# block 1

`src/rtl/crc_code_decoder.sv`:
```
// crc_code_decoder
// Receive-side CRC-4 checker (x^4 + x + 1). A 12-bit stored codeword
// ({data[7:0], crc[3:0]}) and its address are captured on start. The data
// byte is then walked through the same serial LFSR the encoder uses, MSB
// first, one bit per clock. After the eighth bit the result is compared
// against the captured check bits, and syndrome/error/valid are registered.
// A saturating counter tracks how many checks failed.
//
// Handshake: start is sampled on a rising clock edge and is accepted only
// while busy=0 (FSM in IDLE). There is no queue and no backpressure. A start
// seen while busy=1 is dropped. valid is a single-cycle pulse. It rises on
// the same edge that busy falls, and it marks the cycle in which error and
// syndrome hold the new result. data_out and addr_out change at capture.
// error, syndrome, data_out and addr_out then hold until the next check
// overwrites them.
//
// dbg_state exposes the FSM state (0 = IDLE, 1 = SHIFT) so that external
// checkers can bind to it.

module crc_code_decoder #(
  parameter int ERR_CNT_W = 8
) (
  input  logic                 clk,
  input  logic                 rst_n,
  input  logic                 start,
  input  logic [11:0]          codeword_in,
  input  logic [3:0]           addr_in,
  output logic                 busy,
  output logic                 valid,
  output logic                 error,
  output logic [3:0]           syndrome,
  output logic [7:0]           data_out,
  output logic [3:0]           addr_out,
  output logic [ERR_CNT_W-1:0] err_count,
  output logic                 dbg_state
);

  typedef enum logic {
    IDLE  = 1'b0,
    SHIFT = 1'b1
  } state_t;

  // FSM state
  state_t r_state;
  state_t w_next_state;

  // Serial CRC datapath
  logic [7:0] r_shift;      // data bits still to be fed, MSB first
  logic [3:0] r_lfsr;       // running CRC remainder
  logic [2:0] r_cnt;        // index of the bit being shifted this cycle
  logic [3:0] r_crc_rx;     // check bits captured from the codeword

  // Result / reporting registers
  logic [7:0]           r_data;
  logic [3:0]           r_addr;
  logic                 r_valid;
  logic                 r_error;
  logic [3:0]           r_syndrome;
  logic [ERR_CNT_W-1:0] r_err_count;

  // Control strobes decoded from the FSM
  logic       w_accept;     // start taken this edge
  logic       w_last;       // this edge shifts the final data bit
  logic       w_in_bit;     // data bit entering the LFSR
  logic [3:0] w_lfsr_next;  // LFSR value after this edge's shift
  logic [3:0] w_syndrome;   // final remainder XOR received check bits
  logic       w_mismatch;
  logic       w_err_sat;

  // LFSR update shared with the encoder: feedback from bit 3 enters
  // bit 0 (with the data bit) and bit 1 (with the old bit 0).
  assign w_in_bit    = r_shift[7];
  assign w_lfsr_next = {r_lfsr[2], r_lfsr[1], r_lfsr[3] ^ r_lfsr[0], r_lfsr[3] ^ w_in_bit};
  assign w_syndrome  = w_lfsr_next ^ r_crc_rx;
  assign w_mismatch  = |w_syndrome;
  assign w_err_sat   = &r_err_count;

  // Next-state and control decode; defaults hold state and idle the strobes
  always_comb begin
    w_next_state = r_state;
    w_accept     = 1'b0;
    w_last       = 1'b0;
    case (r_state)
      IDLE: begin
        if (start) begin
          w_accept     = 1'b1;
          w_next_state = SHIFT;
        end
      end
      SHIFT: begin
        if (r_cnt == 3'd7) begin
          w_last       = 1'b1;
          w_next_state = IDLE;
        end
      end
      default: begin
        w_next_state = IDLE;
      end
    endcase
  end

  // State register; reset aborts any in-flight check
  always_ff @(posedge clk or negedge rst_n) begin
    if (!rst_n) begin
      r_state <= IDLE;
    end else begin
      r_state <= w_next_state;
    end
  end

  // Capture on accept, then shift one data bit per cycle through the LFSR
  always_ff @(posedge clk or negedge rst_n) begin
    if (!rst_n) begin
      r_shift  <= 8'h00;
      r_lfsr   <= 4'h0;
      r_cnt    <= 3'd0;
      r_crc_rx <= 4'h0;
      r_data   <= 8'h00;
      r_addr   <= 4'h0;
    end else if (w_accept) begin
      r_shift  <= codeword_in[11:4];
      r_lfsr   <= 4'h0;
      r_cnt    <= 3'd0;
      r_crc_rx <= codeword_in[3:0];
      r_data   <= codeword_in[11:4];
      r_addr   <= addr_in;
    end else if (r_state == SHIFT) begin
      r_shift  <= {r_shift[6:0], 1'b0};
      r_lfsr   <= w_lfsr_next;
      r_cnt    <= r_cnt + 3'd1;
    end
  end

  // Register the comparison on the last shift; valid pulses for one cycle
  always_ff @(posedge clk or negedge rst_n) begin
    if (!rst_n) begin
      r_valid    <= 1'b0;
      r_error    <= 1'b0;
      r_syndrome <= 4'h0;
    end else begin
      r_valid <= w_last;
      if (w_last) begin
        r_error    <= w_mismatch;
        r_syndrome <= w_syndrome;
      end
    end
  end

  // Count failed checks, sticking at all-ones instead of wrapping
  always_ff @(posedge clk or negedge rst_n) begin
    if (!rst_n) begin
      r_err_count <= '0;
    end else if (w_last && w_mismatch && !w_err_sat) begin
      r_err_count <= r_err_count + ERR_CNT_W'(1);
    end
  end

  assign busy      = (r_state == SHIFT);
  assign valid     = r_valid;
  assign error     = r_error;
  assign syndrome  = r_syndrome;
  assign data_out  = r_data;
  assign addr_out  = r_addr;
  assign err_count = r_err_count;
  assign dbg_state = r_state;

endmodule
```
`config.mk`:
```
export PLATFORM = sky130hd
export DESIGN_NAME = crc_code_decoder
export DESIGN_NICKNAME = d
export VERILOG_FILES = /design/src/rtl/crc_code_decoder.sv
export SDC_FILE = /design/constraint.sdc
export NUM_CORES = 1
export LEC_CHECK = 0
export CAP_MARGIN = 20
export CORE_ASPECT_RATIO = 1.2
export CORE_MARGIN = 1.5
export CORE_UTILIZATION = 49
export DETAILED_ROUTE_END_ITERATION = 8
export PLACE_DENSITY_LB_ADDON = 0.15
export SYNTH_ARGS = -nofsm -noshare
export SYNTH_HDL_FRONTEND = slang
export SYNTH_SLANG_ARGS = --single-unit
```
`constraint.sdc`:
```
create_clock -name clk -period 1.93 [get_ports clk]
set_clock_uncertainty 0.05 [all_clocks]
set_input_delay 0.386 -clock clk [delete_from_list [all_inputs] [get_ports clk]]
set_output_delay 0.386 -clock clk [all_outputs]
set_load 0.1 [all_outputs]
```
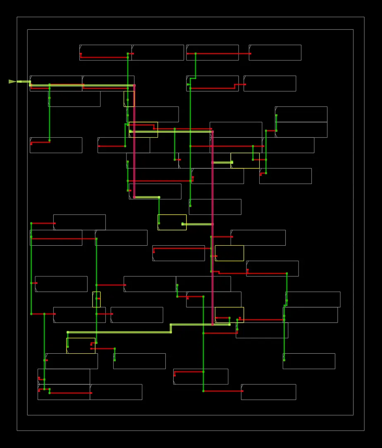
*Clock nets, block 1*
Seq cells: 46
CTS buffer count: 5
clock buf count: 7

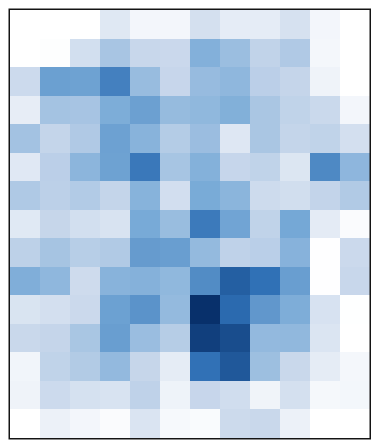
*Wiring heat map, block 1*
The die is cut into 12 by 15 equal tiles; white is low, dark blue is high, scaled to the fullest tile. Values are wire area over tile area, all layers added.
mean over tiles: 0.14
tiles over half the peak: 16%
nearly empty tiles: 8.3%
densest ninth of the die: middle
fullest tile: 0.47

==> flow_summary.yaml <==
# generated from flow reports
status:
  outcome: "finished clean"
sta:
  layout_min_cycle_time_ns: 1.860
  slew_headroom_pct: 61.52
  tightest_slew_ns: 0.5772
  rsz0062_at_grt: "false"
  finalSetupTns_ns: 0
  setup_violations: 0
  drv_slew: 0
  hold_viol_final: 0
cells_and_area:
  fin_util_pct: 73.44
  nFillCells: 273
  n_antenna_cell: 0
  register_area_um2: 1160
  fin_nets: 230
cts:
  cts-resized-gates: 1
  htreeDepth: 2
  clock-sinks: 46
  cts_setup_buffers: 0
  clkTransAtPathRegs_ns: 0.09
  cts_buffer_depth: 2
  cts_tree: "built"
global_routing:
  grtUsageMet1_pct: 23.28
  grt_overflow: 0
  grt.busiest_layer: "met2"
  grt_max_degree: 47
  grt_usage_pct: 20.12
  grt_pass1_wl_um: 6527
yosys:
  top_cell_area_share_pct: 57.64
  ys_area_um2: 1997
  simple_gate_area_share_pct: 9.023
  synth_warnings: 0
  syn_inst: 157
  ys_seq_share_pct: 57.64
  ys_cells: 157
  synth_compound_gate_area_share_pct: 7.769
  syn_nets: 179
  syn-cell-area_um2: 1997
setup_path:
  crit_chain: "xnor3_1 -> nand4_4 -> and3_1 -> mux2_1"
  cp.buffers_inverters: 0
  r2r_end: "err_count[2]$_DFFE_PN0P_"
  crit_path_max_incr_delay_ns: 0.47
  reg2reg_depth: 4
  cp_slowest_cell: "xnor3_1"
  cp.arrival_ns: 2.00
  crit_type: "reg2reg"
  crit_end: "err_count[2]$_DFFE_PN0P_"
detailed_routing:
  wl_per_cell_um: 15.32
  met2_length_um: 2136
  drt_iter0_markers: 61
  wl_met3_um: 184
  wl_met1_um: 1638
  drtAntennaViolNets: 0
  drtPass1Iterations: 4
  via_count: 1382
floorplan:
  die_width_um: 61.28
  die_h_um: 72.93
  core.rowCount: 25
place:
  dpl_worst_slack_ns: 0.03248
  dp_cells: 255
hold_path:
  hold_class: "in2async"
job:
  cap_violations: 0
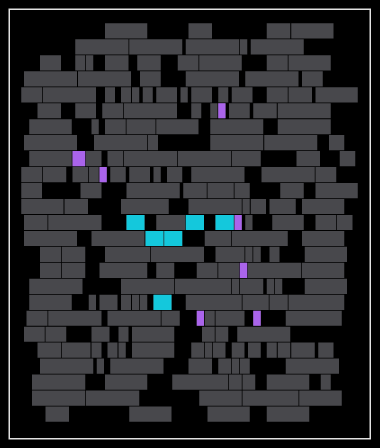
*Selected gate families, block 1*
[non-inverting ao/oa cells] cyan | cells: 6 | most used: a22o_1 | where: middle
[nor cells] purple | cells: 7 | most used: nor2_1

worst min-delay path by stage:
stage                               endpoint  slack (ns)  cells after the start
global route        err_count[0]$_DFFE_PN0P_        0.16                      2
detailed placement    r_shift[4]$_DFFE_PN0P_        0.43                      2
CTS                 err_count[7]$_DFFE_PN0P_        0.14                      2
floorplan            addr_out[0]$_DFFE_PN0P_        0.04                      0
finish              err_count[7]$_DFFE_PN0P_        0.11                      2
global placement      r_shift[1]$_DFFE_PN0P_        0.42                      2

# block 2

### I/O pins on the die edge, block 2

Scale bar: 20 um. Pins as bars across the die edge, other pins in gray.
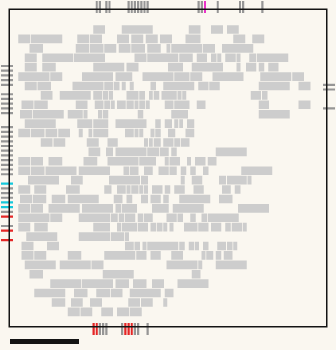
### Selected gate families, block 2

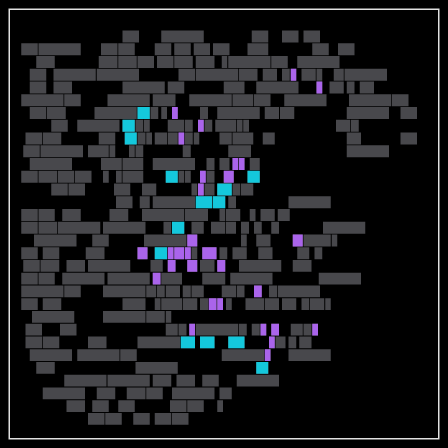
### Clock nets, block 2

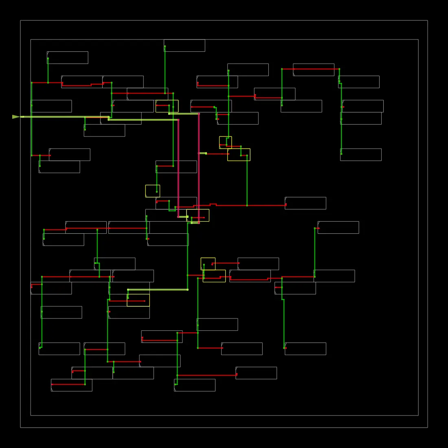
`src/rtl/exec_sequencer.sv`:
```
// Instruction-driven strobe sequencer for exec_unit: drives ld/write/en_alu/en_mem
// in timed drive/gap phases and returns READ/ALU results over a valid/ready port.
module exec_sequencer #(
    parameter int HOLD_CYCLES = 2,
    parameter int GAP_CYCLES  = 1
) (
    input  logic        clk,
    input  logic        rst,
    input  logic        instr_valid,
    output logic        instr_ready,
    input  logic [15:0] instr,
    output logic        ld,
    output logic        write,
    output logic        en_alu,
    output logic        en_mem,
    output logic [2:0]  addr,
    output logic [7:0]  indata,
    output logic [2:0]  f_select,
    input  logic [7:0]  outdata,
    output logic        res_valid,
    input  logic        res_ready,
    output logic [7:0]  res_data,
    output logic [7:0]  op_count,
    output logic        busy
);

    // state | meaning
    // IDLE  | waiting for an instruction (ready only while no result is pending)
    // DRIVE | strobes asserted for HOLD_CYCLES cycles
    // GAP   | strobes low for GAP_CYCLES cycles
    // WAIT  | result still pending, holding until res_ready
    typedef enum logic [1:0] {IDLE, DRIVE, GAP, WAIT} state_t;

    localparam logic [1:0]  OP_LOAD   = 2'b00;
    localparam logic [1:0]  OP_ALU    = 2'b01;
    localparam logic [1:0]  OP_READ   = 2'b10;
    localparam logic [1:0]  OP_NOP    = 2'b11;
    localparam logic [15:0] HOLD_LAST = 16'(HOLD_CYCLES - 1);
    localparam logic [15:0] GAP_LAST  = 16'(GAP_CYCLES - 1);

    state_t      state;
    logic [15:0] cnt;
    logic        res_op;
    logic        accept;
    logic [1:0]  op;

    assign op          = instr[15:14];
    assign instr_ready = (state == IDLE) && !res_valid;
    assign accept      = instr_valid && instr_ready;

    always_ff @(posedge clk or posedge rst) begin
        if (rst) begin
            state     <= IDLE;
            cnt       <= '0;
            res_op    <= 1'b0;
            ld        <= 1'b0;
            write     <= 1'b0;
            en_alu    <= 1'b0;
            en_mem    <= 1'b0;
            addr      <= '0;
            indata    <= '0;
            f_select  <= '0;
            res_valid <= 1'b0;
            res_data  <= '0;
            op_count  <= '0;
            busy      <= 1'b0;
        end else begin
            if (res_valid && res_ready)
                res_valid <= 1'b0;

            case (state)
                IDLE: begin
                    if (accept) begin
                        op_count <= op_count + 8'd1;
                        busy     <= 1'b1;
                        if (op == OP_NOP) begin
                            state <= GAP;
                            cnt   <= GAP_LAST;
                        end else begin
                            state  <= DRIVE;
                            cnt    <= HOLD_LAST;
                            addr   <= instr[13:11];
                            res_op <= (op == OP_ALU) || (op == OP_READ);
                            ld     <= (op == OP_LOAD);
                            write  <= (op == OP_LOAD);
                            en_mem <= (op == OP_LOAD) || (op == OP_READ);
                            en_alu <= (op == OP_ALU);
                            if (op == OP_LOAD)
                                indata <= instr[7:0];
                            if (op == OP_ALU)
                                f_select <= instr[10:8];
                        end
                    end
                end
                DRIVE: begin
                    if (cnt == '0) begin
                        ld     <= 1'b0;
                        write  <= 1'b0;
                        en_alu <= 1'b0;
                        en_mem <= 1'b0;
                        state  <= GAP;
                        cnt    <= GAP_LAST;
                        if (res_op) begin
                            res_valid <= 1'b1;
                            res_data  <= outdata;
                        end
                    end else begin
                        cnt <= cnt - 16'd1;
                    end
                end
                GAP: begin
                    if (cnt == '0) begin
                        // A handshake on this same edge counts as consumed.
                        if (res_valid && !res_ready) begin
                            state <= WAIT;
                        end else begin
                            state <= IDLE;
                            busy  <= 1'b0;
                        end
                    end else begin
                        cnt <= cnt - 16'd1;
                    end
                end
                WAIT: begin
                    if (res_valid && res_ready) begin
                        state <= IDLE;
                        busy  <= 1'b0;
                    end
                end
                default: begin
                    state <= IDLE;
                    busy  <= 1'b0;
                end
            endcase
        end
    end

endmodule
```
`config.mk`:
```
export PLATFORM = sky130hd
export DESIGN_NAME = exec_sequencer
export DESIGN_NICKNAME = d
export VERILOG_FILES = /design/src/rtl/exec_sequencer.sv
export SDC_FILE = /design/constraint.sdc
export NUM_CORES = 1
export LEC_CHECK = 0
export CAP_MARGIN = 0
export CORE_MARGIN = 2
export CORE_UTILIZATION = 35
export CTS_BUF_LIST = sky130_fd_sc_hd__clkbuf_8
export DETAILED_ROUTE_END_ITERATION = 7
export PLACE_DENSITY = 0.67
export SYNTH_ARGS = -nofsm -noshare
export SYNTH_HDL_FRONTEND = slang
export SYNTH_SLANG_ARGS = --single-unit
```
`constraint.sdc`:
```
create_clock -name clk -period 3.5 [get_ports clk]
set_input_delay 0.7 -clock clk [delete_from_list [all_inputs] [get_ports clk]]
set_output_delay 0.7 -clock clk [all_outputs]
set_load 0.03 [all_outputs]
```
==> flow_summary.yaml <==
# generated from flow reports
status:
  outcome: "finished clean"
cells_and_area:
  seq_share_pct: 38.48
  inverters: 11
  comb_share_pct: 35.48
  area_growth_pct: 31.60
  register_area_um2: 1351
detailed_routing:
  wl_per_cell_um: 13.82
cts:
  root_buffer: "clkbuf_8"
  cts-resized-gates: 0
setup_path:
  startpoint: "state[0]$_DFFE_PP0P_"
  crit_type: "reg2out"
  reg2reg_depth: 5
sta:
  layout_min_cycle_time_ns: 3.021
power_and_ir_drop:
  p_clk_uw: 363
  ir_drop_uv: 168.2
yosys:
  syn_inst: 241
  synth_async_sr_flop_share_pct: 100.0
global_routing:
  grt_overflow: 0
## Picture notes: 'I/O pins on the die edge' of block 2
[instr_valid] magenta | pins: 1 | direction: input | edge: top
[outdata] red | pins: 8 | direction: input | edge: 5 bottom, 3 left
[f_select] cyan | pins: 3 | direction: output | edge: left
all pins by edge: 32 left, 18 top, 12 bottom, 3 right

## Picture notes: 'Selected gate families' of block 2
[nor cells] purple | cells: 30 | most used: nor2_1
[non-inverting ao/oa cells] cyan | cells: 14 | most used: a21o_1

## Picture notes: 'Clock nets' of block 2
clk_skew: 0.01109 ns
clock buf count: 5

## worst max-delay path: cells and delay by family, from the launching register on
family	cells	cell delay, ns
adders and majority gates	1	0.36
and+or+nand+nor	1	0.15
buffers and inverters	3	1.08
DFF	1	0.42
## routing by layer
layer	share of wire [%]	GRT usage, %
met1	46	18.17
met2	47	23.46
met3	5.9	3.817
met4	0.82	3.788
met5	0	0
## state kept, by name, indices dropped and copies added, names as in the netlist, 2 cells and up
register  cells
state         2
op_count      8
f_select      3
indata        8
addr          3
res_data      8
cnt          16

# block 3

### Wiring heat map, block 3

The die is cut into 26 by 26 equal tiles; white is low, dark blue is high, scaled to the fullest tile. Values are wire area over tile area, all layers added.
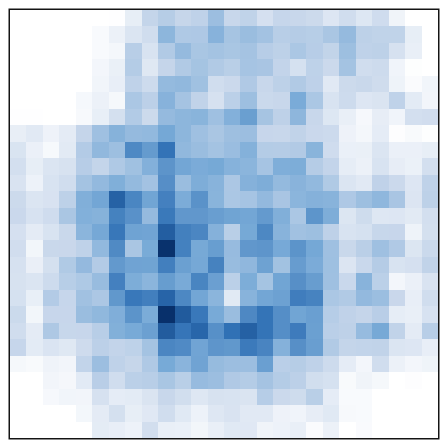
### I/O pins on the die edge, block 3

Scale bar: 50 um. Pins as bars across the die edge, other pins in gray.
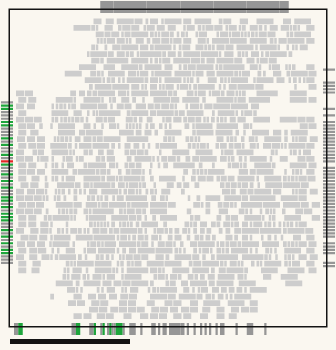
$ cat src/rtl/fetch_sequencer_if.sv
// Fetch-side bundle: decode control and redirects in, instruction memory handshake,
// and the instruction presented to the IF/ID register.
interface fetch_sequencer_if;
  logic        stall;
  logic        br_taken;
  logic [31:0] br_target;
  logic        jmp;
  logic [31:0] jmp_target;
  logic        exc;
  logic        mem_req;
  logic [31:0] mem_addr;
  logic        mem_ack;
  logic [31:0] mem_rdata;
  logic        if_valid;
  logic [31:0] if_instr;
  logic [31:0] if_pc;
  logic [31:0] if_pc_plus4;

  modport master (
    input  stall, br_taken, br_target, jmp, jmp_target, exc, mem_ack, mem_rdata,
    output mem_req, mem_addr, if_valid, if_instr, if_pc, if_pc_plus4
  );

  modport slave (
    output stall, br_taken, br_target, jmp, jmp_target, exc, mem_ack, mem_rdata,
    input  mem_req, mem_addr, if_valid, if_instr, if_pc, if_pc_plus4
  );
endinterface

$ cat src/rtl/fetch_sequencer.sv
// MIPS program counter and instruction fetch sequencer: one outstanding req/ack fetch,
// one-entry output to decode, redirects buffered while a fetch is in flight.
module fetch_sequencer #(
  parameter logic [31:0] RESET_VEC = 32'h0000_0000,
  parameter logic [31:0] EXC_VEC   = 32'h8000_0180
) (
  input  logic              clk,
  input  logic              reset,
  fetch_sequencer_if.master bus
);

  typedef enum logic [1:0] {
    IDLE,
    FETCH,
    OUT
  } state_e;

  state_e      state_q, state_d;
  logic [31:0] pc_q, pc_d;
  logic        pend_v_q, pend_v_d;
  logic        pend_exc_q, pend_exc_d;
  logic [31:0] pend_addr_q, pend_addr_d;
  logic        if_valid_q, if_valid_d;
  logic [31:0] if_instr_q, if_instr_d;
  logic [31:0] if_pc_q, if_pc_d;
  logic [31:0] if_pc_plus4_q, if_pc_plus4_d;

  logic        redir_now;
  logic        take_new;
  logic [31:0] redir_raw;
  logic [31:0] redir_tgt;
  logic [31:0] pc_plus4;

  always_comb begin
    redir_now = bus.exc | bus.jmp | bus.br_taken;
    if (bus.exc) begin
      redir_raw = EXC_VEC;
    end else if (bus.jmp) begin
      redir_raw = bus.jmp_target;
    end else begin
      redir_raw = bus.br_target;
    end
    redir_tgt = {redir_raw[31:2], 2'b00};
    // A buffered exception is only displaced by another exception.
    take_new  = redir_now & ~(pend_v_q & pend_exc_q & ~bus.exc);
    pc_plus4  = pc_q + 32'd4;
  end

  always_comb begin
    state_d       = state_q;
    pc_d          = pc_q;
    pend_v_d      = pend_v_q;
    pend_exc_d    = pend_exc_q;
    pend_addr_d   = pend_addr_q;
    if_valid_d    = if_valid_q;
    if_instr_d    = if_instr_q;
    if_pc_d       = if_pc_q;
    if_pc_plus4_d = if_pc_plus4_q;

    unique case (state_q)
      IDLE: begin
        state_d = FETCH;
      end

      FETCH: begin
        if (bus.mem_ack) begin
          if (pend_v_q || redir_now) begin
            pc_d       = take_new ? redir_tgt : pend_addr_q;
            pend_v_d   = 1'b0;
            pend_exc_d = 1'b0;
          end else begin
            if_instr_d    = bus.mem_rdata;
            if_pc_d       = pc_q;
            if_pc_plus4_d = pc_plus4;
            if_valid_d    = 1'b1;
            pc_d          = pc_plus4;
            state_d       = OUT;
          end
        end else if (take_new) begin
          pend_addr_d = redir_tgt;
          pend_exc_d  = bus.exc;
          pend_v_d    = 1'b1;
        end
      end

      OUT: begin
        if (redir_now) begin
          if_valid_d = 1'b0;
          pc_d       = redir_tgt;
          state_d    = FETCH;
        end else if (!bus.stall) begin
          if_valid_d = 1'b0;
          state_d    = FETCH;
        end
      end

      default: begin
        state_d = IDLE;
      end
    endcase
  end

  always_ff @(posedge clk) begin
    if (reset) begin
      state_q       <= IDLE;
      pc_q          <= RESET_VEC;
      pend_v_q      <= 1'b0;
      pend_exc_q    <= 1'b0;
      pend_addr_q   <= '0;
      if_valid_q    <= 1'b0;
      if_instr_q    <= '0;
      if_pc_q       <= '0;
      if_pc_plus4_q <= '0;
    end else begin
      state_q       <= state_d;
      pc_q          <= pc_d;
      pend_v_q      <= pend_v_d;
      pend_exc_q    <= pend_exc_d;
      pend_addr_q   <= pend_addr_d;
      if_valid_q    <= if_valid_d;
      if_instr_q    <= if_instr_d;
      if_pc_q       <= if_pc_d;
      if_pc_plus4_q <= if_pc_plus4_d;
    end
  end

  assign bus.mem_req     = (state_q == FETCH);
  assign bus.mem_addr    = pc_q;
  assign bus.if_valid    = if_valid_q;
  assign bus.if_instr    = if_instr_q;
  assign bus.if_pc       = if_pc_q;
  assign bus.if_pc_plus4 = if_pc_plus4_q;

endmodule

$ cat src/flat_wrapper.sv
// flat-port wrapper written by rule: the top's interface ports become plain ports
module fetch_sequencer_flat 
#(
  parameter logic [31:0] RESET_VEC = 32'h0000_0000,
  parameter logic [31:0] EXC_VEC   = 32'h8000_0180
)
  (clk, reset, bus_stall, bus_br_taken, bus_br_target, bus_jmp, bus_jmp_target, bus_exc, bus_mem_ack, bus_mem_rdata, bus_mem_req, bus_mem_addr, bus_if_valid, bus_if_instr, bus_if_pc, bus_if_pc_plus4);
  fetch_sequencer_if bus_i ();
  input  logic clk;
  input  logic reset;
  input wire logic [$bits(bus_i.stall)-1:0] bus_stall;
  input wire logic [$bits(bus_i.br_taken)-1:0] bus_br_taken;
  input wire logic [$bits(bus_i.br_target)-1:0] bus_br_target;
  input wire logic [$bits(bus_i.jmp)-1:0] bus_jmp;
  input wire logic [$bits(bus_i.jmp_target)-1:0] bus_jmp_target;
  input wire logic [$bits(bus_i.exc)-1:0] bus_exc;
  input wire logic [$bits(bus_i.mem_ack)-1:0] bus_mem_ack;
  input wire logic [$bits(bus_i.mem_rdata)-1:0] bus_mem_rdata;
  output wire logic [$bits(bus_i.mem_req)-1:0] bus_mem_req;
  output wire logic [$bits(bus_i.mem_addr)-1:0] bus_mem_addr;
  output wire logic [$bits(bus_i.if_valid)-1:0] bus_if_valid;
  output wire logic [$bits(bus_i.if_instr)-1:0] bus_if_instr;
  output wire logic [$bits(bus_i.if_pc)-1:0] bus_if_pc;
  output wire logic [$bits(bus_i.if_pc_plus4)-1:0] bus_if_pc_plus4;
  assign bus_i.stall = bus_stall;
  assign bus_i.br_taken = bus_br_taken;
  assign bus_i.br_target = bus_br_target;
  assign bus_i.jmp = bus_jmp;
  assign bus_i.jmp_target = bus_jmp_target;
  assign bus_i.exc = bus_exc;
  assign bus_i.mem_ack = bus_mem_ack;
  assign bus_i.mem_rdata = bus_mem_rdata;
  assign bus_mem_req = bus_i.mem_req;
  assign bus_mem_addr = bus_i.mem_addr;
  assign bus_if_valid = bus_i.if_valid;
  assign bus_if_instr = bus_i.if_instr;
  assign bus_if_pc = bus_i.if_pc;
  assign bus_if_pc_plus4 = bus_i.if_pc_plus4;
  fetch_sequencer #(.RESET_VEC(RESET_VEC), .EXC_VEC(EXC_VEC)) u_core (.clk(clk), .reset(reset), .bus(bus_i));
endmodule
$ cat config.mk
export PLATFORM = sky130hd
export DESIGN_NAME = fetch_sequencer_flat
export DESIGN_NICKNAME = d
export VERILOG_FILES = /design/src/rtl/fetch_sequencer_if.sv /design/src/rtl/fetch_sequencer.sv /design/src/flat_wrapper.sv
export SDC_FILE = /design/constraint.sdc
export NUM_CORES = 1
export LEC_CHECK = 0
export CORE_MARGIN = 2
export CORE_UTILIZATION = 47
export DETAILED_ROUTE_END_ITERATION = 16
export GPL_TIMING_DRIVEN = 0
export HOLD_SLACK_MARGIN = 0.08
export MAX_ROUTING_LAYER = met4
export PLACE_DENSITY = 0.89
export SLEW_MARGIN = 20
export SYNTH_ARGS = -nofsm -noshare
export SYNTH_HDL_FRONTEND = slang
export SYNTH_SLANG_ARGS = --single-unit
$ cat constraint.sdc
create_clock -name clk -period 2.9 [get_ports clk]
set_input_delay 0.87 -clock clk [delete_from_list [all_inputs] [get_ports clk]]
set_output_delay 0.87 -clock clk [all_outputs]
set_load 0.01 [all_outputs]
==> flow_summary.yaml <==
# generated from flow reports
status:
  outcome: "finished clean"
yosys:
  top_cell_area_share_pct: 42.94
  syn_area_per_cell_um2: 8.015
  syn-cell-area_um2: 7599
  top_cells_by_area: "dfxtp_1, nand2_1, a21oi_1"
  ys_sh_adder_pct: 0.1647
sta:
  drv_slew: 0
  fmax_ghz: 0.3637
  setup_violations: 0
power_and_ir_drop:
  p_per_area_nw_per_um2: 475.5
detailed_routing:
  via_count: 8237
setup_path:
  startpoint_type: "input pin"
hold_path:
  min_from: "u_core.bus.if_pc[8]$_SDFFE_PP0P_"
global_routing:
  grt_overflow: 0
  grt_usage_pct: 30.74
cells_and_area:
  seq_share_pct: 30.54
About 'Wiring heat map' of block 3:
nearly empty tiles: 11%
emptiest ninth of the die: top left
fullest tile: 0.92
densest ninth of the die: middle
tiles over half the peak: 16%

About 'I/O pins on the die edge' of block 3:
[reset] red | pins: 1 | direction: input | edge: left
[bus_jmp_target] green | pins: 32 | direction: input | edge: 22 left, 10 bottom
all pins by edge: 85 top, 50 left, 50 bottom, 48 right

[report_power, final]
part | internal, mW | switching (mW)
Combinational | 0.297 | 0.320
Clock | 1.23 | 0.880
Sequential | 2.29 | 0.0632
[worst max-delay path: stages]
cell and delay [ns]:
clkdlybuf4s50_1 0.55, o21bai_1 0.30, nand3_1 0.23, clkbuf_1 0.30, o221ai_1 0.48, o21ai_0 0.18
o2bb2ai_1 0.14
[metal layers]
metal  GRT usage, %  wire (um)  vias up
li1               -          -     3821
met1          38.94      10610     3799
met2          49.21      12200      523
met3          4.938       2534       94
met4          12.56        963        0
met5              -          0        -

# block 4

### Clock nets, block 4

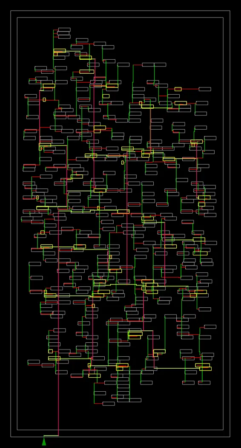
### Wiring heat map, block 4

The die is cut into 17 by 33 equal tiles; white is low, dark blue is high, scaled to the fullest tile. Values are wire area over tile area, all layers added.
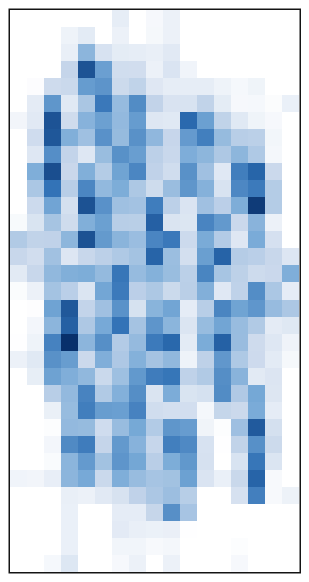
### I/O pins on the die edge, block 4

Scale bar: 50 um. Pins as bars across the die edge, other pins in gray.
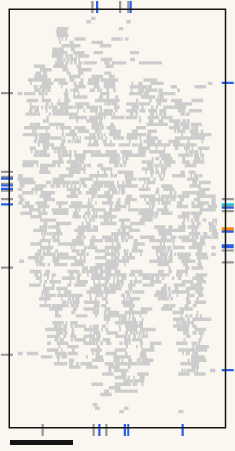
## config.mk

```make
export PLATFORM = sky130hd
export DESIGN_NAME = page_switch_ctrl
export DESIGN_NICKNAME = d
export VERILOG_FILES = /design/src/rtl/page_pkg.sv /design/src/rtl/btn_debounce.sv /design/src/rtl/page_switch_ctrl.sv
export SDC_FILE = /design/constraint.sdc
export NUM_CORES = 1
export LEC_CHECK = 0
export CORE_ASPECT_RATIO = 2
export CORE_MARGIN = 5
export CORE_UTILIZATION = 30
export CTS_CLUSTER_DIAMETER = 60
export DETAILED_ROUTE_END_ITERATION = 8
export GPL_TIMING_DRIVEN = 0
export PLACE_DENSITY_LB_ADDON = 0.25
export SLEW_MARGIN = 10
export SYNTH_ARGS = -nofsm -noshare
export SYNTH_HDL_FRONTEND = slang
export SYNTH_HIERARCHICAL = 1
export SYNTH_SLANG_ARGS = --single-unit
```

## constraint.sdc

```tcl
create_clock -name clk -period 9.66 [get_ports clk]
set_input_delay 1.449 -clock clk [delete_from_list [all_inputs] [get_ports clk]]
set_output_delay 1.449 -clock clk [all_outputs]
set_load 0.03 [all_outputs]
```

## src/rtl/page_pkg.sv

```systemverilog
// Shared types and helpers for the page switch controller.
package page_pkg;

    // Scheduler states: waiting for a press, waiting for vblank, blanking frames.
    typedef enum logic [1:0] {
        IDLE    = 2'd0,
        PENDING = 2'd1,
        BLANK   = 2'd2
    } page_state_t;

    localparam int DEF_NEXT_IDX = 0;
    localparam int DEF_PREV_IDX = 1;

    // Width of the page index for a given page count (count is at least 2).
    function automatic int page_idx_w(input int num_pages);
        return (num_pages < 2) ? 1 : $clog2(num_pages);
    endfunction

    // Width of a counter that must hold values 0..max_val, never narrower than 1 bit.
    function automatic int cnt_w(input int max_val);
        return (max_val < 1) ? 1 : $clog2(max_val + 1);
    endfunction

endpackage

```

## src/rtl/btn_debounce.sv

```systemverilog
// Two-flop synchroniser plus per-bit stability counter for the raw button bus.
module btn_debounce
    import page_pkg::*;
#(
    parameter int WIDTH      = 16,
    parameter int DEB_CYCLES = 65536
) (
    input  logic             clk,
    input  logic             rst,
    input  logic [WIDTH-1:0] btns_raw,
    output logic [WIDTH-1:0] btns_deb
);

    localparam int CNT_W = cnt_w(DEB_CYCLES);
    // Last count before acceptance; the accepting cycle is the DEB_CYCLES-th differing one.
    localparam logic [CNT_W-1:0] CNT_LAST = CNT_W'(DEB_CYCLES - 1);

    logic [WIDTH-1:0]            sync1_q;
    logic [WIDTH-1:0]            sync2_q;
    logic [WIDTH-1:0]            deb_q;
    logic [WIDTH-1:0]            deb_d;
    logic [WIDTH-1:0][CNT_W-1:0] cnt_q;
    logic [WIDTH-1:0][CNT_W-1:0] cnt_d;

    // Bring the asynchronous button levels into the clk domain.
    always_ff @(posedge clk or posedge rst) begin
        if (rst) begin
            sync1_q <= '0;
            sync2_q <= '0;
        end else begin
            sync1_q <= btns_raw;
            sync2_q <= sync1_q;
        end
    end

    // Count consecutive disagreeing cycles; accept the new level once the count completes.
    always_comb begin
        deb_d = deb_q;
        cnt_d = cnt_q;
        for (int i = 0; i < WIDTH; i++) begin
            if (sync2_q[i] == deb_q[i]) begin
                cnt_d[i] = '0;
            end else if (cnt_q[i] == CNT_LAST) begin
                deb_d[i] = sync2_q[i];
                cnt_d[i] = '0;
            end else begin
                cnt_d[i] = cnt_q[i] + 1'b1;
            end
        end
    end

    // Debounced level and counter state.
    always_ff @(posedge clk or posedge rst) begin
        if (rst) begin
            deb_q <= '0;
            cnt_q <= '0;
        end else begin
            deb_q <= deb_d;
            cnt_q <= cnt_d;
        end
    end

    assign btns_deb = deb_q;

endmodule

```

## src/rtl/page_switch_ctrl.sv

```systemverilog
// Page scheduler: turns debounced next/prev presses into page changes committed at
// vblank, followed by a run of black frames; gates button forwarding meanwhile.
module page_switch_ctrl
    import page_pkg::*;
#(
    parameter int NUM_PAGES    = 3,
    parameter int BTN_W        = 16,
    parameter int NEXT_IDX     = DEF_NEXT_IDX,
    parameter int PREV_IDX     = DEF_PREV_IDX,
    parameter int DEB_CYCLES   = 65536,
    parameter int BLANK_FRAMES = 2
) (
    input  logic                         clk,
    input  logic                         rst,
    input  logic [BTN_W-1:0]             btns_raw,
    input  logic                         vblank,
    output logic [$clog2(NUM_PAGES)-1:0] page_sel,
    output logic                         blank,
    output logic [BTN_W-1:0]             btns_fwd
);

    localparam int PAGE_W     = page_idx_w(NUM_PAGES);
    localparam int PAGE_EXT_W = PAGE_W + 1;
    localparam int FRAME_W    = cnt_w(BLANK_FRAMES);

    localparam logic [PAGE_W-1:0]     PAGE_LAST  = PAGE_W'(NUM_PAGES - 1);
    localparam logic [PAGE_EXT_W-1:0] PAGE_COUNT = PAGE_EXT_W'(NUM_PAGES);
    // Unreachable when BLANK_FRAMES is 0 since BLANK is then never entered.
    localparam logic [FRAME_W-1:0]    FRAME_LAST = FRAME_W'(BLANK_FRAMES - 1);

    logic [BTN_W-1:0]      btns_deb;
    logic [BTN_W-1:0]      btns_masked;
    logic [BTN_W-1:0]      btns_fwd_q;
    logic [BTN_W-1:0]      btns_fwd_d;

    logic                  next_last_q;
    logic                  prev_last_q;
    logic                  press_next_q;
    logic                  press_prev_q;
    logic                  vblank_last_q;
    logic                  vblank_rise;

    page_state_t           state_q;
    page_state_t           state_d;
    logic                  dir_up_q;
    logic                  dir_up_d;
    logic [PAGE_W-1:0]     page_q;
    logic [PAGE_W-1:0]     page_d;
    logic [FRAME_W-1:0]    frame_cnt_q;
    logic [FRAME_W-1:0]    frame_cnt_d;

    logic [PAGE_EXT_W-1:0] page_inc_ext;
    logic [PAGE_EXT_W-1:0] page_dec_ext;
    logic [PAGE_W-1:0]     page_inc;
    logic [PAGE_W-1:0]     page_dec;

    btn_debounce #(
        .WIDTH      (BTN_W),
        .DEB_CYCLES (DEB_CYCLES)
    ) u_btn_debounce (
        .clk      (clk),
        .rst      (rst),
        .btns_raw (btns_raw),
        .btns_deb (btns_deb)
    );

    // One-cycle press events on debounced rises, plus vblank history for edge detection.
    always_ff @(posedge clk or posedge rst) begin
        if (rst) begin
            next_last_q   <= 1'b0;
            prev_last_q   <= 1'b0;
            press_next_q  <= 1'b0;
            press_prev_q  <= 1'b0;
            vblank_last_q <= 1'b0;
        end else begin
            next_last_q   <= btns_deb[NEXT_IDX];
            prev_last_q   <= btns_deb[PREV_IDX];
            press_next_q  <= btns_deb[NEXT_IDX] & ~next_last_q;
            press_prev_q  <= btns_deb[PREV_IDX] & ~prev_last_q;
            vblank_last_q <= vblank;
        end
    end

    assign vblank_rise = vblank & ~vblank_last_q;

    // Wrap arithmetic one bit wider than the index so both overflow and underflow are visible.
    always_comb begin
        page_inc_ext = {1'b0, page_q} + PAGE_EXT_W'(1);
        page_dec_ext = {1'b0, page_q} - PAGE_EXT_W'(1);
        page_inc     = (page_inc_ext == PAGE_COUNT) ? '0 : page_inc_ext[PAGE_W-1:0];
        page_dec     = (page_dec_ext == '1) ? PAGE_LAST : page_dec_ext[PAGE_W-1:0];
    end

    // FSM state register.
    always_ff @(posedge clk or posedge rst) begin
        if (rst) begin
            state_q <= IDLE;
        end else begin
            state_q <= state_d;
        end
    end

    // Next-state and datapath updates; presses outside IDLE fall through unused.
    always_comb begin
        state_d     = state_q;
        dir_up_d    = dir_up_q;
        page_d      = page_q;
        frame_cnt_d = frame_cnt_q;
        unique case (state_q)
            IDLE: begin
                // Simultaneous next and prev cancel out.
                if (press_next_q ^ press_prev_q) begin
                    dir_up_d = press_next_q;
                    state_d  = PENDING;
                end
            end
            PENDING: begin
                if (vblank_rise) begin
                    page_d      = dir_up_q ? page_inc : page_dec;
                    frame_cnt_d = '0;
                    state_d     = (BLANK_FRAMES == 0) ? IDLE : BLANK;
                end
            end
            BLANK: begin
                if (vblank_rise) begin
                    if (frame_cnt_q == FRAME_LAST) begin
                        frame_cnt_d = '0;
                        state_d     = IDLE;
                    end else begin
                        frame_cnt_d = frame_cnt_q + 1'b1;
                    end
                end
            end
            default: begin
                state_d = IDLE;
            end
        endcase
    end

    // Outputs: blank follows the state, forwarded buttons are masked then registered.
    always_comb begin
        btns_masked           = btns_deb;
        btns_masked[NEXT_IDX] = 1'b0;
        btns_masked[PREV_IDX] = 1'b0;
        blank                 = (state_q == BLANK);
        btns_fwd_d            = (state_q == IDLE) ? btns_masked : '0;
    end

    // Datapath registers: direction, page index, frame count, forwarded buttons.
    always_ff @(posedge clk or posedge rst) begin
        if (rst) begin
            dir_up_q    <= 1'b0;
            page_q      <= '0;
            frame_cnt_q <= '0;
            btns_fwd_q  <= '0;
        end else begin
            dir_up_q    <= dir_up_d;
            page_q      <= page_d;
            frame_cnt_q <= frame_cnt_d;
            btns_fwd_q  <= btns_fwd_d;
        end
    end

    assign page_sel = page_q;
    assign btns_fwd = btns_fwd_q;

endmodule

```

==> flow_summary.yaml <==
# generated from flow reports
global_routing:
  grt_pass1_wl_um: 53230
  grt_pass1_vias: 11140
power_and_ir_drop:
  leakage_nw: 7.460
  power_top_consumer: "sequential cells"
  ir_drop_uv: 102.4
  p_per_area_nw_per_um2: 169.4
  switchingPower_uw: 686.9
  p_int_mw: 2.396
  seq-power_mw: 1.50
cts:
  cts_buffers: 36
  cts_buffer_depth: 3
  clkTransAtPathRegs_ns: 0.06
yosys:
  ys_seq_share_pct: 55.77
  topCombFamilyByArea: "simple AND/OR/NAND/NOR gates"
  ys_cells: 1494
  ys_sh_adder_pct: 1.531
  xor_share_pct: 12.69
  synthFlopType: "dfrtp_1"
  synth_warnings: 6
place:
  dp_cells: 2201
  dp_hpwl_um: 21880
sta:
  whs_ns: 0.3422
  tightest_slew_ns: 0.5696
  finalSetupTns_ns: 0
status:
  outcome: "finished clean"
detailed_routing:
  route.top_layer_used: "met4"
  drt_wl_total_um: 30620
  drcViolationCount: 0
setup_path:
  cp_slowest_cell: "clkdlybuf4s50_1"
  startpoint_type: "register"
  r2r_slack_ns: 7.34
  crit_chain: "buf_4 -> nor2b_2 -> clkdlybuf4s50_1"
  cp_max_fo: 9
cells_and_area:
  final_layout_size_suffix_gt1_share_pct: 7.659
  fin_nets: 1617
  fin_util_pct: 35.32
hold_path:
  hold_class: "reg2reg"
job:
  cap_violations: 0
floorplan:
  die_h_um: 331.7
  core_um2: 51530
  core.rowCount: 118
## Picture notes: 'Clock nets' of block 4
clock buf count: 48
Seq cells: 346
clk ins delay skew pair: 0.53 ns

## Picture notes: 'Wiring heat map' of block 4
mean over tiles: 0.084
densest ninth of the die: middle
tiles over half the peak: 19%

## Picture notes: 'I/O pins on the die edge' of block 4
[page_sel] orange | pins: 2 | direction: output | edge: right
[blank] cyan | pins: 1 | direction: output | edge: right
[btns_fwd] blue | pins: 16 | direction: output | edge: 6 right, 4 bottom, 4 left, 2 top

-- cell type report --
class                           count  area, um2  share of cell area, %
Clock buffer                       48       1049                  5.762
Buffer                             29      141.4                 0.7770
Clock inverter                     17      211.5                  1.162
Timing Repair Buffer               46      578.1                  3.177
Sequential cell                   346       8658                  47.58
Multi-Input combinational cell   1061       6509                  35.77
Inverter                           59      225.2                  1.238
Tap cell                          660      825.8                  4.538
-- worst register-to-register path, delay by kind of cell, from the launching register on --
kind,cells,cell delay [ns]
AOI/OAI and AO/OA,1,0.41
buffers and inverters,1,0.40
adders and majority gates,1,0.26
DFF,1,0.39
and+or+nand+nor,3,0.74

# block 5

===== src/rtl/gpio_irq_ctrl_if.sv =====
// Processor bus port of the GPIO interrupt controller: single-cycle
// read/write strobes, 2-bit register select, registered read data.
interface gpio_irq_ctrl_if #(
  parameter int N_GPIO = 4
);
  logic              wr_en;
  logic              rd_en;
  logic [1:0]        addr;
  logic [N_GPIO-1:0] wdata;
  logic [N_GPIO-1:0] rdata;

  modport master (output wr_en, rd_en, addr, wdata, input rdata);
  modport slave  (input wr_en, rd_en, addr, wdata, output rdata);
endinterface


===== src/rtl/gpio_irq_ctrl.sv =====
// GPIO controller: synchronises and debounces switches, latches rising
// edges into a sticky W1C status register, masks them into one level
// interrupt, and holds the LED output register.
module gpio_irq_ctrl #(
  parameter int N_GPIO          = 4,
  parameter int DEBOUNCE_CYCLES = 4,
  localparam int CNT_W          = $clog2(DEBOUNCE_CYCLES) + 1
) (
  input  logic              clk,
  input  logic              rst,
  input  logic [N_GPIO-1:0] sw,
  output logic [N_GPIO-1:0] led,
  gpio_irq_ctrl_if.slave    bus,
  output logic              irq
);

  typedef enum logic [1:0] {
    ADDR_SW_IN      = 2'd0,
    ADDR_LED_OUT    = 2'd1,
    ADDR_IRQ_MASK   = 2'd2,
    ADDR_IRQ_STATUS = 2'd3
  } reg_addr_e;

  localparam logic [CNT_W-1:0] CNT_MAX = CNT_W'(DEBOUNCE_CYCLES - 1);

  reg_addr_e         sel;
  logic [N_GPIO-1:0] sync1;
  logic [N_GPIO-1:0] sw_sync;
  logic [N_GPIO-1:0] sw_stable;
  logic [CNT_W-1:0]  cnt [N_GPIO];
  logic [N_GPIO-1:0] mask;
  logic [N_GPIO-1:0] status;
  logic [N_GPIO-1:0] status_next;
  logic [N_GPIO-1:0] rise;
  logic [N_GPIO-1:0] clr;
  logic [N_GPIO-1:0] rd_mux;

  assign sel = reg_addr_e'(bus.addr);

  // Two-flop synchroniser for the asynchronous switch inputs.
  // NOTE: every sequential block uses non-blocking (<=) assignments so all
  // flops sample pre-edge values; blocking here would collapse the two stages.
  always_ff @(posedge clk or negedge rst) begin
    if (!rst) begin
      sync1   <= '0;
      sw_sync <= '0;
    end else begin
      sync1   <= sw;
      sw_sync <= sync1;
    end
  end

  // Per-bit debounce: accept a new level after DEBOUNCE_CYCLES consecutive
  // differing samples; any matching sample restarts the count.
  // NOTE: the counter array is ordinary flops and is cleared in the reset
  // branch, so a mid-operation reset also discards in-flight counts.
  always_ff @(posedge clk or negedge rst) begin
    if (!rst) begin
      sw_stable <= '0;
      for (int i = 0; i < N_GPIO; i++) cnt[i] <= '0;
    end else begin
      for (int i = 0; i < N_GPIO; i++) begin
        if (sw_sync[i] == sw_stable[i]) begin
          cnt[i] <= '0;
        end else if (cnt[i] == CNT_MAX) begin
          sw_stable[i] <= sw_sync[i];
          cnt[i]       <= '0;
        end else begin
          cnt[i] <= cnt[i] + CNT_W'(1);
        end
      end
    end
  end

  // Rising-edge events, W1C clear vector and next status value.
  // NOTE: each output gets a default before any conditional assignment so
  // no path leaves it unassigned and no latch is inferred.
  always_comb begin
    rise = '0;
    clr  = '0;
    for (int i = 0; i < N_GPIO; i++)
      rise[i] = !sw_stable[i] && sw_sync[i] && (cnt[i] == CNT_MAX);
    if (bus.wr_en && sel == ADDR_IRQ_STATUS) clr = bus.wdata;
    status_next = (status & ~clr) | rise;
  end

  // Read mux; returns pre-write register contents.
  always_comb begin
    rd_mux = '0;
    case (sel)
      ADDR_SW_IN:      rd_mux = sw_stable;
      ADDR_LED_OUT:    rd_mux = led;
      ADDR_IRQ_MASK:   rd_mux = mask;
      ADDR_IRQ_STATUS: rd_mux = status;
      default:         rd_mux = '0;
    endcase
  end

  // Bus-visible registers: LED, mask, sticky status, interrupt and read data.
  always_ff @(posedge clk or negedge rst) begin
    if (!rst) begin
      led       <= '0;
      mask      <= '0;
      status    <= '0;
      irq       <= 1'b0;
      bus.rdata <= '0;
    end else begin
      status <= status_next;
      irq    <= |(status_next & mask);
      if (bus.wr_en && sel == ADDR_LED_OUT)  led  <= bus.wdata;
      if (bus.wr_en && sel == ADDR_IRQ_MASK) mask <= bus.wdata;
      if (bus.rd_en) bus.rdata <= rd_mux;
    end
  end

endmodule


===== src/flat_wrapper.sv =====
// flat-port wrapper written by rule: the top's interface ports become plain ports
module gpio_irq_ctrl_flat 
#(
  parameter int N_GPIO          = 4,
  parameter int DEBOUNCE_CYCLES = 4,
  localparam int CNT_W          = $clog2(DEBOUNCE_CYCLES) + 1
)
  (clk, rst, sw, led, irq, bus_wr_en, bus_rd_en, bus_addr, bus_wdata, bus_rdata);
  gpio_irq_ctrl_if #(.N_GPIO(N_GPIO)) bus_i ();
  input  logic clk;
  input  logic rst;
  input  logic [N_GPIO-1:0] sw;
  output logic [N_GPIO-1:0] led;
  output logic irq;
  input wire logic [$bits(bus_i.wr_en)-1:0] bus_wr_en;
  input wire logic [$bits(bus_i.rd_en)-1:0] bus_rd_en;
  input wire logic [$bits(bus_i.addr)-1:0] bus_addr;
  input wire logic [$bits(bus_i.wdata)-1:0] bus_wdata;
  output wire logic [$bits(bus_i.rdata)-1:0] bus_rdata;
  assign bus_i.wr_en = bus_wr_en;
  assign bus_i.rd_en = bus_rd_en;
  assign bus_i.addr = bus_addr;
  assign bus_i.wdata = bus_wdata;
  assign bus_rdata = bus_i.rdata;
  gpio_irq_ctrl #(.N_GPIO(N_GPIO), .DEBOUNCE_CYCLES(DEBOUNCE_CYCLES)) u_core (.clk(clk), .rst(rst), .sw(sw), .led(led), .bus(bus_i), .irq(irq));
endmodule

===== config.mk =====
export PLATFORM = sky130hd
export DESIGN_NAME = gpio_irq_ctrl_flat
export DESIGN_NICKNAME = d
export VERILOG_FILES = /design/src/rtl/gpio_irq_ctrl_if.sv /design/src/rtl/gpio_irq_ctrl.sv /design/src/flat_wrapper.sv
export SDC_FILE = /design/constraint.sdc
export NUM_CORES = 1
export LEC_CHECK = 0
export CAP_MARGIN = 20
export CORE_UTILIZATION = 44
export DETAILED_ROUTE_END_ITERATION = 8
export PLACE_DENSITY_LB_ADDON = 0.3
export SETUP_SLACK_MARGIN = 0.3
export SYNTH_ARGS = -nofsm -noshare
export SYNTH_HDL_FRONTEND = slang
export SYNTH_SLANG_ARGS = --single-unit

===== constraint.sdc =====
create_clock -name clk -period 4.1 [get_ports clk]
set_input_delay 0.615 -clock clk [delete_from_list [all_inputs] [get_ports clk]]
set_output_delay 0.615 -clock clk [all_outputs]
set_load 0.01 [all_outputs]

==> flow_summary.yaml <==
# generated from flow reports
power_and_ir_drop:
  leakage_nw: 0.8927
  switchingPower_uw: 322.1
  p_per_area_nw_per_um2: 568.8
  combPwrFrac_pct: 28.2
yosys:
  xor_share_pct: 0
  yosysTopAreaCell: "dfrtp_1"
  synthTopCellsByCount: "dfrtp_1, mux2_2, ha_1, nor2b_1, nor3b_1"
  syn_area_per_cell_um2: 14.68
  synth_warnings: 0
  simple_gate_area_share_pct: 14.20
  top_cell_area_share_pct: 59.72
  ys_area_um2: 1718
setup_path:
  cp_slowest_cell: "clkdlybuf4s50_1"
  crit_type: "in2reg"
  r2r_end: "u_core.sw_stable[0]$_DFFE_PN0P_"
  endpoint_kind: "register"
  cp.required_ns: 4.27
  cp.buffers_inverters: 1
  reg2reg_from: "u_core.cnt[9]$_DFF_PN0_"
  crit_end: "u_core.bus.rdata[1]$_DFFE_PN0P_"
hold_path:
  min_to: "u_core.sw_sync[1]$_DFF_PN0_"
  min_path_cells: 0
  min_from: "u_core.sync1[1]$_DFF_PN0_"
status:
  outcome: "finished clean"
detailed_routing:
  wl_per_cell_um: 15.10
  drcViolationCount: 0
  wl_met1_um: 1273
  drt_iter0_markers: 68
floorplan:
  io-pin-count: 23
  initCoreUtil_pct: 46.23
  core.rowCount: 22
cts:
  cts_setup_buffers: 0
  cts-resized-gates: 0
  worstSkewPairLatency_ns: 0.28
global_routing:
  gr-usage-met2_pct: 25.39
  grt_pass1_vias: 1099
  grt_overflow: 0
cells_and_area:
  fin_nets: 166
  area_growth_pct: 19.74
  lay_top_count: "dfrtp_1"
  top_register: "u_core.cnt"
  comb_share_pct: 31.81
  buffers: 22
  largest_reg_flops: 12
  inverters: 4
  nFillCells: 301
  final_layout_size_suffix_gt1_share_pct: 18.75
sta:
  finalSetupTns_ns: 0
  whs_ns: 0.3489
  tightest_slew_ns: 0.8704
  min_period_over_period_pct: 50.61
job:
  warnings: 26
==> stage by stage <==
stage          power [mW]  std cells  worst slack (ns)
4_1_cts             1.186        192             2.021
3_3_place_gp       0.9063        185             1.779
2_1_floorplan      0.7914        117             2.505
3_5_place_dp       0.9296        185             1.720
5_1_grt             1.259        192             1.968
6_report            1.170        192             2.025
==> worst reg2reg max path: stages, from the launching register on <==
cell,delay (ns)
dfrtp_1,0.35
ha_1,0.19
nor2b_1,0.28
nor2b_1,0.19
mux2_2,0.34
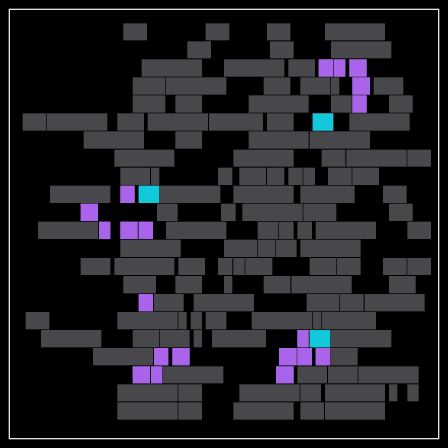
*Selected gate families, block 5*
[non-inverting ao/oa cells] cyan | cells: 3 | most used: a22o_1
[nor cells] purple | cells: 20


# block 6

### I/O pins on the die edge, block 6

Scale bar: 50 um. Pins as bars across the die edge, other pins in gray.
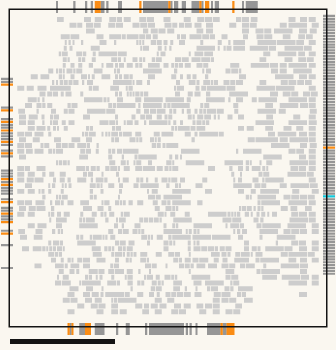
### Selected gate families, block 6

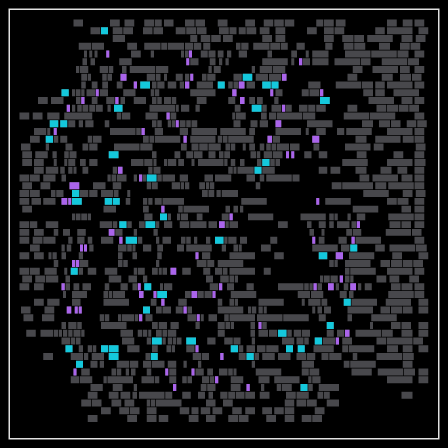
[config.mk]
export PLATFORM = sky130hd
export DESIGN_NAME = pc_fetch_unit
export DESIGN_NICKNAME = d
export VERILOG_FILES = /design/src/rtl/pc_fetch_unit.sv
export SDC_FILE = /design/constraint.sdc
export NUM_CORES = 1
export LEC_CHECK = 0
export CAP_MARGIN = 20
export CELL_PAD_IN_SITES_DETAIL_PLACEMENT = 0
export CELL_PAD_IN_SITES_GLOBAL_PLACEMENT = 1
export CORE_MARGIN = 3
export CORE_UTILIZATION = 35
export CTS_CLUSTER_DIAMETER = 120
export CTS_CLUSTER_SIZE = 40
export DETAILED_ROUTE_END_ITERATION = 16
export GPL_ROUTABILITY_DRIVEN = 0
export PLACE_DENSITY_LB_ADDON = 0.2
export SLEW_MARGIN = 20
export SYNTH_ARGS = -nofsm -noshare
export SYNTH_HDL_FRONTEND = slang
export SYNTH_SLANG_ARGS = --single-unit
[constraint.sdc]
create_clock -name clk -period 4.4 [get_ports clk]
set_clock_uncertainty 0.15 [all_clocks]
set_input_delay 0.66 -clock clk [delete_from_list [all_inputs] [get_ports clk]]
set_output_delay 0.66 -clock clk [all_outputs]
set_load 0.1 [all_outputs]
[src/rtl/pc_fetch_unit.sv]
// pc_fetch_unit: program counter register and instruction-fetch sequencer for
// the unpipelined core. Fetches one instruction at a time over a req/ack
// handshake, holds it for decode until the datapath retires it, then computes
// the next PC (pc+4, pc+imm, or the jalr target) and starts the next fetch.
// Misaligned next-PC values and unanswered fetches park the unit in FAULT
// until reset.

module pc_fetch_unit #(
    parameter logic [31:0] RESET_VECTOR = 32'h0000_0000,
    parameter int unsigned IMEM_TIMEOUT = 16
) (
    input  logic        clk,
    input  logic        rst,

    // Branch / jump resolution from the datapath
    input  logic        PC_src,
    input  logic        jalr,
    input  logic [31:0] imm,
    input  logic [31:0] rs1,
    input  logic        instr_done,

    // Instruction memory handshake
    output logic        imem_req,
    output logic [31:0] imem_addr,
    input  logic        imem_ack,
    input  logic [31:0] imem_rdata,

    // Decode-facing view of the current instruction
    output logic [31:0] instr,
    output logic        instr_valid,
    output logic [31:0] pc,
    output logic [31:0] pc_plus4,

    // Sticky fault flags
    output logic        misalign_fault,
    output logic        fetch_timeout
);

    // The timeout counter only has to reach IMEM_TIMEOUT-1, so clog2 bits
    // suffice; a single-cycle timeout still needs one bit to exist.
    localparam int unsigned CNT_W = (IMEM_TIMEOUT > 1) ? $clog2(IMEM_TIMEOUT) : 1;
    localparam logic [CNT_W-1:0] CNT_LAST = CNT_W'(IMEM_TIMEOUT - 1);

    typedef enum logic [1:0] {
        IDLE  = 2'd0,
        FETCH = 2'd1,
        EXEC  = 2'd2,
        FAULT = 2'd3
    } state_t;

    state_t           state;
    logic [CNT_W-1:0] wait_cnt;
    logic [31:0]      next_pc;
    logic             next_misaligned;

    // The fetch address is the PC itself; it is stable for the whole FETCH
    // state because pc only moves on the EXEC -> FETCH transition.
    assign imem_addr = pc;

    // Link value for jal/jalr, valid in every state.
    assign pc_plus4 = pc + 32'd4;

    // Next-PC selection: jalr overrides PC_src; all sums wrap modulo 2^32.
    always_comb begin
        // NOTE: assigning a default before any condition keeps every path
        // driven, so no latch is inferred for next_pc.
        next_pc = pc_plus4;
        if (jalr) begin
            next_pc = (rs1 + imm) & 32'hFFFF_FFFE;
        end else if (PC_src) begin
            next_pc = pc + imm;
        end
    end

    // A jalr target has bit 0 cleared but bit 1 may still be set, so the
    // alignment test covers both low bits for every source.
    assign next_misaligned = (next_pc[1:0] != 2'b00);

    // Fetch sequencer: state, PC, latched instruction and registered outputs.
    always_ff @(posedge clk or posedge rst) begin
        if (rst) begin
            // NOTE: sequential state uses non-blocking assignments so every
            // register in this block samples the pre-edge values of the others.
            state          <= IDLE;
            pc             <= RESET_VECTOR;
            imem_req       <= 1'b0;
            instr          <= 32'h0000_0000;
            instr_valid    <= 1'b0;
            misalign_fault <= 1'b0;
            fetch_timeout  <= 1'b0;
            wait_cnt       <= '0;
        end else begin
            case (state)
                IDLE: begin
                    // Any ack seen here is stale (e.g. from an aborted fetch).
                    imem_req <= 1'b1;
                    wait_cnt <= '0;
                    state    <= FETCH;
                end

                FETCH: begin
                    if (imem_ack) begin
                        // An ack on the final allowed cycle still wins.
                        instr       <= imem_rdata;
                        instr_valid <= 1'b1;
                        imem_req    <= 1'b0;
                        state       <= EXEC;
                    end else if (wait_cnt == CNT_LAST) begin
                        fetch_timeout <= 1'b1;
                        imem_req      <= 1'b0;
                        state         <= FAULT;
                    end else begin
                        wait_cnt <= wait_cnt + CNT_W'(1);
                    end
                end

                EXEC: begin
                    // imem_ack is ignored here: no request is outstanding.
                    if (instr_done) begin
                        instr_valid <= 1'b0;
                        if (next_misaligned) begin
                            // pc is left pointing at the faulting instruction.
                            misalign_fault <= 1'b1;
                            imem_req       <= 1'b0;
                            state          <= FAULT;
                        end else begin
                            pc       <= next_pc;
                            imem_req <= 1'b1;
                            wait_cnt <= '0;
                            state    <= FETCH;
                        end
                    end
                end

                FAULT: begin
                    // Terminal until reset; everything is frozen.
                    imem_req    <= 1'b0;
                    instr_valid <= 1'b0;
                end

                default: begin
                    state <= FAULT;
                end
            endcase
        end
    end

endmodule

==> flow_summary.yaml <==
# generated from flow reports
status:
  outcome: "finished clean"
floorplan:
  die_width_um: 150.0
  die_h_um: 150.0
  dieArea_um2: 22510
sta:
  tightest_slew_ns: 1.063
  whs_ns: 0.3408
  drv_slew: 0
  slew_headroom_pct: 28.93
  finalSetupTns_ns: 0
yosys:
  syn_nets: 1036
  mux_area_share_pct: 6.496
  ys_cells: 866
  ys_types: 73
  topCombFamilyByArea: "AND-OR/OR-AND gates"
  syn-cell-area_um2: 7262
  syn_inst: 866
  ys_seq_share_pct: 25.50
global_routing:
  grt_pass1_wl_um: 38630
  grt_use_met3_pct: 3.937
  grt_max_degree: 49
  grt_pass1_vias: 6973
place:
  dpl_worst_slack_ns: 0.2251
  place_area_um2: 9686
cells_and_area:
  logic_area_um2: 4999
  comb_share_pct: 50.05
  buf_share_pct: 24.03
  clkCellAreaFrac_pct: 3.019
  fin_cells: 1334
  buffers: 249
  nClkBuffers: 9
  nFillCells: 1993
  largest_class: "logic gates"
  register_area_um2: 1852
  area_growth_pct: 37.53
  inverters: 26
  final_cell_mix: "clkdlybuf4s50_1, a21oi_1, nand2_1"
detailed_routing:
  drtPass1Iterations: 5
  drt_wl_total_um: 25180
  drcViolationCount: 0
  via_count: 7172
job:
  cap_violations: 0
  warnings: 28
setup_path:
  r2r_end: "imem_addr[31]$_DFFE_PP0P_"
  cp.buffers_inverters: 1
  cp_max_fo: 3
  r2r_slack_ns: 0.99
  reg2reg_depth: 10
  path_depth: 12
  cp.required_ns: 4.52
  reg2reg_from: "imem_addr[4]$_DFFE_PP0P_"
  crit_type: "in2reg"
cts:
  cts_tree: "built"
  htreeDepth: 3
  cts_setup_buffers: 0
  worstSkewPairLatency_ns: 0.34
hold_path:
  min_to: "fetch_timeout$_DFFE_PP0P_"
## Picture notes: 'I/O pins on the die edge' of block 6
[instr_valid] cyan | pins: 1 | direction: output | edge: right
[imm] orange | pins: 32 | direction: input | edge: 12 left, 10 bottom, 9 top, 1 right
all pins by edge: 91 right, 53 bottom, 51 top, 39 left

## Picture notes: 'Selected gate families' of block 6
[non-inverting ao/oa cells] cyan | cells: 49 | most used: a21o_1
[nor cells] purple | cells: 79 | most used: nor2_1

cells in the mapped netlist (3+ instances only):
master	count
dfrtp_1	74
clkbuf_1	23
nand2_1	77
inv_1	26
nand4_1	14
a21boi_1	3
and4_1	3
o21ai_0	60
ha_1	66
and2_1	7
buf_4	34
o21a_1	9
nor3_1	9
a22oi_1	3
o211ai_1	8
o31ai_1	6
nand3_1	31
and3_1	17
xnor2_1	49
a211oi_1	16
a21oi_1	81
mux2_2	33
a31oi_1	8
or3_1	3
mux2i_1	10
a21o_1	20
nor2b_1	8
buf_1	8
o21bai_1	6
a221o_1	8
nor2_1	57
o22ai_1	4
xor2_1	32

# block 7

### I/O pins on the die edge, block 7

Scale bar: 50 um. Pins as bars across the die edge, other pins in gray.
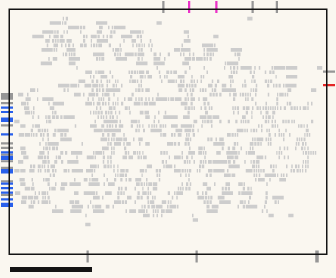
### A small window of the routed layout, block 7

Scale bar: 5 um. Region (86, 94) to (106, 114) um. Cells in gray, sequential cells in the stronger gray; small squares are vias.
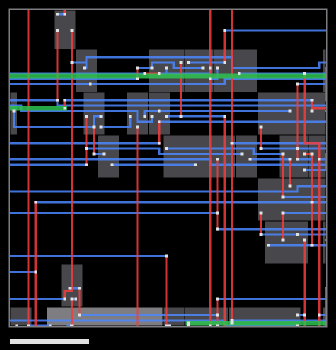
### src/rtl/envelope_follower_pkg.sv
// Shared types and helpers for the envelope follower: sample width, phase encoding
// and the minimum-one step used by both the attack and release paths.
package envelope_follower_pkg;

    localparam int unsigned SampleW = 16;
    localparam int unsigned MathW   = SampleW + 1;
    localparam int unsigned CountW  = 16;

    typedef enum logic [1:0] {
        PhIdle = 2'd0,
        PhRise = 2'd1,
        PhHold = 2'd2,
        PhFall = 2'd3
    } phase_e;

    // Shifted difference, never allowed to stall at zero.
    function automatic logic [MathW-1:0] min1_step(input logic [MathW-1:0] diff,
                                                   input int unsigned      shift);
        logic [MathW-1:0] s;
        s = diff >> shift;
        return (s == '0) ? MathW'(1) : s;
    endfunction

endpackage

### src/rtl/envelope_follower_abs_sat.sv
// Combinational saturating absolute value of a two's-complement sample;
// the most negative code maps to the most positive one.
module envelope_follower_abs_sat
    import envelope_follower_pkg::*;
(
    input  logic [SampleW-1:0] sample_i,
    output logic [SampleW-1:0] abs_o
);

    localparam logic [SampleW-1:0] MinNeg = {1'b1, {(SampleW-1){1'b0}}};
    localparam logic [SampleW-1:0] MaxPos = {1'b0, {(SampleW-1){1'b1}}};

    always_comb begin
        if (!sample_i[SampleW-1]) begin
            abs_o = sample_i;
        end else if (sample_i == MinNeg) begin
            abs_o = MaxPos;
        end else begin
            abs_o = (~sample_i) + SampleW'(1);
        end
    end

endmodule

### src/rtl/envelope_follower.sv
// Peak/hold/release envelope tracker on |sample| with a hysteretic gate.
// Two stages: rectify on the input strobe, then update envelope, phase, hold count and gate.
module envelope_follower
    import envelope_follower_pkg::*;
#(
    parameter int unsigned ATTACK_SHIFT  = 2,
    parameter int unsigned RELEASE_SHIFT = 4,
    parameter int unsigned HOLD_SAMPLES  = 480,
    parameter int unsigned ON_THRESH     = 4096,
    parameter int unsigned OFF_THRESH    = 2048
) (
    input  logic               clk,
    input  logic               reset,
    input  logic [SampleW-1:0] sample_in,
    input  logic               in_ready,
    output logic [SampleW-1:0] env_out,
    output logic               gate_out,
    output logic [1:0]         phase_out,
    output logic               out_ready
);

    localparam logic [CountW-1:0] HoldLast = CountW'(HOLD_SAMPLES - 1);
    localparam logic [MathW-1:0]  OnLevel  = MathW'(ON_THRESH);
    localparam logic [MathW-1:0]  OffLevel = MathW'(OFF_THRESH);
    localparam logic [SampleW-1:0] EnvMax  = {1'b0, {(SampleW-1){1'b1}}};

    logic [SampleW-1:0] abs_w;
    logic [SampleW-1:0] abs_q;
    logic               vld_q;

    phase_e             state_q, state_d;
    logic [MathW-1:0]   env_q, env_d;
    logic [CountW-1:0]  cnt_q, cnt_d;
    logic               gate_q, gate_d;
    logic               rdy_q;
    logic [MathW-1:0]   abs_x;

    envelope_follower_abs_sat u_abs_sat (
        .sample_i (sample_in),
        .abs_o    (abs_w)
    );

    // Stage 0: rectify the strobed sample.
    always_ff @(posedge clk) begin
        if (reset) begin
            abs_q <= '0;
            vld_q <= 1'b0;
        end else begin
            vld_q <= in_ready;
            if (in_ready) begin
                abs_q <= abs_w;
            end
        end
    end

    // Stage 1: state register, advanced only on a valid rectified sample.
    always_ff @(posedge clk) begin
        if (reset) begin
            state_q <= PhIdle;
            env_q   <= '0;
            cnt_q   <= '0;
            gate_q  <= 1'b0;
            rdy_q   <= 1'b0;
        end else begin
            rdy_q <= vld_q;
            if (vld_q) begin
                state_q <= state_d;
                env_q   <= env_d;
                cnt_q   <= cnt_d;
                gate_q  <= gate_d;
            end
        end
    end

    // Next-state and step arithmetic, all compared against the pre-update envelope.
    always_comb begin
        abs_x   = {1'b0, abs_q};
        state_d = state_q;
        env_d   = env_q;
        cnt_d   = cnt_q;
        gate_d  = gate_q;

        if (abs_x > env_q) begin
            state_d = PhRise;
            env_d   = env_q + min1_step(abs_x - env_q, ATTACK_SHIFT);
            cnt_d   = '0;
        end else begin
            unique case (state_q)
                PhRise: begin
                    state_d = PhHold;
                    cnt_d   = '0;
                end
                PhHold: begin
                    cnt_d = cnt_q + CountW'(1);
                    if (cnt_q == HoldLast) begin
                        state_d = PhFall;
                    end
                end
                PhFall: begin
                    if (abs_x < env_q) begin
                        env_d = env_q - min1_step(env_q - abs_x, RELEASE_SHIFT);
                        if (env_d == '0) begin
                            state_d = PhIdle;
                        end
                    end
                end
                PhIdle: begin
                    state_d = PhIdle;
                end
                default: begin
                    state_d = PhIdle;
                end
            endcase
        end

        // Gate hysteresis sees the envelope this sample produces.
        if (env_d >= OnLevel) begin
            gate_d = 1'b1;
        end else if (env_d < OffLevel) begin
            gate_d = 1'b0;
        end
    end

    always_comb begin
        env_out   = env_q[MathW-1] ? EnvMax : env_q[SampleW-1:0];
        gate_out  = gate_q;
        phase_out = state_q;
        out_ready = rdy_q;
    end

endmodule

### config.mk
export PLATFORM = sky130hd
export DESIGN_NAME = envelope_follower
export DESIGN_NICKNAME = d
export VERILOG_FILES = /design/src/rtl/envelope_follower_pkg.sv /design/src/rtl/envelope_follower_abs_sat.sv /design/src/rtl/envelope_follower.sv
export SDC_FILE = /design/constraint.sdc
export NUM_CORES = 1
export LEC_CHECK = 0
export ABC_AREA = 1
export CORE_AREA = 2 2 190 146
export DETAILED_ROUTE_END_ITERATION = 10
export DIE_AREA = 0 0 192 148
export GPL_ROUTABILITY_DRIVEN = 0
export PLACE_DENSITY_LB_ADDON = 0.15
export SLEW_MARGIN = 10
export SYNTH_ARGS = -nofsm -noshare
export SYNTH_HDL_FRONTEND = slang
export SYNTH_SLANG_ARGS = --single-unit
### constraint.sdc
create_clock -name clk -period 8.7 [get_ports clk]
set_input_delay 1.74 -clock clk [delete_from_list [all_inputs] [get_ports clk]]
set_output_delay 1.74 -clock clk [all_outputs]
set_load 0.01 [all_outputs]
==> flow_summary.yaml <==
# generated from flow reports
setup_path:
  cp_top_family: "simple AND/OR/NAND/NOR gates"
  crit_type: "reg2reg"
  cp_slowest_cell: "dfxtp_1"
  endpoint_kind: "register"
  cp.buffers_inverters: 1
  critPathMostFrequentCell: "nand2_1"
  reg2reg_depth: 27
  cp.required_ns: 8.90
  r2r_end: "phase_out[0]$_SDFFE_PP0P_"
power_and_ir_drop:
  p_per_area_nw_per_um2: 196.3
  leakage_nw: 3.696
cells_and_area:
  final_layout_size_suffix_gt1_share_pct: 4.649
  nFillCells: 3027
  buffers: 41
  fin_nets: 1184
  fin_util_pct: 27.84
  lay_top_count: "nand2_1"
  largest_class: "logic gates"
  fin_cells: 1448
  area_growth_pct: 12.86
  n_antenna_cell: 0
  final_cell_area_um2: 7391
detailed_routing:
  drt_iter0_markers: 379
  drcViolationCount: 0
  route.top_layer_used: "met4"
  wl_met1_um: 12910
  via_count: 6732
  drtPass1Iterations: 8
yosys:
  simple_gate_area_share_pct: 33.45
  top_cells_by_area: "dfxtp_1, nand2_1, ha_1"
  syn_nets: 1163
  synth_flops: 54
  ys_seq_share_pct: 16.51
  mux_area_share_pct: 0
  ys_sh_adder_pct: 13.41
  yosysMostFrequentCell: "nand2_1"
  synth-edff-count: 0
  syn-cell-area_um2: 6549
  yosysTopAreaCell: "dfxtp_1"
  topCombFamilyByArea: "simple AND/OR/NAND/NOR gates"
  xor_share_pct: 4.948
  synth_warnings: 0
  top_cell_area_share_pct: 16.51
global_routing:
  grt_max_degree: 29
  grtUsageMet1_pct: 26.55
  antenna_found_initial: 0
  grt.busiest_layer: "met1"
  grt_overflow: 0
  grt_usage_pct: 16.24
cts:
  clkTransAtPathRegs_ns: 0.08
  root_buffer: "clkbuf_16"
  clock-sinks: 54
sta:
  setup_violations: 0
  whs_ns: 0.4679
  clock-skew-final_ns: 0.007404
  fmax_ghz: 0.2128
  hold_viol_final: 0
floorplan:
  dieArea_um2: 28420
  tap_cells: 351
  core_um2: 26550
  core.rowCount: 52
job:
  cap_violations: 0
place:
  port_buffers: 38
  dpl_worst_slack_ns: 3.987
status:
  outcome: "finished clean"
hold_path:
  min_path_cells: 1
  min_from: "cnt_q[8]$_SDFFE_PP0P_"
About 'I/O pins on the die edge' of block 7:
[sample_in] blue | pins: 16 | direction: input | edge: left
[reset] red | pins: 1 | direction: input | edge: right
[phase_out] magenta | pins: 2 | direction: output | edge: top

About 'A small window of the routed layout' of block 7:
[M3] green
[M1] blue
[M2] red
most frequent: inv_1 (4), nor2_1 (3), ha_1 (3)
sequential cells in the window: 0
cells with their middle in the window: 17

## power by group
| part | switching, mW | internal, mW | total (mW) |
|---|---|---|---|
| registers | 0.0265 | 0.263 | 0.289 |
| logic | 0.614 | 0.301 | 0.915 |
| clock network | 0.108 | 0.138 | 0.247 |
## kinds of logic after synthesis
| family | count (synthesis) |
|---|---|
| adder cells (fa/ha/maj) | 69 |
| AND/OR/NAND/NOR | 495 |
| XOR/XNOR | 37 |
| buffers and inverters | 214 |
| AND-OR/OR-AND | 206 |
| flip-flops | 54 |

# block 8

File: config.mk
export PLATFORM = sky130hd
export DESIGN_NAME = ac_actuator
export DESIGN_NICKNAME = d
export VERILOG_FILES = /design/src/rtl/ac_actuator.sv
export SDC_FILE = /design/constraint.sdc
export NUM_CORES = 1
export LEC_CHECK = 0
export CORE_AREA = 3 3 56 69
export DETAILED_ROUTE_END_ITERATION = 8
export DIE_AREA = 0 0 59 72
export PLACE_DENSITY_LB_ADDON = 0.25
export SYNTH_ARGS = -nofsm -noshare
export SYNTH_HDL_FRONTEND = slang
export SYNTH_SLANG_ARGS = --single-unit
File: constraint.sdc
create_clock -name clk -period 4.03 [get_ports clk]
set_clock_uncertainty 0.2 [all_clocks]
set_input_delay 0.806 -clock clk [delete_from_list [all_inputs] [get_ports clk]]
set_output_delay 0.806 -clock clk [all_outputs]
set_load 0.01 [all_outputs]
File: src/rtl/ac_actuator.sv
// ac_actuator: fan PWM driver with soft-start ramp, compressor flag and room temperature model.
// Define AC_ACTUATOR_SOFT_START_EN to ramp the fan speed; otherwise speed jumps at the next frame end.
module ac_actuator #(
  parameter int PWM_PERIOD       = 16,
  parameter int RAMP_FRAMES      = 4,
  parameter int HEAT_STEP_FRAMES = 32,
  parameter int TEMP_INIT        = 24,
  parameter int AMBIENT          = 30
) (
  input  logic       clk,
  input  logic       reset,
  input  logic [2:0] fan_speed,
  input  logic [7:0] fan_heat,
  output logic       fan_pwm,
  output logic [2:0] applied_speed,
  output logic       ramping,
  output logic       compressor_on,
  output logic [6:0] temperature
);
  localparam int CW = $clog2(PWM_PERIOD);
  localparam int HW = $clog2(HEAT_STEP_FRAMES + 1);
  logic [CW-1:0] count_q, count_d;
  logic [2:0] applied_q, applied_d, target;
  logic [6:0] temp_q, temp_d, outlet, goal;
  logic [HW-1:0] heat_q, heat_d;
  logic [8:0] thr;
  logic pwm_q, pwm_d, comp_q, comp_d, ramp_q, ramp_d, frame_end, heat_tick;
  assign target    = fan_speed > 3'd4 ? 3'd4 : fan_speed;
  assign outlet    = fan_heat[7] ? 7'd0 : fan_heat[6:0];
  assign frame_end = count_q == CW'(PWM_PERIOD - 1);
  assign count_d   = count_q + 1'b1;
`ifdef AC_ACTUATOR_SOFT_START_EN
  localparam int TW = $clog2(RAMP_FRAMES + 1);
  typedef enum logic [1:0] {IDLE, UP, DOWN} state_t;
  state_t state_q, state_d, state_c;
  logic [TW-1:0] tally_q, tally_d;
  logic same, step;
  // state_c is the direction implied by this cycle's request; a mismatch with state_q restarts the tally
  always_comb begin
    state_c   = target > applied_q ? UP : target < applied_q ? DOWN : IDLE;
    same      = state_c == state_q;
    step      = same && state_c != IDLE && frame_end && tally_q == TW'(RAMP_FRAMES - 1);
    applied_d = target == 3'd0 ? 3'd0 : !step ? applied_q : state_c == UP ? applied_q + 3'd1 : applied_q - 3'd1;
    tally_d   = (target == 3'd0 || !same || step) ? '0 : frame_end ? tally_q + 1'b1 : tally_q;
    state_d   = target > applied_d ? UP : target < applied_d ? DOWN : IDLE;
    ramp_d    = state_d != IDLE;
  end
  always_ff @(posedge clk) begin
    if (reset) begin
      state_q <= IDLE;
      tally_q <= '0;
    end else begin
      state_q <= state_d;
      tally_q <= tally_d;
    end
  end
`else
  always_comb begin
    applied_d = target == 3'd0 ? 3'd0 : frame_end ? target : applied_q;
    ramp_d    = 1'b0;
  end
`endif
  // PWM is computed from next-cycle count/speed so fan_pwm lines up with the frame it belongs to
  always_comb begin
    thr       = {6'd0, applied_d} * 9'(PWM_PERIOD / 4);
    pwm_d     = {{(9 - CW){1'b0}}, count_d} < thr;
    comp_d    = applied_q != 3'd0 && outlet < temp_q;
    goal      = applied_q != 3'd0 ? outlet : 7'(AMBIENT);
    heat_tick = frame_end && heat_q == HW'(HEAT_STEP_FRAMES - 1);
    heat_d    = !frame_end ? heat_q : heat_tick ? '0 : heat_q + 1'b1;
    temp_d    = !heat_tick ? temp_q : temp_q < goal ? temp_q + 7'd1 : temp_q > goal ? temp_q - 7'd1 : temp_q;
  end
  always_ff @(posedge clk) begin
    if (reset) begin
      count_q   <= '0;
      applied_q <= '0;
      pwm_q     <= 1'b0;
      comp_q    <= 1'b0;
      ramp_q    <= 1'b0;
      heat_q    <= '0;
      temp_q    <= 7'(TEMP_INIT);
    end else begin
      count_q   <= count_d;
      applied_q <= applied_d;
      pwm_q     <= pwm_d;
      comp_q    <= comp_d;
      ramp_q    <= ramp_d;
      heat_q    <= heat_d;
      temp_q    <= temp_d;
    end
  end
  assign fan_pwm       = pwm_q;
  assign applied_speed = applied_q;
  assign ramping       = ramp_q;
  assign compressor_on = comp_q;
  assign temperature   = temp_q;
endmodule
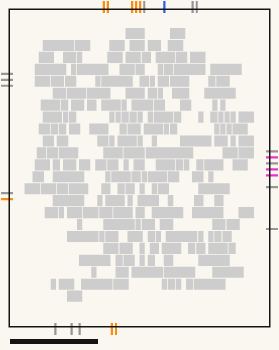
*I/O pins on the die edge, block 8*
Scale bar: 20 um. Pins as bars across the die edge, other pins in gray.
[fan_speed] magenta | pins: 3 | direction: input | edge: right
[fan_heat] orange | pins: 8 | direction: input | edge: 5 top, 2 bottom, 1 left
[reset] blue | pins: 1 | direction: input | edge: top

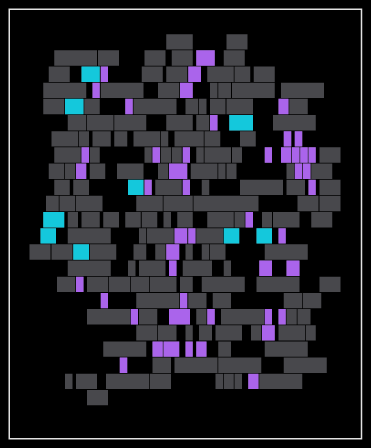
*Selected gate families, block 8*
[non-inverting ao/oa cells] cyan | cells: 9 | most used: a21o_1
[nor cells] purple | cells: 48 | most used: nor2_1

==> flow_summary.yaml <==
# generated from flow reports
status:
  outcome: "finished clean"
yosys:
  ys_types: 36
  simple_gate_area_share_pct: 23.17
  syn-cell-area_um2: 1453
  synthTopCellsByCount: "nor2_1, dfxtp_1, ha_1"
  syn_inst: 172
  mux_area_share_pct: 3.101
  synth_async_sr_flop_share_pct: 0
  ys_cells: 172
detailed_routing:
  vias_per_cell: 5.327
  drt_iter0_markers: 86
  wl_met1_um: 1462
  met2_length_um: 1711
power_and_ir_drop:
  p_clk_share_pct: 44.9
  leakage_nw: 0.8778
  seqPwrFrac_pct: 47.3
  swShare_pct: 20.36
place:
  dpl_worst_slack_ns: -0.2210
  dp_cells: 241
  dp_hpwl_um: 2600
hold_path:
  min_from: "count_q[0]$_SDFF_PP0_"
  min_path_cells: 1
  hold_class: "reg2reg"
  min_to: "count_q[0]$_SDFF_PP0_"
sta:
  layout_setup_ws_ns: 0.2081
  hold_viol_final: 0
  finalSetupTns_ns: 0
  fmax_ghz: 0.2617
  drv_slew: 0
  whs_ns: 0.2613
cells_and_area:
  seq_share_pct: 23.26
  fin_nets: 244
  nClkBuffers: 3
  final_layout_size_suffix_gt1_share_pct: 10.58
  logic_gate_count: 139
  area_growth_pct: 30.32
  flops: 22
setup_path:
  reg2reg_from: "applied_speed[2]$_SDFF_PP0_"
  cp.required_ns: 3.99
  startpoint: "fan_heat[2]"
  reg2reg_depth: 14
global_routing:
  grt_use_met3_pct: 1.779
cts:
  cts_tree: "built"
  clkTransAtPathRegs_ns: 0.09
  htreeDepth: 1
  cts_buffer_depth: 2
job:
  cap_violations: 0
cell families after synthesis:
kind of cell | after synthesis
XOR/XNOR | 11
flip-flops | 22
multiplexers | 4
other | 1
adder cells (fa/ha/maj) | 22
buffers and inverters | 11
AND-OR/OR-AND | 30
AND/OR/NAND/NOR | 71
power groups by stage:
stage	Sequential, mW	Combinational [mW]	Clock, mW
2_1_floorplan	0.226	0.0161	0
3_3_place_gp	0.227	0.0350	0
3_5_place_dp	0.227	0.0359	0
4_1_cts	0.222	0.0363	0.210
5_1_grt	0.222	0.0406	0.222
6_report	0.222	0.0367	0.211

# block 9

### Selected gate families, block 9

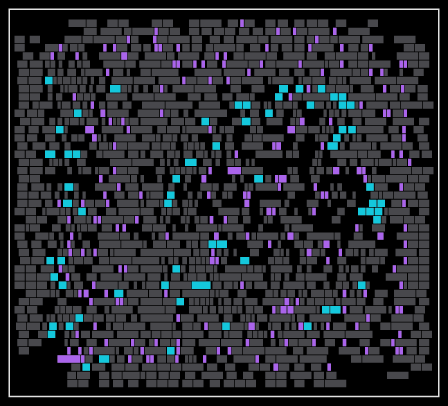
### Wiring heat map, block 9

The die is cut into 28 by 26 equal tiles; white is low, dark blue is high, scaled to the fullest tile. Values are wire area over tile area, all layers added.
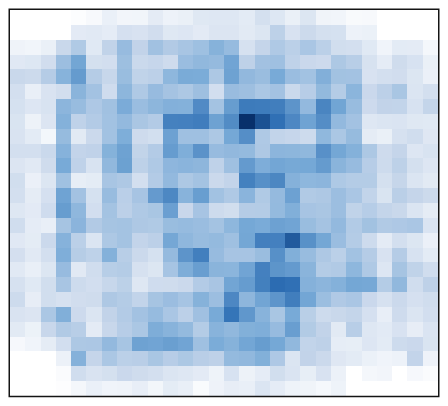
### I/O pins on the die edge, block 9

Scale bar: 50 um. Pins as bars across the die edge, other pins in gray.
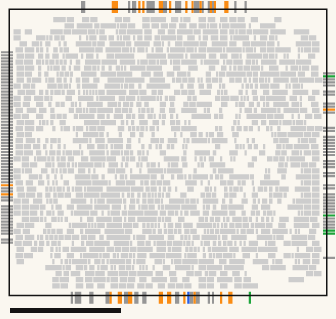
## src/rtl/mul_result_combine_if.sv

```systemverilog
// Bundle between the multiplier cell's M stage and the W-stage writeback of
// the combined 32x32 product.
interface mul_result_combine_if #(
  parameter int DST_W    = 5,
  parameter int RESULT_W = 32
);
  logic                M_en;
  logic                flush;
  logic                M_mul_valid;
  logic                M_mul_hi;
  logic                M_mul_src1_signed;
  logic                M_mul_src2_signed;
  logic [DST_W-1:0]    M_dst_regnum;
  logic [31:0]         M_mul_cell_p1;
  logic [31:0]         M_mul_cell_p2;
  logic [31:0]         M_mul_cell_p3;
  logic [31:0]         M_mul_cell_p4;
  logic                W_mul_valid;
  logic [RESULT_W-1:0] W_mul_result;
  logic [DST_W-1:0]    W_dst_regnum;

  modport master (
    output M_en, flush, M_mul_valid, M_mul_hi,
    output M_mul_src1_signed, M_mul_src2_signed, M_dst_regnum,
    output M_mul_cell_p1, M_mul_cell_p2, M_mul_cell_p3, M_mul_cell_p4,
    input  W_mul_valid, W_mul_result, W_dst_regnum
  );

  modport slave (
    input  M_en, flush, M_mul_valid, M_mul_hi,
    input  M_mul_src1_signed, M_mul_src2_signed, M_dst_regnum,
    input  M_mul_cell_p1, M_mul_cell_p2, M_mul_cell_p3, M_mul_cell_p4,
    output W_mul_valid, W_mul_result, W_dst_regnum
  );
endinterface

```

## src/rtl/mul_result_combine.sv

```systemverilog
// Sums the four 16x16 partial products of the multiplier cell into the 64-bit
// product over two M_en-qualified stages and delivers the selected half.
module mul_result_combine #(
  parameter int DST_W    = 5,
  parameter int RESULT_W = 32
) (
  input logic                clk,
  input logic                reset,
  mul_result_combine_if.slave bus
);

  localparam int PROD_W = 2 * RESULT_W;

  logic [33:0]         mid_next;
  logic [33:0]         mid_a;
  logic [31:0]         p1_a;
  logic [31:0]         p4_a;
  logic                hi_a;
  logic [DST_W-1:0]    dst_a;
  logic                a_valid;
  logic [PROD_W-1:0]   prod;
  logic                w_valid;
  logic [RESULT_W-1:0] w_result;
  logic [DST_W-1:0]    w_dst;

  // The cross terms carry the sign of whichever source contributed the high half.
  always_comb begin
    mid_next = {{2{bus.M_mul_src2_signed & bus.M_mul_cell_p2[31]}}, bus.M_mul_cell_p2}
             + {{2{bus.M_mul_src1_signed & bus.M_mul_cell_p3[31]}}, bus.M_mul_cell_p3};
  end

  always_comb begin
    prod = {p4_a, p1_a} + ({{(PROD_W-34){mid_a[33]}}, mid_a} << 16);
  end

  // Flush kills valids even while stalled; data registers only move on M_en.
  always_ff @(posedge clk) begin
    if (reset) begin
      mid_a    <= '0;
      p1_a     <= '0;
      p4_a     <= '0;
      hi_a     <= 1'b0;
      dst_a    <= '0;
      a_valid  <= 1'b0;
      w_valid  <= 1'b0;
      w_result <= '0;
      w_dst    <= '0;
    end else if (bus.M_en) begin
      mid_a    <= mid_next;
      p1_a     <= bus.M_mul_cell_p1;
      p4_a     <= bus.M_mul_cell_p4;
      hi_a     <= bus.M_mul_hi;
      dst_a    <= bus.M_dst_regnum;
      a_valid  <= bus.M_mul_valid & ~bus.flush;
      w_valid  <= a_valid & ~bus.flush;
      w_result <= hi_a ? prod[PROD_W-1:RESULT_W] : prod[RESULT_W-1:0];
      w_dst    <= dst_a;
    end else if (bus.flush) begin
      a_valid  <= 1'b0;
      w_valid  <= 1'b0;
    end
  end

  assign bus.W_mul_valid  = w_valid;
  assign bus.W_mul_result = w_result;
  assign bus.W_dst_regnum = w_dst;

endmodule

```

## src/flat_wrapper.sv

```systemverilog
// flat-port wrapper written by rule: the top's interface ports become plain ports
module mul_result_combine_flat 
#(
  parameter int DST_W    = 5,
  parameter int RESULT_W = 32
)
  (clk, reset, bus_M_en, bus_flush, bus_M_mul_valid, bus_M_mul_hi, bus_M_mul_src1_signed, bus_M_mul_src2_signed, bus_M_dst_regnum, bus_M_mul_cell_p1, bus_M_mul_cell_p2, bus_M_mul_cell_p3, bus_M_mul_cell_p4, bus_W_mul_valid, bus_W_mul_result, bus_W_dst_regnum);
  mul_result_combine_if #(.DST_W(DST_W), .RESULT_W(RESULT_W)) bus_i ();
  input logic clk;
  input logic reset;
  input wire logic [$bits(bus_i.M_en)-1:0] bus_M_en;
  input wire logic [$bits(bus_i.flush)-1:0] bus_flush;
  input wire logic [$bits(bus_i.M_mul_valid)-1:0] bus_M_mul_valid;
  input wire logic [$bits(bus_i.M_mul_hi)-1:0] bus_M_mul_hi;
  input wire logic [$bits(bus_i.M_mul_src1_signed)-1:0] bus_M_mul_src1_signed;
  input wire logic [$bits(bus_i.M_mul_src2_signed)-1:0] bus_M_mul_src2_signed;
  input wire logic [$bits(bus_i.M_dst_regnum)-1:0] bus_M_dst_regnum;
  input wire logic [$bits(bus_i.M_mul_cell_p1)-1:0] bus_M_mul_cell_p1;
  input wire logic [$bits(bus_i.M_mul_cell_p2)-1:0] bus_M_mul_cell_p2;
  input wire logic [$bits(bus_i.M_mul_cell_p3)-1:0] bus_M_mul_cell_p3;
  input wire logic [$bits(bus_i.M_mul_cell_p4)-1:0] bus_M_mul_cell_p4;
  output wire logic [$bits(bus_i.W_mul_valid)-1:0] bus_W_mul_valid;
  output wire logic [$bits(bus_i.W_mul_result)-1:0] bus_W_mul_result;
  output wire logic [$bits(bus_i.W_dst_regnum)-1:0] bus_W_dst_regnum;
  assign bus_i.M_en = bus_M_en;
  assign bus_i.flush = bus_flush;
  assign bus_i.M_mul_valid = bus_M_mul_valid;
  assign bus_i.M_mul_hi = bus_M_mul_hi;
  assign bus_i.M_mul_src1_signed = bus_M_mul_src1_signed;
  assign bus_i.M_mul_src2_signed = bus_M_mul_src2_signed;
  assign bus_i.M_dst_regnum = bus_M_dst_regnum;
  assign bus_i.M_mul_cell_p1 = bus_M_mul_cell_p1;
  assign bus_i.M_mul_cell_p2 = bus_M_mul_cell_p2;
  assign bus_i.M_mul_cell_p3 = bus_M_mul_cell_p3;
  assign bus_i.M_mul_cell_p4 = bus_M_mul_cell_p4;
  assign bus_W_mul_valid = bus_i.W_mul_valid;
  assign bus_W_mul_result = bus_i.W_mul_result;
  assign bus_W_dst_regnum = bus_i.W_dst_regnum;
  mul_result_combine #(.DST_W(DST_W), .RESULT_W(RESULT_W)) u_core (.clk(clk), .reset(reset), .bus(bus_i));
endmodule
```

## config.mk

```make
export PLATFORM = sky130hd
export DESIGN_NAME = mul_result_combine_flat
export DESIGN_NICKNAME = d
export VERILOG_FILES = /design/src/rtl/mul_result_combine_if.sv /design/src/rtl/mul_result_combine.sv /design/src/flat_wrapper.sv
export SDC_FILE = /design/constraint.sdc
export NUM_CORES = 1
export LEC_CHECK = 0
export CORE_ASPECT_RATIO = 0.9
export CORE_UTILIZATION = 54
export CTS_CLUSTER_DIAMETER = 50
export CTS_CLUSTER_SIZE = 20
export DETAILED_ROUTE_END_ITERATION = 7
export GPL_TIMING_DRIVEN = 0
export PLACE_DENSITY = 0.87
export SYNTH_ARGS = -nofsm -noshare
export SYNTH_HDL_FRONTEND = slang
export SYNTH_SLANG_ARGS = --single-unit
export TNS_END_PERCENT = 10
```

## constraint.sdc

```tcl
create_clock -name clk -period 3.3 [get_ports clk]
set_input_delay 0.66 -clock clk [delete_from_list [all_inputs] [get_ports clk]]
set_output_delay 0.66 -clock clk [all_outputs]
set_load 0.01 [all_outputs]
```

==> flow_summary.yaml <==
# generated from flow reports
setup_path:
  crit_type: "in2reg"
  reg2reg_from: "u_core.mid_a[0]$_SDFFE_PP0P_"
  reg2reg_depth: 12
  cp_top_family: "AND-OR/OR-AND gates"
  cp.arrival_ns: 3.63
  r2r_slack_ns: 0.10
power_and_ir_drop:
  seqPwrFrac_pct: 36.0
  power_top_consumer: "clock"
  power_mw: 5.447
  p_per_area_nw_per_um2: 441.8
  switchingPower_mw: 1.705
  p_clk_share_pct: 37.3
yosys:
  syn_area_per_cell_um2: 8.330
  synth_compound_gate_area_share_pct: 22.15
  topCombFamilyByArea: "AND-OR/OR-AND gates"
  synthFlopType: "dfxtp_1"
  synthTopCellsByCount: "nor2_1, dfxtp_1, mux2i_1"
  top_cell_area_share_pct: 29.99
  ys_sh_adder_pct: 10.90
  synth_async_sr_flop_share_pct: 0
  mux_area_share_pct: 11.35
  top_cells_by_area: "dfxtp_1, mux2i_1, ha_1"
place:
  place_area_um2: 11610
  dp_cells: 1558
  port_buffers: 177
cells_and_area:
  n_antenna_cell: 0
  final_cell_mix: "clkdlybuf4s50_1, nor2_1, dfxtp_1"
  lay_top_count: "clkdlybuf4s50_1"
  nClkBuffers: 18
  buffers: 234
  fin_cells: 1591
  final_cell_area_um2: 12330
  logic_gate_count: 918
detailed_routing:
  drt_iter0_markers: 716
  wl_per_cell_um: 18.45
cts:
  clkTransAtPathRegs_ns: 0.06
  cts_tree: "built"
  cts-resized-gates: 8
  root_buffer: "clkbuf_16"
sta:
  layout_setup_ws_ns: -0.01318
  setup_violations: 1
  layout_min_cycle_time_ns: 3.313
  min_period_over_period_pct: 100.4
status:
  failed_checks: "setup timing"
  outcome: "complete, but fails checks"
hold_path:
  hold_class: "reg2reg"
global_routing:
  grt_pass1_wl_um: 45440
  grt_overflow: 0
job:
  cap_violations: 0
  warnings: 27
floorplan:
  die_width_um: 142.2
Notes on 'Selected gate families' of block 9 above:
[nor cells] purple | cells: 198 | most used: nor2_1 | where: widely spread
[non-inverting ao/oa cells] cyan | cells: 65 | most used: a21o_1

Notes on 'Wiring heat map' of block 9 above:
nearly empty tiles: 4.8%
densest ninth of the die: middle
mean over tiles: 0.27
tiles over half the peak: 12%
fullest tile: 0.91

Notes on 'I/O pins on the die edge' of block 9 above:
[bus_W_dst_regnum] green | pins: 5 | direction: output | edge: 4 right, 1 bottom
[bus_flush] blue | pins: 1 | direction: input | edge: bottom
[bus_M_mul_cell_p1] orange | pins: 32 | direction: input | edge: 15 top, 14 bottom, 2 left, 1 right
all pins by edge: 62 left, 42 right, 38 bottom, 37 top

sequential cells by signal (all words and copies together) (netlist names):
signal / cells
u_core.p1_a: 32
u_core.hi_a: 1
u_core.bus.W_mul_valid: 1
u_core.p4_a: 32
u_core.bus.W_dst_regnum: 5
u_core.mid_a: 34
u_core.bus.W_mul_result: 32
u_core.dst_a: 5
u_core.a_valid: 1
layer usage:
metal | vias up | wire length [um] | global-route usage, %
met5 | - | 0 | 0
met4 | 0 | 1011 | 14.17
met3 | 65 | 2360 | 7.097
met2 | 415 | 13220 | 52.88
met1 | 4450 | 12760 | 41.03
li1 | 4573 | - | -

# block 10

### I/O pins on the die edge, block 10

Scale bar: 20 um. Pins as bars across the die edge, other pins in gray.
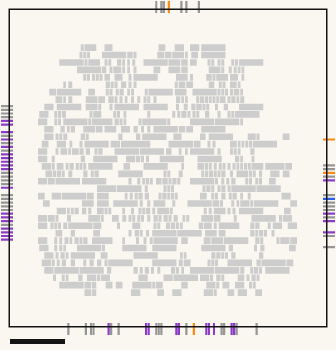
## src/rtl/trireg_hold_bank_if.sv

```systemverilog
// Purpose: bundles the per-channel mode/data/refresh inputs and held-value outputs of trireg_hold_bank.
// Latency: none; this is wiring only.
// Backpressure: none; there is no handshake, and every field is sampled or presented each cycle.
interface trireg_hold_bank_if #(
  parameter int WIDTH = 8,
  parameter int NCH   = 4
);
  logic [2*NCH-1:0]     ch_mode;
  logic [WIDTH*NCH-1:0] ch_din;
  logic                 refresh;
  logic [WIDTH*NCH-1:0] ch_dout;
  logic [NCH-1:0]       ch_charged;
  logic [NCH-1:0]       ch_decay_evt;
  logic                 any_charged;

  // Control side: drives modes, data and refresh, and observes the held values.
  modport master (
    output ch_mode, ch_din, refresh,
    input  ch_dout, ch_charged, ch_decay_evt, any_charged
  );

  // Hold bank side.
  modport slave (
    input  ch_mode, ch_din, refresh,
    output ch_dout, ch_charged, ch_decay_evt, any_charged
  );
endinterface

```

## src/rtl/trireg_hold_bank.sv

```systemverilog
// Purpose: multi-channel charge-retaining hold register with timed decay to an uncharged value.
// Latency: 1 cycle from the mode/din sampled at an edge to every registered output after that edge.
// Backpressure: none; each channel accepts its mode on every edge.
module trireg_hold_bank #(
  parameter int WIDTH        = 8,
  parameter int NCH          = 4,
  parameter int DECAY_CYCLES = 16,
  parameter int CONST_VAL    = 255,
  parameter int DECAY_VALUE  = 0
) (
  input logic             clk,
  input logic             rst_n,
  trireg_hold_bank_if.slave bus
);

  // The timer holds 0..DECAY_CYCLES. It keeps one dummy bit when decay is disabled.
  localparam int TW = (DECAY_CYCLES == 0) ? 1 : $clog2(DECAY_CYCLES + 1);
  localparam logic [TW-1:0]    TMR_LOAD = TW'(DECAY_CYCLES);
  localparam logic [TW-1:0]    TMR_ONE  = TW'(1);
  localparam logic [WIDTH-1:0] CONST_W  = WIDTH'(CONST_VAL);
  localparam logic [WIDTH-1:0] DECAY_W  = WIDTH'(DECAY_VALUE);

  logic [WIDTH*NCH-1:0] dout_q, dout_d;
  logic [TW*NCH-1:0]    tmr_q, tmr_d;
  logic [NCH-1:0]       chg_q, chg_d;
  logic [NCH-1:0]       evt_q, evt_d;
  logic                 any_q;

  // Per-channel next state. A drive or a refresh takes priority over expiry on the same edge.
  always_comb begin
    dout_d = dout_q;
    tmr_d  = tmr_q;
    chg_d  = chg_q;
    evt_d  = '0;
    for (int i = 0; i < NCH; i++) begin
      case (bus.ch_mode[2*i +: 2])
        2'd1: begin
          dout_d[WIDTH*i +: WIDTH] = bus.ch_din[WIDTH*i +: WIDTH];
          chg_d[i]                 = 1'b1;
          tmr_d[TW*i +: TW]        = TMR_LOAD;
        end
        2'd2: begin
          dout_d[WIDTH*i +: WIDTH] = CONST_W;
          chg_d[i]                 = 1'b1;
          tmr_d[TW*i +: TW]        = TMR_LOAD;
        end
        2'd3: begin
          // Explicit discharge is deliberately not reported as a decay event.
          dout_d[WIDTH*i +: WIDTH] = DECAY_W;
          chg_d[i]                 = 1'b0;
          tmr_d[TW*i +: TW]        = '0;
        end
        default: begin
          // Hold. An uncharged channel already presents DECAY_VALUE and ignores refresh.
          if (DECAY_CYCLES != 0 && chg_q[i]) begin
            if (bus.refresh) begin
              tmr_d[TW*i +: TW] = TMR_LOAD;
            end else if (tmr_q[TW*i +: TW] > TMR_ONE) begin
              tmr_d[TW*i +: TW] = tmr_q[TW*i +: TW] - TMR_ONE;
            end else if (tmr_q[TW*i +: TW] == TMR_ONE) begin
              tmr_d[TW*i +: TW]        = '0;
              chg_d[i]                 = 1'b0;
              dout_d[WIDTH*i +: WIDTH] = DECAY_W;
              evt_d[i]                 = 1'b1;
            end
          end
        end
      endcase
    end
  end

  // State and output registers. any_charged is taken from the next-state charged bits so it stays aligned with ch_charged.
  always_ff @(posedge clk or negedge rst_n) begin
    if (!rst_n) begin
      dout_q <= {NCH{DECAY_W}};
      tmr_q  <= '0;
      chg_q  <= '0;
      evt_q  <= '0;
      any_q  <= 1'b0;
    end else begin
      dout_q <= dout_d;
      tmr_q  <= tmr_d;
      chg_q  <= chg_d;
      evt_q  <= evt_d;
      any_q  <= |chg_d;
    end
  end

  assign bus.ch_dout      = dout_q;
  assign bus.ch_charged   = chg_q;
  assign bus.ch_decay_evt = evt_q;
  assign bus.any_charged  = any_q;

endmodule

```

## src/flat_wrapper.sv

```systemverilog
// flat-port wrapper written by rule: the top's interface ports become plain ports
module trireg_hold_bank_flat 
#(
  parameter int WIDTH        = 8,
  parameter int NCH          = 4,
  parameter int DECAY_CYCLES = 16,
  parameter int CONST_VAL    = 255,
  parameter int DECAY_VALUE  = 0
)
  (clk, rst_n, bus_ch_mode, bus_ch_din, bus_refresh, bus_ch_dout, bus_ch_charged, bus_ch_decay_evt, bus_any_charged);
  trireg_hold_bank_if #(.WIDTH(WIDTH), .NCH(NCH)) bus_i ();
  input logic clk;
  input logic rst_n;
  input wire logic [$bits(bus_i.ch_mode)-1:0] bus_ch_mode;
  input wire logic [$bits(bus_i.ch_din)-1:0] bus_ch_din;
  input wire logic [$bits(bus_i.refresh)-1:0] bus_refresh;
  output wire logic [$bits(bus_i.ch_dout)-1:0] bus_ch_dout;
  output wire logic [$bits(bus_i.ch_charged)-1:0] bus_ch_charged;
  output wire logic [$bits(bus_i.ch_decay_evt)-1:0] bus_ch_decay_evt;
  output wire logic [$bits(bus_i.any_charged)-1:0] bus_any_charged;
  assign bus_i.ch_mode = bus_ch_mode;
  assign bus_i.ch_din = bus_ch_din;
  assign bus_i.refresh = bus_refresh;
  assign bus_ch_dout = bus_i.ch_dout;
  assign bus_ch_charged = bus_i.ch_charged;
  assign bus_ch_decay_evt = bus_i.ch_decay_evt;
  assign bus_any_charged = bus_i.any_charged;
  trireg_hold_bank #(.WIDTH(WIDTH), .NCH(NCH), .DECAY_CYCLES(DECAY_CYCLES), .CONST_VAL(CONST_VAL), .DECAY_VALUE(DECAY_VALUE)) u_core (.clk(clk), .rst_n(rst_n), .bus(bus_i));
endmodule
```

## config.mk

```make
export PLATFORM = sky130hd
export DESIGN_NAME = trireg_hold_bank_flat
export DESIGN_NICKNAME = d
export VERILOG_FILES = /design/src/rtl/trireg_hold_bank_if.sv /design/src/rtl/trireg_hold_bank.sv /design/src/flat_wrapper.sv
export SDC_FILE = /design/constraint.sdc
export NUM_CORES = 1
export LEC_CHECK = 0
export ABC_AREA = 1
export CAP_MARGIN = 20
export CORE_MARGIN = 10
export CORE_UTILIZATION = 40
export CTS_BUF_LIST = sky130_fd_sc_hd__clkbuf_16
export DETAILED_ROUTE_END_ITERATION = 6
export PLACE_DENSITY = 0.66
export REMOVE_ABC_BUFFERS = 1
export SLEW_MARGIN = 15
export SYNTH_ARGS = -nofsm -noshare
export SYNTH_HDL_FRONTEND = slang
export SYNTH_SLANG_ARGS = --single-unit
export TNS_END_PERCENT = 20
```

## constraint.sdc

```tcl
create_clock -name clk -period 2.1 [get_ports clk]
set_clock_uncertainty 0.2 [all_clocks]
set_input_delay 0.315 -clock clk [delete_from_list [all_inputs] [get_ports clk]]
set_output_delay 0.315 -clock clk [all_outputs]
set_load 0.1 [all_outputs]
```

==> flow_summary.yaml <==
# generated from flow reports
status:
  outcome: "finished clean"
hold_path:
  min_from: "u_core.bus.ch_dout[6]$_DFFE_PN0P_"
setup_path:
  startpoint: "bus_ch_mode[0]"
  path_depth: 8
  crit_end: "u_core.tmr_q[4]$_DFFE_PN0P_"
  crit_chain: "clkdlybuf4s50_1 -> inv_1 -> ha_1 -> nor3_1 -> nand4_1 -> nand2_1 -> nand2_1 -> nand2_1"
  crit_type: "in2reg"
sta:
  hold_viol_final: 0
  fmax_ghz: 0.5327
  layout_setup_ws_ns: 0.2227
place:
  place_area_um2: 4698
  dp_cells: 711
detailed_routing:
  wl_per_cell_um: 13.26
  route.top_layer_used: "met4"
power_and_ir_drop:
  leakage_nw: 2.821
global_routing:
  grt_max_degree: 31
  grt_use_met3_pct: 4.703
  grt_overflow: 0
cells_and_area:
  comb_share_pct: 35.97
  final_layout_size_suffix_gt1_share_pct: 14.84
  clkCellAreaFrac_pct: 5.828
yosys:
  ys_cells: 503
  top_cells_by_area: "dfrtp_1, nand2_1, ha_1"
  yosysMostFrequentCell: "nand2_1"
cts:
  clock-sinks: 61
  root_buffer: "clkbuf_16"
Notes on 'I/O pins on the die edge' of block 10 above:
[bus_refresh] blue | pins: 1 | direction: input | edge: right
[bus_ch_din] purple | pins: 32 | direction: input | edge: 18 left, 10 bottom, 4 right
[bus_ch_decay_evt] orange | pins: 4 | direction: output | edge: 2 right, 1 bottom, 1 top

[power breakdown]
part           internal (mW)  leakage [nW]  switching [mW]
Combinational          0.525          1.90            1.46
Sequential              1.34         0.782           0.134
Clock                  0.908         0.135           0.527
[logic make-up (layout without fill, tap and decap cells)]
kind of cell,after synthesis,in the layout
XOR/XNOR,3,3
AND-OR/OR-AND,50,50
AND/OR/NAND/NOR,275,275
adder cells (fa/ha/maj),25,25
flip-flops,61,61
buffers and inverters,89,206
[tightest hold or removal path, stage by stage, from the launching register on]
cell     delay (ns)
dfrtp_1        0.35
nand2_1        0.05
nand2_1        0.04

# block 11

### Wiring heat map, block 11

The die is cut into 13 by 13 equal tiles; white is low, dark blue is high, scaled to the fullest tile. Values are wire area over tile area, all layers added.
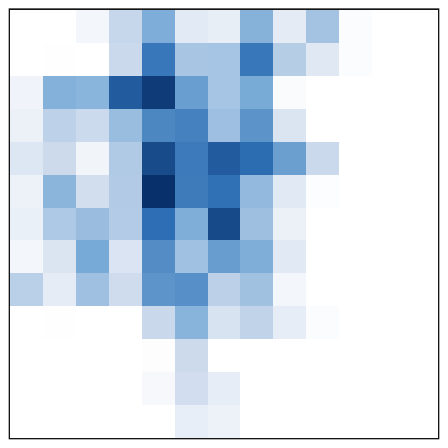
### Selected gate families, block 11

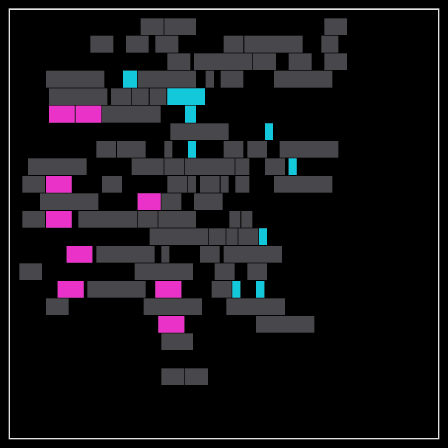
--- config.mk ---
export PLATFORM = sky130hd
export DESIGN_NAME = clock_phase_gen
export DESIGN_NICKNAME = d
export VERILOG_FILES = /design/src/rtl/clock_phase_gen.sv
export SDC_FILE = /design/constraint.sdc
export NUM_CORES = 1
export LEC_CHECK = 0
export CORE_UTILIZATION = 23
export CTS_CLUSTER_SIZE = 10
export DETAILED_ROUTE_END_ITERATION = 8
export PLACE_DENSITY = 0.52
export SLEW_MARGIN = 40
export SYNTH_ARGS = -nofsm -noshare
export SYNTH_HDL_FRONTEND = slang
export SYNTH_SLANG_ARGS = --single-unit
--- constraint.sdc ---
create_clock -name clkin -period 2.15 [get_ports clkin]
set_clock_uncertainty 0.1 [all_clocks]
set_input_delay 0.3225 -clock clkin [delete_from_list [all_inputs] [get_ports clkin]]
set_output_delay 0.3225 -clock clkin [all_outputs]
set_load 0.005 [all_outputs]
--- src/rtl/clock_phase_gen.sv ---
// clock_phase_gen: multi-phase processor clock-enable generator.
// Produces a phase counter with phase-advance (tick) and end-of-cycle
// (cycle_done) strobes from a programmable prescaler, with run/stop/step
// control. Every output is a registered enable in the clkin domain.
//
// state       | meaning
// ------------+------------------------------------------------------
// IDLE        | stopped; phase and prescaler held
// RUN         | free-running, phases advance continuously
// STEP_WAIT   | step mode, waiting for step_req
// STEP_ACTIVE | executing one processor cycle up to the next phase wrap
module clock_phase_gen #(
    parameter int DIV_W  = 8,
    parameter int PHASES = 2,
    parameter int PH_W   = 1
) (
    input  logic             clkin,
    input  logic             reset,
    input  logic [DIV_W-1:0] div,
    input  logic [1:0]       mode,
    input  logic             step_req,
    output logic [PH_W-1:0]  phase,
    output logic             tick,
    output logic             cycle_done,
    output logic             running
);

    typedef enum logic [1:0] {
        IDLE        = 2'd0,
        RUN         = 2'd1,
        STEP_WAIT   = 2'd2,
        STEP_ACTIVE = 2'd3
    } state_t;

    localparam logic [PH_W-1:0] PH_LAST = PH_W'(PHASES - 1);

    state_t           state_q, state_d;
    logic [DIV_W-1:0] pre_q, pre_d;
    logic [DIV_W-1:0] div_q, div_d;
    logic [PH_W-1:0]  phase_q, phase_d;
    logic             tick_q, cycle_done_q, running_q;

    logic adv_en;
    logic fire;
    logic wrap;
    logic mode_stop;
    logic mode_step;
    logic mode_run;

    assign mode_stop = (mode == 2'b00);
    assign mode_step = (mode == 2'b10);
    assign mode_run  = mode[0];

    assign adv_en = (state_q == RUN) || (state_q == STEP_ACTIVE);
    assign fire   = adv_en && (pre_q == div_q);
    assign wrap   = fire && (phase_q == PH_LAST);

    // Prescaler and phase counter next-state; the ratio is only reloaded at
    // terminal count so a mid-interval div change never distorts the current one.
    always_comb begin
        pre_d   = pre_q;
        div_d   = div_q;
        phase_d = phase_q;
        if (adv_en) begin
            if (fire) begin
                pre_d   = '0;
                div_d   = div;
                phase_d = wrap ? '0 : phase_q + 1'b1;
            end else begin
                pre_d = pre_q + 1'b1;
            end
        end else begin
            div_d = div;
        end
    end

    // Mode/step FSM next-state.
    always_comb begin
        state_d = state_q;
        case (state_q)
            IDLE: begin
                if (mode_run)       state_d = RUN;
                else if (mode_step) state_d = STEP_WAIT;
            end
            RUN: begin
                if (mode_stop)      state_d = IDLE;
                else if (mode_step) state_d = STEP_WAIT;
            end
            STEP_WAIT: begin
                if (mode_stop)      state_d = IDLE;
                else if (mode_run)  state_d = RUN;
                else if (step_req)  state_d = STEP_ACTIVE;
            end
            STEP_ACTIVE: begin
                if (mode_stop)      state_d = IDLE;
                else if (mode_run)  state_d = RUN;
                else if (wrap)      state_d = STEP_WAIT;
            end
            default:                state_d = IDLE;
        endcase
    end

    // State, counters and registered output strobes.
    always_ff @(posedge clkin or negedge reset) begin
        if (!reset) begin
            state_q      <= IDLE;
            pre_q        <= '0;
            div_q        <= '0;
            phase_q      <= '0;
            tick_q       <= 1'b0;
            cycle_done_q <= 1'b0;
            running_q    <= 1'b0;
        end else begin
            state_q      <= state_d;
            pre_q        <= pre_d;
            div_q        <= div_d;
            phase_q      <= phase_d;
            tick_q       <= fire;
            cycle_done_q <= wrap;
            running_q    <= (state_d == RUN) || (state_d == STEP_ACTIVE);
        end
    end

    assign phase      = phase_q;
    assign tick       = tick_q;
    assign cycle_done = cycle_done_q;
    assign running    = running_q;

endmodule

==> flow_summary.yaml <==
# generated from flow reports
status:
  outcome: "finished clean"
global_routing:
  gr-usage-met2_pct: 13.78
  grt_use_met3_pct: 2.055
  antenna_found_initial: 0
  grt_max_degree: 22
  grtUsageMet1_pct: 12.63
yosys:
  top_cells_by_area: "dfrtp_1, mux2_2, xnor2_1"
  syn_nets: 87
  synth_async_sr_flop_share_pct: 100.0
  yosysMostFrequentCell: "dfrtp_1"
sta:
  fmax_ghz: 0.5467
  layout_min_cycle_time_ns: 1.829
detailed_routing:
  drtAntennaViolNets: 0
  met2_length_um: 796
  drt_wl_total_um: 1724
cts:
  root_buffer: "clkbuf_8"
  cts_buffer_depth: 2
  clkTransAtPathRegs_ns: 0.07
  cts_tree: "built"
  clock-sinks: 21
floorplan:
  initCoreUtil_pct: 23.93
  core_um2: 4000
place:
  gp_congestion: 0.7465
  dp_hpwl_um: 1292
setup_path:
  startpoint_type: "register"
  crit_chain: "xnor2_1 -> nand4_2 -> o21ai_4 -> mux2_2"
  crit_type: "reg2reg"
  crit_end: "div_q[1]$_DFFE_PN0P_"
power_and_ir_drop:
  power_mw: 1.131
## Picture notes: 'Wiring heat map' of block 11
nearly empty tiles: 46%
densest ninth of the die: middle
fullest tile: 0.31
tiles over half the peak: 13%
emptiest ninth of the die: bottom right
mean over tiles: 0.061

## Picture notes: 'Selected gate families' of block 11
[nor cells] cyan | cells: 9 | most used: nor2_1
[mux cells] magenta | cells: 9 | most used: mux2_2 | where: left middle

[layout make-up]
cell class                 count  area (um2)
clock buffer                   4       45.04
fill                         393        2773
inverter                       2       7.507
multi-input combinational     49       419.2
sequential                    21       525.5
tap                           50       62.56
timing repair buffer          17       167.7
[power breakdown]
group,switching (mW),internal [mW]
logic,0.129,0.160
registers,0.107,0.477
clock network,0.126,0.132
[sequential cells by signal, summed over array words and instances (netlist names)]
| register | flops |
|---|---|
| div_q | 8 |
| phase | 1 |
| cycle_done | 1 |
| tick | 1 |
| running | 1 |
| state_q | 1 |
| pre_q | 8 |

# block 12

File: src/rtl/mmio_uart_tx.sv
// mmio_uart_tx: bus-mapped 8N1 UART transmitter with a byte FIFO; define MMIO_UART_TX_IRQ_EN to add IRQEN at offset 3 and an irq output
module mmio_uart_tx #(
    parameter int          FIFO_DEPTH  = 16,
    parameter logic [15:0] DEFAULT_DIV = 16'd867
) (
    input  logic        clk,
    input  logic        reset,
    input  logic        sel,
    input  logic [1:0]  data_mem_addr,
    input  logic [3:0]  data_mem_wmask,
    input  logic [31:0] data_mem_write,
    input  logic        data_mem_w_en,
    output logic [31:0] data_mem_read,
    output logic        tx
`ifdef MMIO_UART_TX_IRQ_EN
    ,
    output logic        irq
`endif
);
    localparam int AW = $clog2(FIFO_DEPTH);

    typedef enum logic [1:0] {IDLE, START, DATA, STOP} state_t;

    state_t          state_q, state_d;
    logic [7:0]      fifo_mem [FIFO_DEPTH];
    logic [AW-1:0]   wr_ptr_q, wr_ptr_d, rd_ptr_q, rd_ptr_d;
    logic [AW:0]     count_q, count_d;
    logic            ovf_q, ovf_d;
    logic [15:0]     div_q, div_d, baud_cnt_q, baud_cnt_d;
    logic [2:0]      bit_idx_q, bit_idx_d;
    logic [7:0]      shift_q, shift_d;
    logic            tx_q, tx_d;
    logic [31:0]     rdata_q, rdata_d, reg3;
    logic            wr_acc, push, push_ok, full, empty, pop, busy, bit_end;
    logic [8:0]      count9;
    logic            unused_ok;

    always_comb begin
        wr_acc  = sel && data_mem_w_en;
        push    = wr_acc && data_mem_addr == 2'd0 && data_mem_wmask[0];
        full    = count_q == (AW+1)'(FIFO_DEPTH);
        empty   = count_q == '0;
        push_ok = push && !full;
        busy    = state_q != IDLE;
        bit_end = baud_cnt_q == '0;
        count9  = 9'(count_q);
    end

    // Full is judged before the FSM pops, so a push while full is always dropped.
    always_comb begin
        ovf_d    = (ovf_q && !(wr_acc && data_mem_addr == 2'd1 && data_mem_wmask[0] && data_mem_write[3]))
                   || (push && full);
        wr_ptr_d = push_ok ? wr_ptr_q + 1'b1 : wr_ptr_q;
        rd_ptr_d = pop ? rd_ptr_q + 1'b1 : rd_ptr_q;
        count_d  = count_q + {{AW{1'b0}}, push_ok} - {{AW{1'b0}}, pop};
        div_d[15:8] = (wr_acc && data_mem_addr == 2'd2 && data_mem_wmask[1]) ? data_mem_write[15:8] : div_q[15:8];
        div_d[7:0]  = (wr_acc && data_mem_addr == 2'd2 && data_mem_wmask[0]) ? data_mem_write[7:0] : div_q[7:0];
        rdata_d  = !(sel && !data_mem_w_en)   ? 32'd0 :
                   data_mem_addr == 2'd0      ? 32'd0 :
                   data_mem_addr == 2'd1      ? {16'd0, count9[7:0], 4'd0, ovf_q, busy, empty, full} :
                   data_mem_addr == 2'd2      ? {16'd0, div_q} : reg3;
    end

    always_comb begin
        state_d    = state_q;
        baud_cnt_d = busy ? baud_cnt_q - 16'd1 : baud_cnt_q;
        bit_idx_d  = bit_idx_q;
        shift_d    = shift_q;
        tx_d       = tx_q;
        pop        = 1'b0;
        case (state_q)
            IDLE: begin
                if (!empty) begin
                    pop        = 1'b1;
                    shift_d    = fifo_mem[rd_ptr_q];
                    state_d    = START;
                    baud_cnt_d = div_q;
                    tx_d       = 1'b0;
                end
            end
            START: begin
                if (bit_end) begin
                    state_d    = DATA;
                    baud_cnt_d = div_q;
                    bit_idx_d  = 3'd0;
                    tx_d       = shift_q[0];
                    shift_d    = shift_q >> 1;
                end
            end
            DATA: begin
                if (bit_end) begin
                    baud_cnt_d = div_q;
                    if (bit_idx_q == 3'd7) begin
                        state_d = STOP;
                        tx_d    = 1'b1;
                    end else begin
                        bit_idx_d = bit_idx_q + 3'd1;
                        tx_d      = shift_q[0];
                        shift_d   = shift_q >> 1;
                    end
                end
            end
            STOP: begin
                if (bit_end) begin
                    if (!empty) begin
                        pop        = 1'b1;
                        shift_d    = fifo_mem[rd_ptr_q];
                        state_d    = START;
                        baud_cnt_d = div_q;
                        tx_d       = 1'b0;
                    end else begin
                        state_d    = IDLE;
                        baud_cnt_d = 16'd0;
                        tx_d       = 1'b1;
                    end
                end
            end
            default: state_d = IDLE;
        endcase
    end

    always_ff @(posedge clk) begin
        if (!reset) begin
            state_q    <= IDLE;
            wr_ptr_q   <= '0;
            rd_ptr_q   <= '0;
            count_q    <= '0;
            ovf_q      <= 1'b0;
            div_q      <= DEFAULT_DIV;
            baud_cnt_q <= 16'd0;
            bit_idx_q  <= 3'd0;
            shift_q    <= 8'd0;
            tx_q       <= 1'b1;
            rdata_q    <= 32'd0;
        end else begin
            state_q    <= state_d;
            wr_ptr_q   <= wr_ptr_d;
            rd_ptr_q   <= rd_ptr_d;
            count_q    <= count_d;
            ovf_q      <= ovf_d;
            div_q      <= div_d;
            baud_cnt_q <= baud_cnt_d;
            bit_idx_q  <= bit_idx_d;
            shift_q    <= shift_d;
            tx_q       <= tx_d;
            rdata_q    <= rdata_d;
        end
    end

    always_ff @(posedge clk) begin
        if (push_ok) fifo_mem[wr_ptr_q] <= data_mem_write[7:0];
    end

`ifdef MMIO_UART_TX_IRQ_EN
    logic [1:0] irqen_q, irqen_d;
    logic       irq_q, irq_d;

    always_comb begin
        irqen_d = (wr_acc && data_mem_addr == 2'd3 && data_mem_wmask[0]) ? data_mem_write[1:0] : irqen_q;
        irq_d   = (irqen_q[0] && empty && !busy) || (irqen_q[1] && ovf_q);
    end

    always_ff @(posedge clk) begin
        if (!reset) begin
            irqen_q <= 2'd0;
            irq_q   <= 1'b0;
        end else begin
            irqen_q <= irqen_d;
            irq_q   <= irq_d;
        end
    end

    assign reg3 = {30'd0, irqen_q};
    assign irq  = irq_q;
`else
    assign reg3 = 32'd0;
`endif

    assign data_mem_read = rdata_q;
    assign tx            = tx_q;
    assign unused_ok     = &{1'b0, data_mem_write[31:16], count9[8]};
endmodule

File: config.mk
export PLATFORM = sky130hd
export DESIGN_NAME = mmio_uart_tx
export DESIGN_NICKNAME = d
export VERILOG_FILES = /design/src/rtl/mmio_uart_tx.sv
export SDC_FILE = /design/constraint.sdc
export NUM_CORES = 1
export LEC_CHECK = 0
export ABC_CLOCK_PERIOD_IN_PS = 4200
export CAP_MARGIN = 10
export CORE_AREA = 2 2 129 131
export DETAILED_ROUTE_END_ITERATION = 6
export DIE_AREA = 0 0 131 133
export PLACE_DENSITY_LB_ADDON = 0.05
export SLEW_MARGIN = 5
export SYNTH_ARGS = -nofsm -noshare
export SYNTH_HDL_FRONTEND = slang
export SYNTH_SLANG_ARGS = --single-unit
export TNS_END_PERCENT = 20
File: constraint.sdc
create_clock -name clk -period 4.2 [get_ports clk]
set_input_delay 0.84 -clock clk [delete_from_list [all_inputs] [get_ports clk]]
set_output_delay 0.84 -clock clk [all_outputs]
set_load 0.03 [all_outputs]
==> flow_summary.yaml <==
# generated from flow reports
detailed_routing:
  met2_length_um: 8520
  drt_iter0_markers: 434
  drt_wl_total_um: 18710
cells_and_area:
  logic_area_um2: 3003
  comb_share_pct: 29.91
  lay_top_count: "edfxtp_1"
  fin_nets: 742
  inverters: 17
  buffers: 52
  nClkBuffers: 30
  buf_share_pct: 4.885
setup_path:
  crit_path_max_incr_delay_ns: 0.66
  r2r_slack_ns: 0.88
  reg2reg_from: "count_q[2]$_SDFF_PN0_"
  path_depth: 14
  r2r_end: "count_q[4]$_SDFF_PN0_"
  startpoint: "count_q[2]$_SDFF_PN0_"
cts:
  postCtsHoldBufs: 0
  clkTransAtPathRegs_ns: 0.06
  worstSkewPairLatency_ns: 0.51
  root_buffer: "clkbuf_16"
  cts_setup_buffers: 0
yosys:
  ys_types: 60
  top_cell_area_share_pct: 44.18
  top_cells_by_area: "edfxtp_1, dfxtp_1, mux4_2"
  synth_warnings: 0
  ys_cells: 632
global_routing:
  grtUsageMet1_pct: 32.90
  antenna_found_initial: 0
  grt_overflow: 0
place:
  dp_hpwl_um: 12360
status:
  outcome: "finished clean"
sta:
  layout_min_cycle_time_ns: 3.320
  hold_viol_final: 0
  tightest_slew_ns: 1.235
  setup_violations: 0
floorplan:
  die_width_um: 131
  dieArea_um2: 17420
  core_um2: 16170
hold_path:
  min_to: "shift_q[7]$_SDFFE_PN0P_"
power_and_ir_drop:
  switchingPower_mw: 1.911
  swShare_pct: 31.38
  combPwrFrac_pct: 27.1
-- kinds of logic (layout without fill, tap and decap cells) --
kind of cell / after synthesis / after routing / share of synthesized area [%]
buffers and inverters: 60 / 111 / 3.538
adder cells (fa/ha/maj): 19 / 19 / 2.819
flip-flops: 208 / 208 / 62.59
AND/OR/NAND/NOR: 167 / 167 / 9.938
other: 1 / 17 / 0.04311
multiplexers: 54 / 54 / 10.96
AND-OR/OR-AND: 104 / 104 / 8.198
XOR/XNOR: 19 / 19 / 1.913
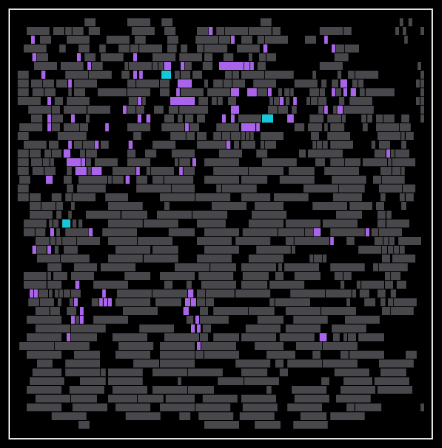
*Selected gate families, block 12*
[non-inverting ao/oa cells] cyan | cells: 3
[nor cells] purple | cells: 92 | most used: nor2_1

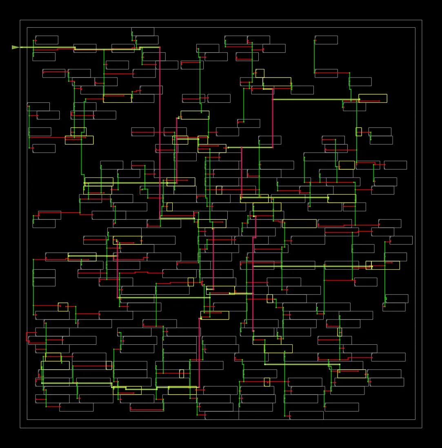
*Clock nets, block 12*
Clock net power: 1.97 mW
Seq cells: 208



==> screenshots <==
A small window of the routed layout.
(a)
Scale bar: 5 um. Region (48, 71) to (68, 91) um. Cells in gray, sequential cells in the stronger gray; small squares are vias.
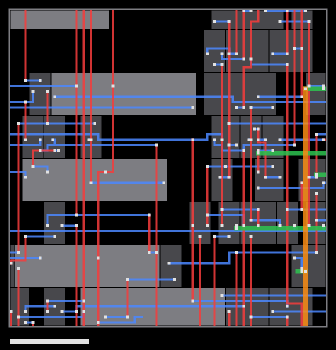
(b)
Scale bar: 5 um. Region (23, 37) to (43, 57) um. Cells in gray, sequential cells in the stronger gray; small squares are vias.
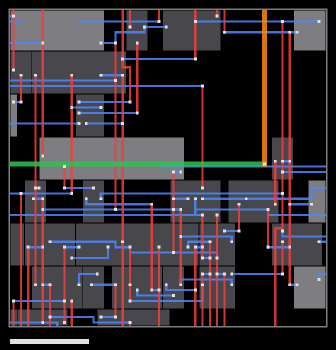
(c)
Scale bar: 5 um. Region (56, 82) to (76, 102) um. Cells in gray, sequential cells in the stronger gray; small squares are vias.
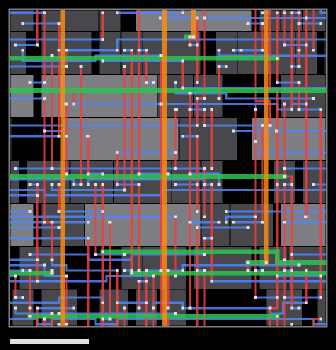
(d)
Scale bar: 5 um. Region (75, 222) to (95, 242) um. Cells in gray, sequential cells in the stronger gray; small squares are vias.
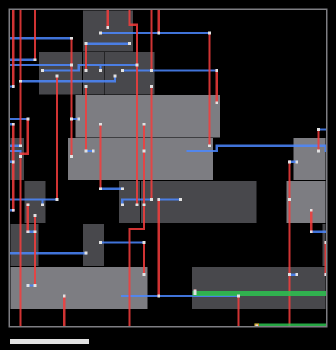
(e)
Scale bar: 5 um. Region (61, 80) to (81, 100) um. Cells in gray, sequential cells in the stronger gray; small squares are vias.
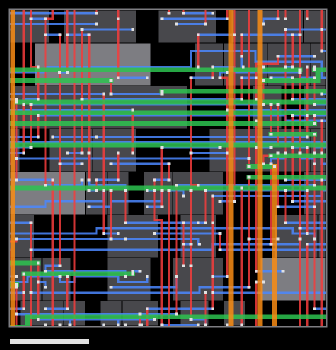
(f)
Scale bar: 5 um. Region (36, 54) to (56, 74) um. Cells in gray, sequential cells in the stronger gray; small squares are vias.
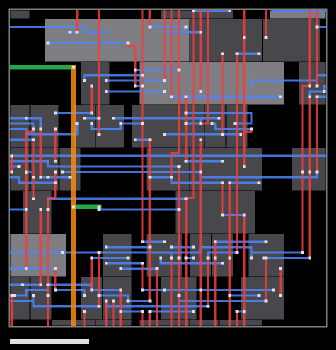
Block 10 is (a).
Block 3 is (c).
Block 11 is (b).
Block 2 is (f).
Block 9 is (e).
Block 4 is (d).
The one with the largest die is (d).

Key to (d):
[M3] green
[M1] blue
[M4] orange
[M2] red
netlist names of flops here include: u_btn_debounce/cnt_q (3)
most frequent: nor2_1 (4), dfrtp_1 (3), xnor2_1 (2)
sequential cells in the window: 3
cells with their middle in the window: 14


==> layout pictures side by side <==
Selected gate families.
image #1
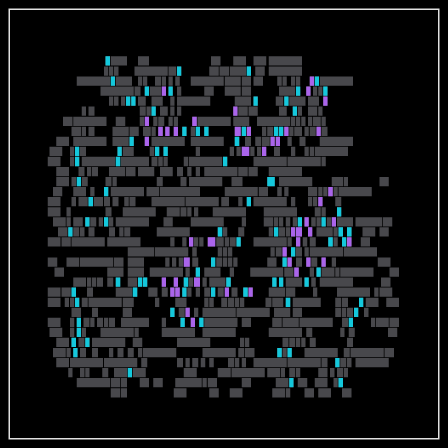
image #2
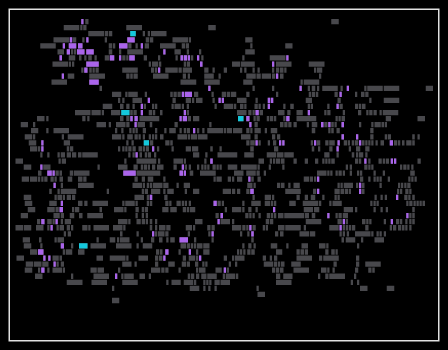
image #3
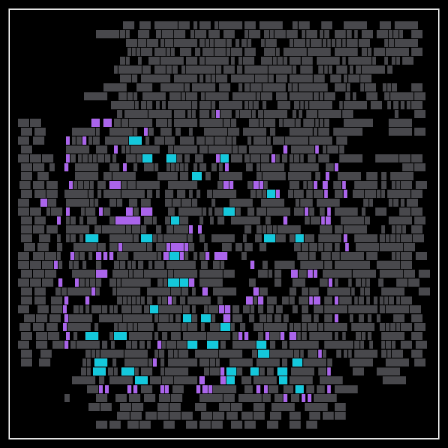
image #4
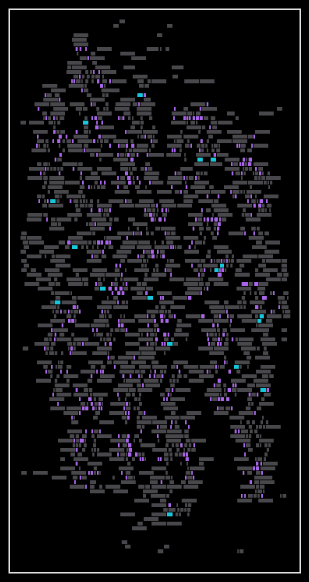
- block 3 = image #3
- block 7 = image #2
- block 4 = image #4
- block 10 = image #1
Of these, most cells: image #4
Of these, fewest cells: image #1

Power is estimated from default activity; no workload was simulated.
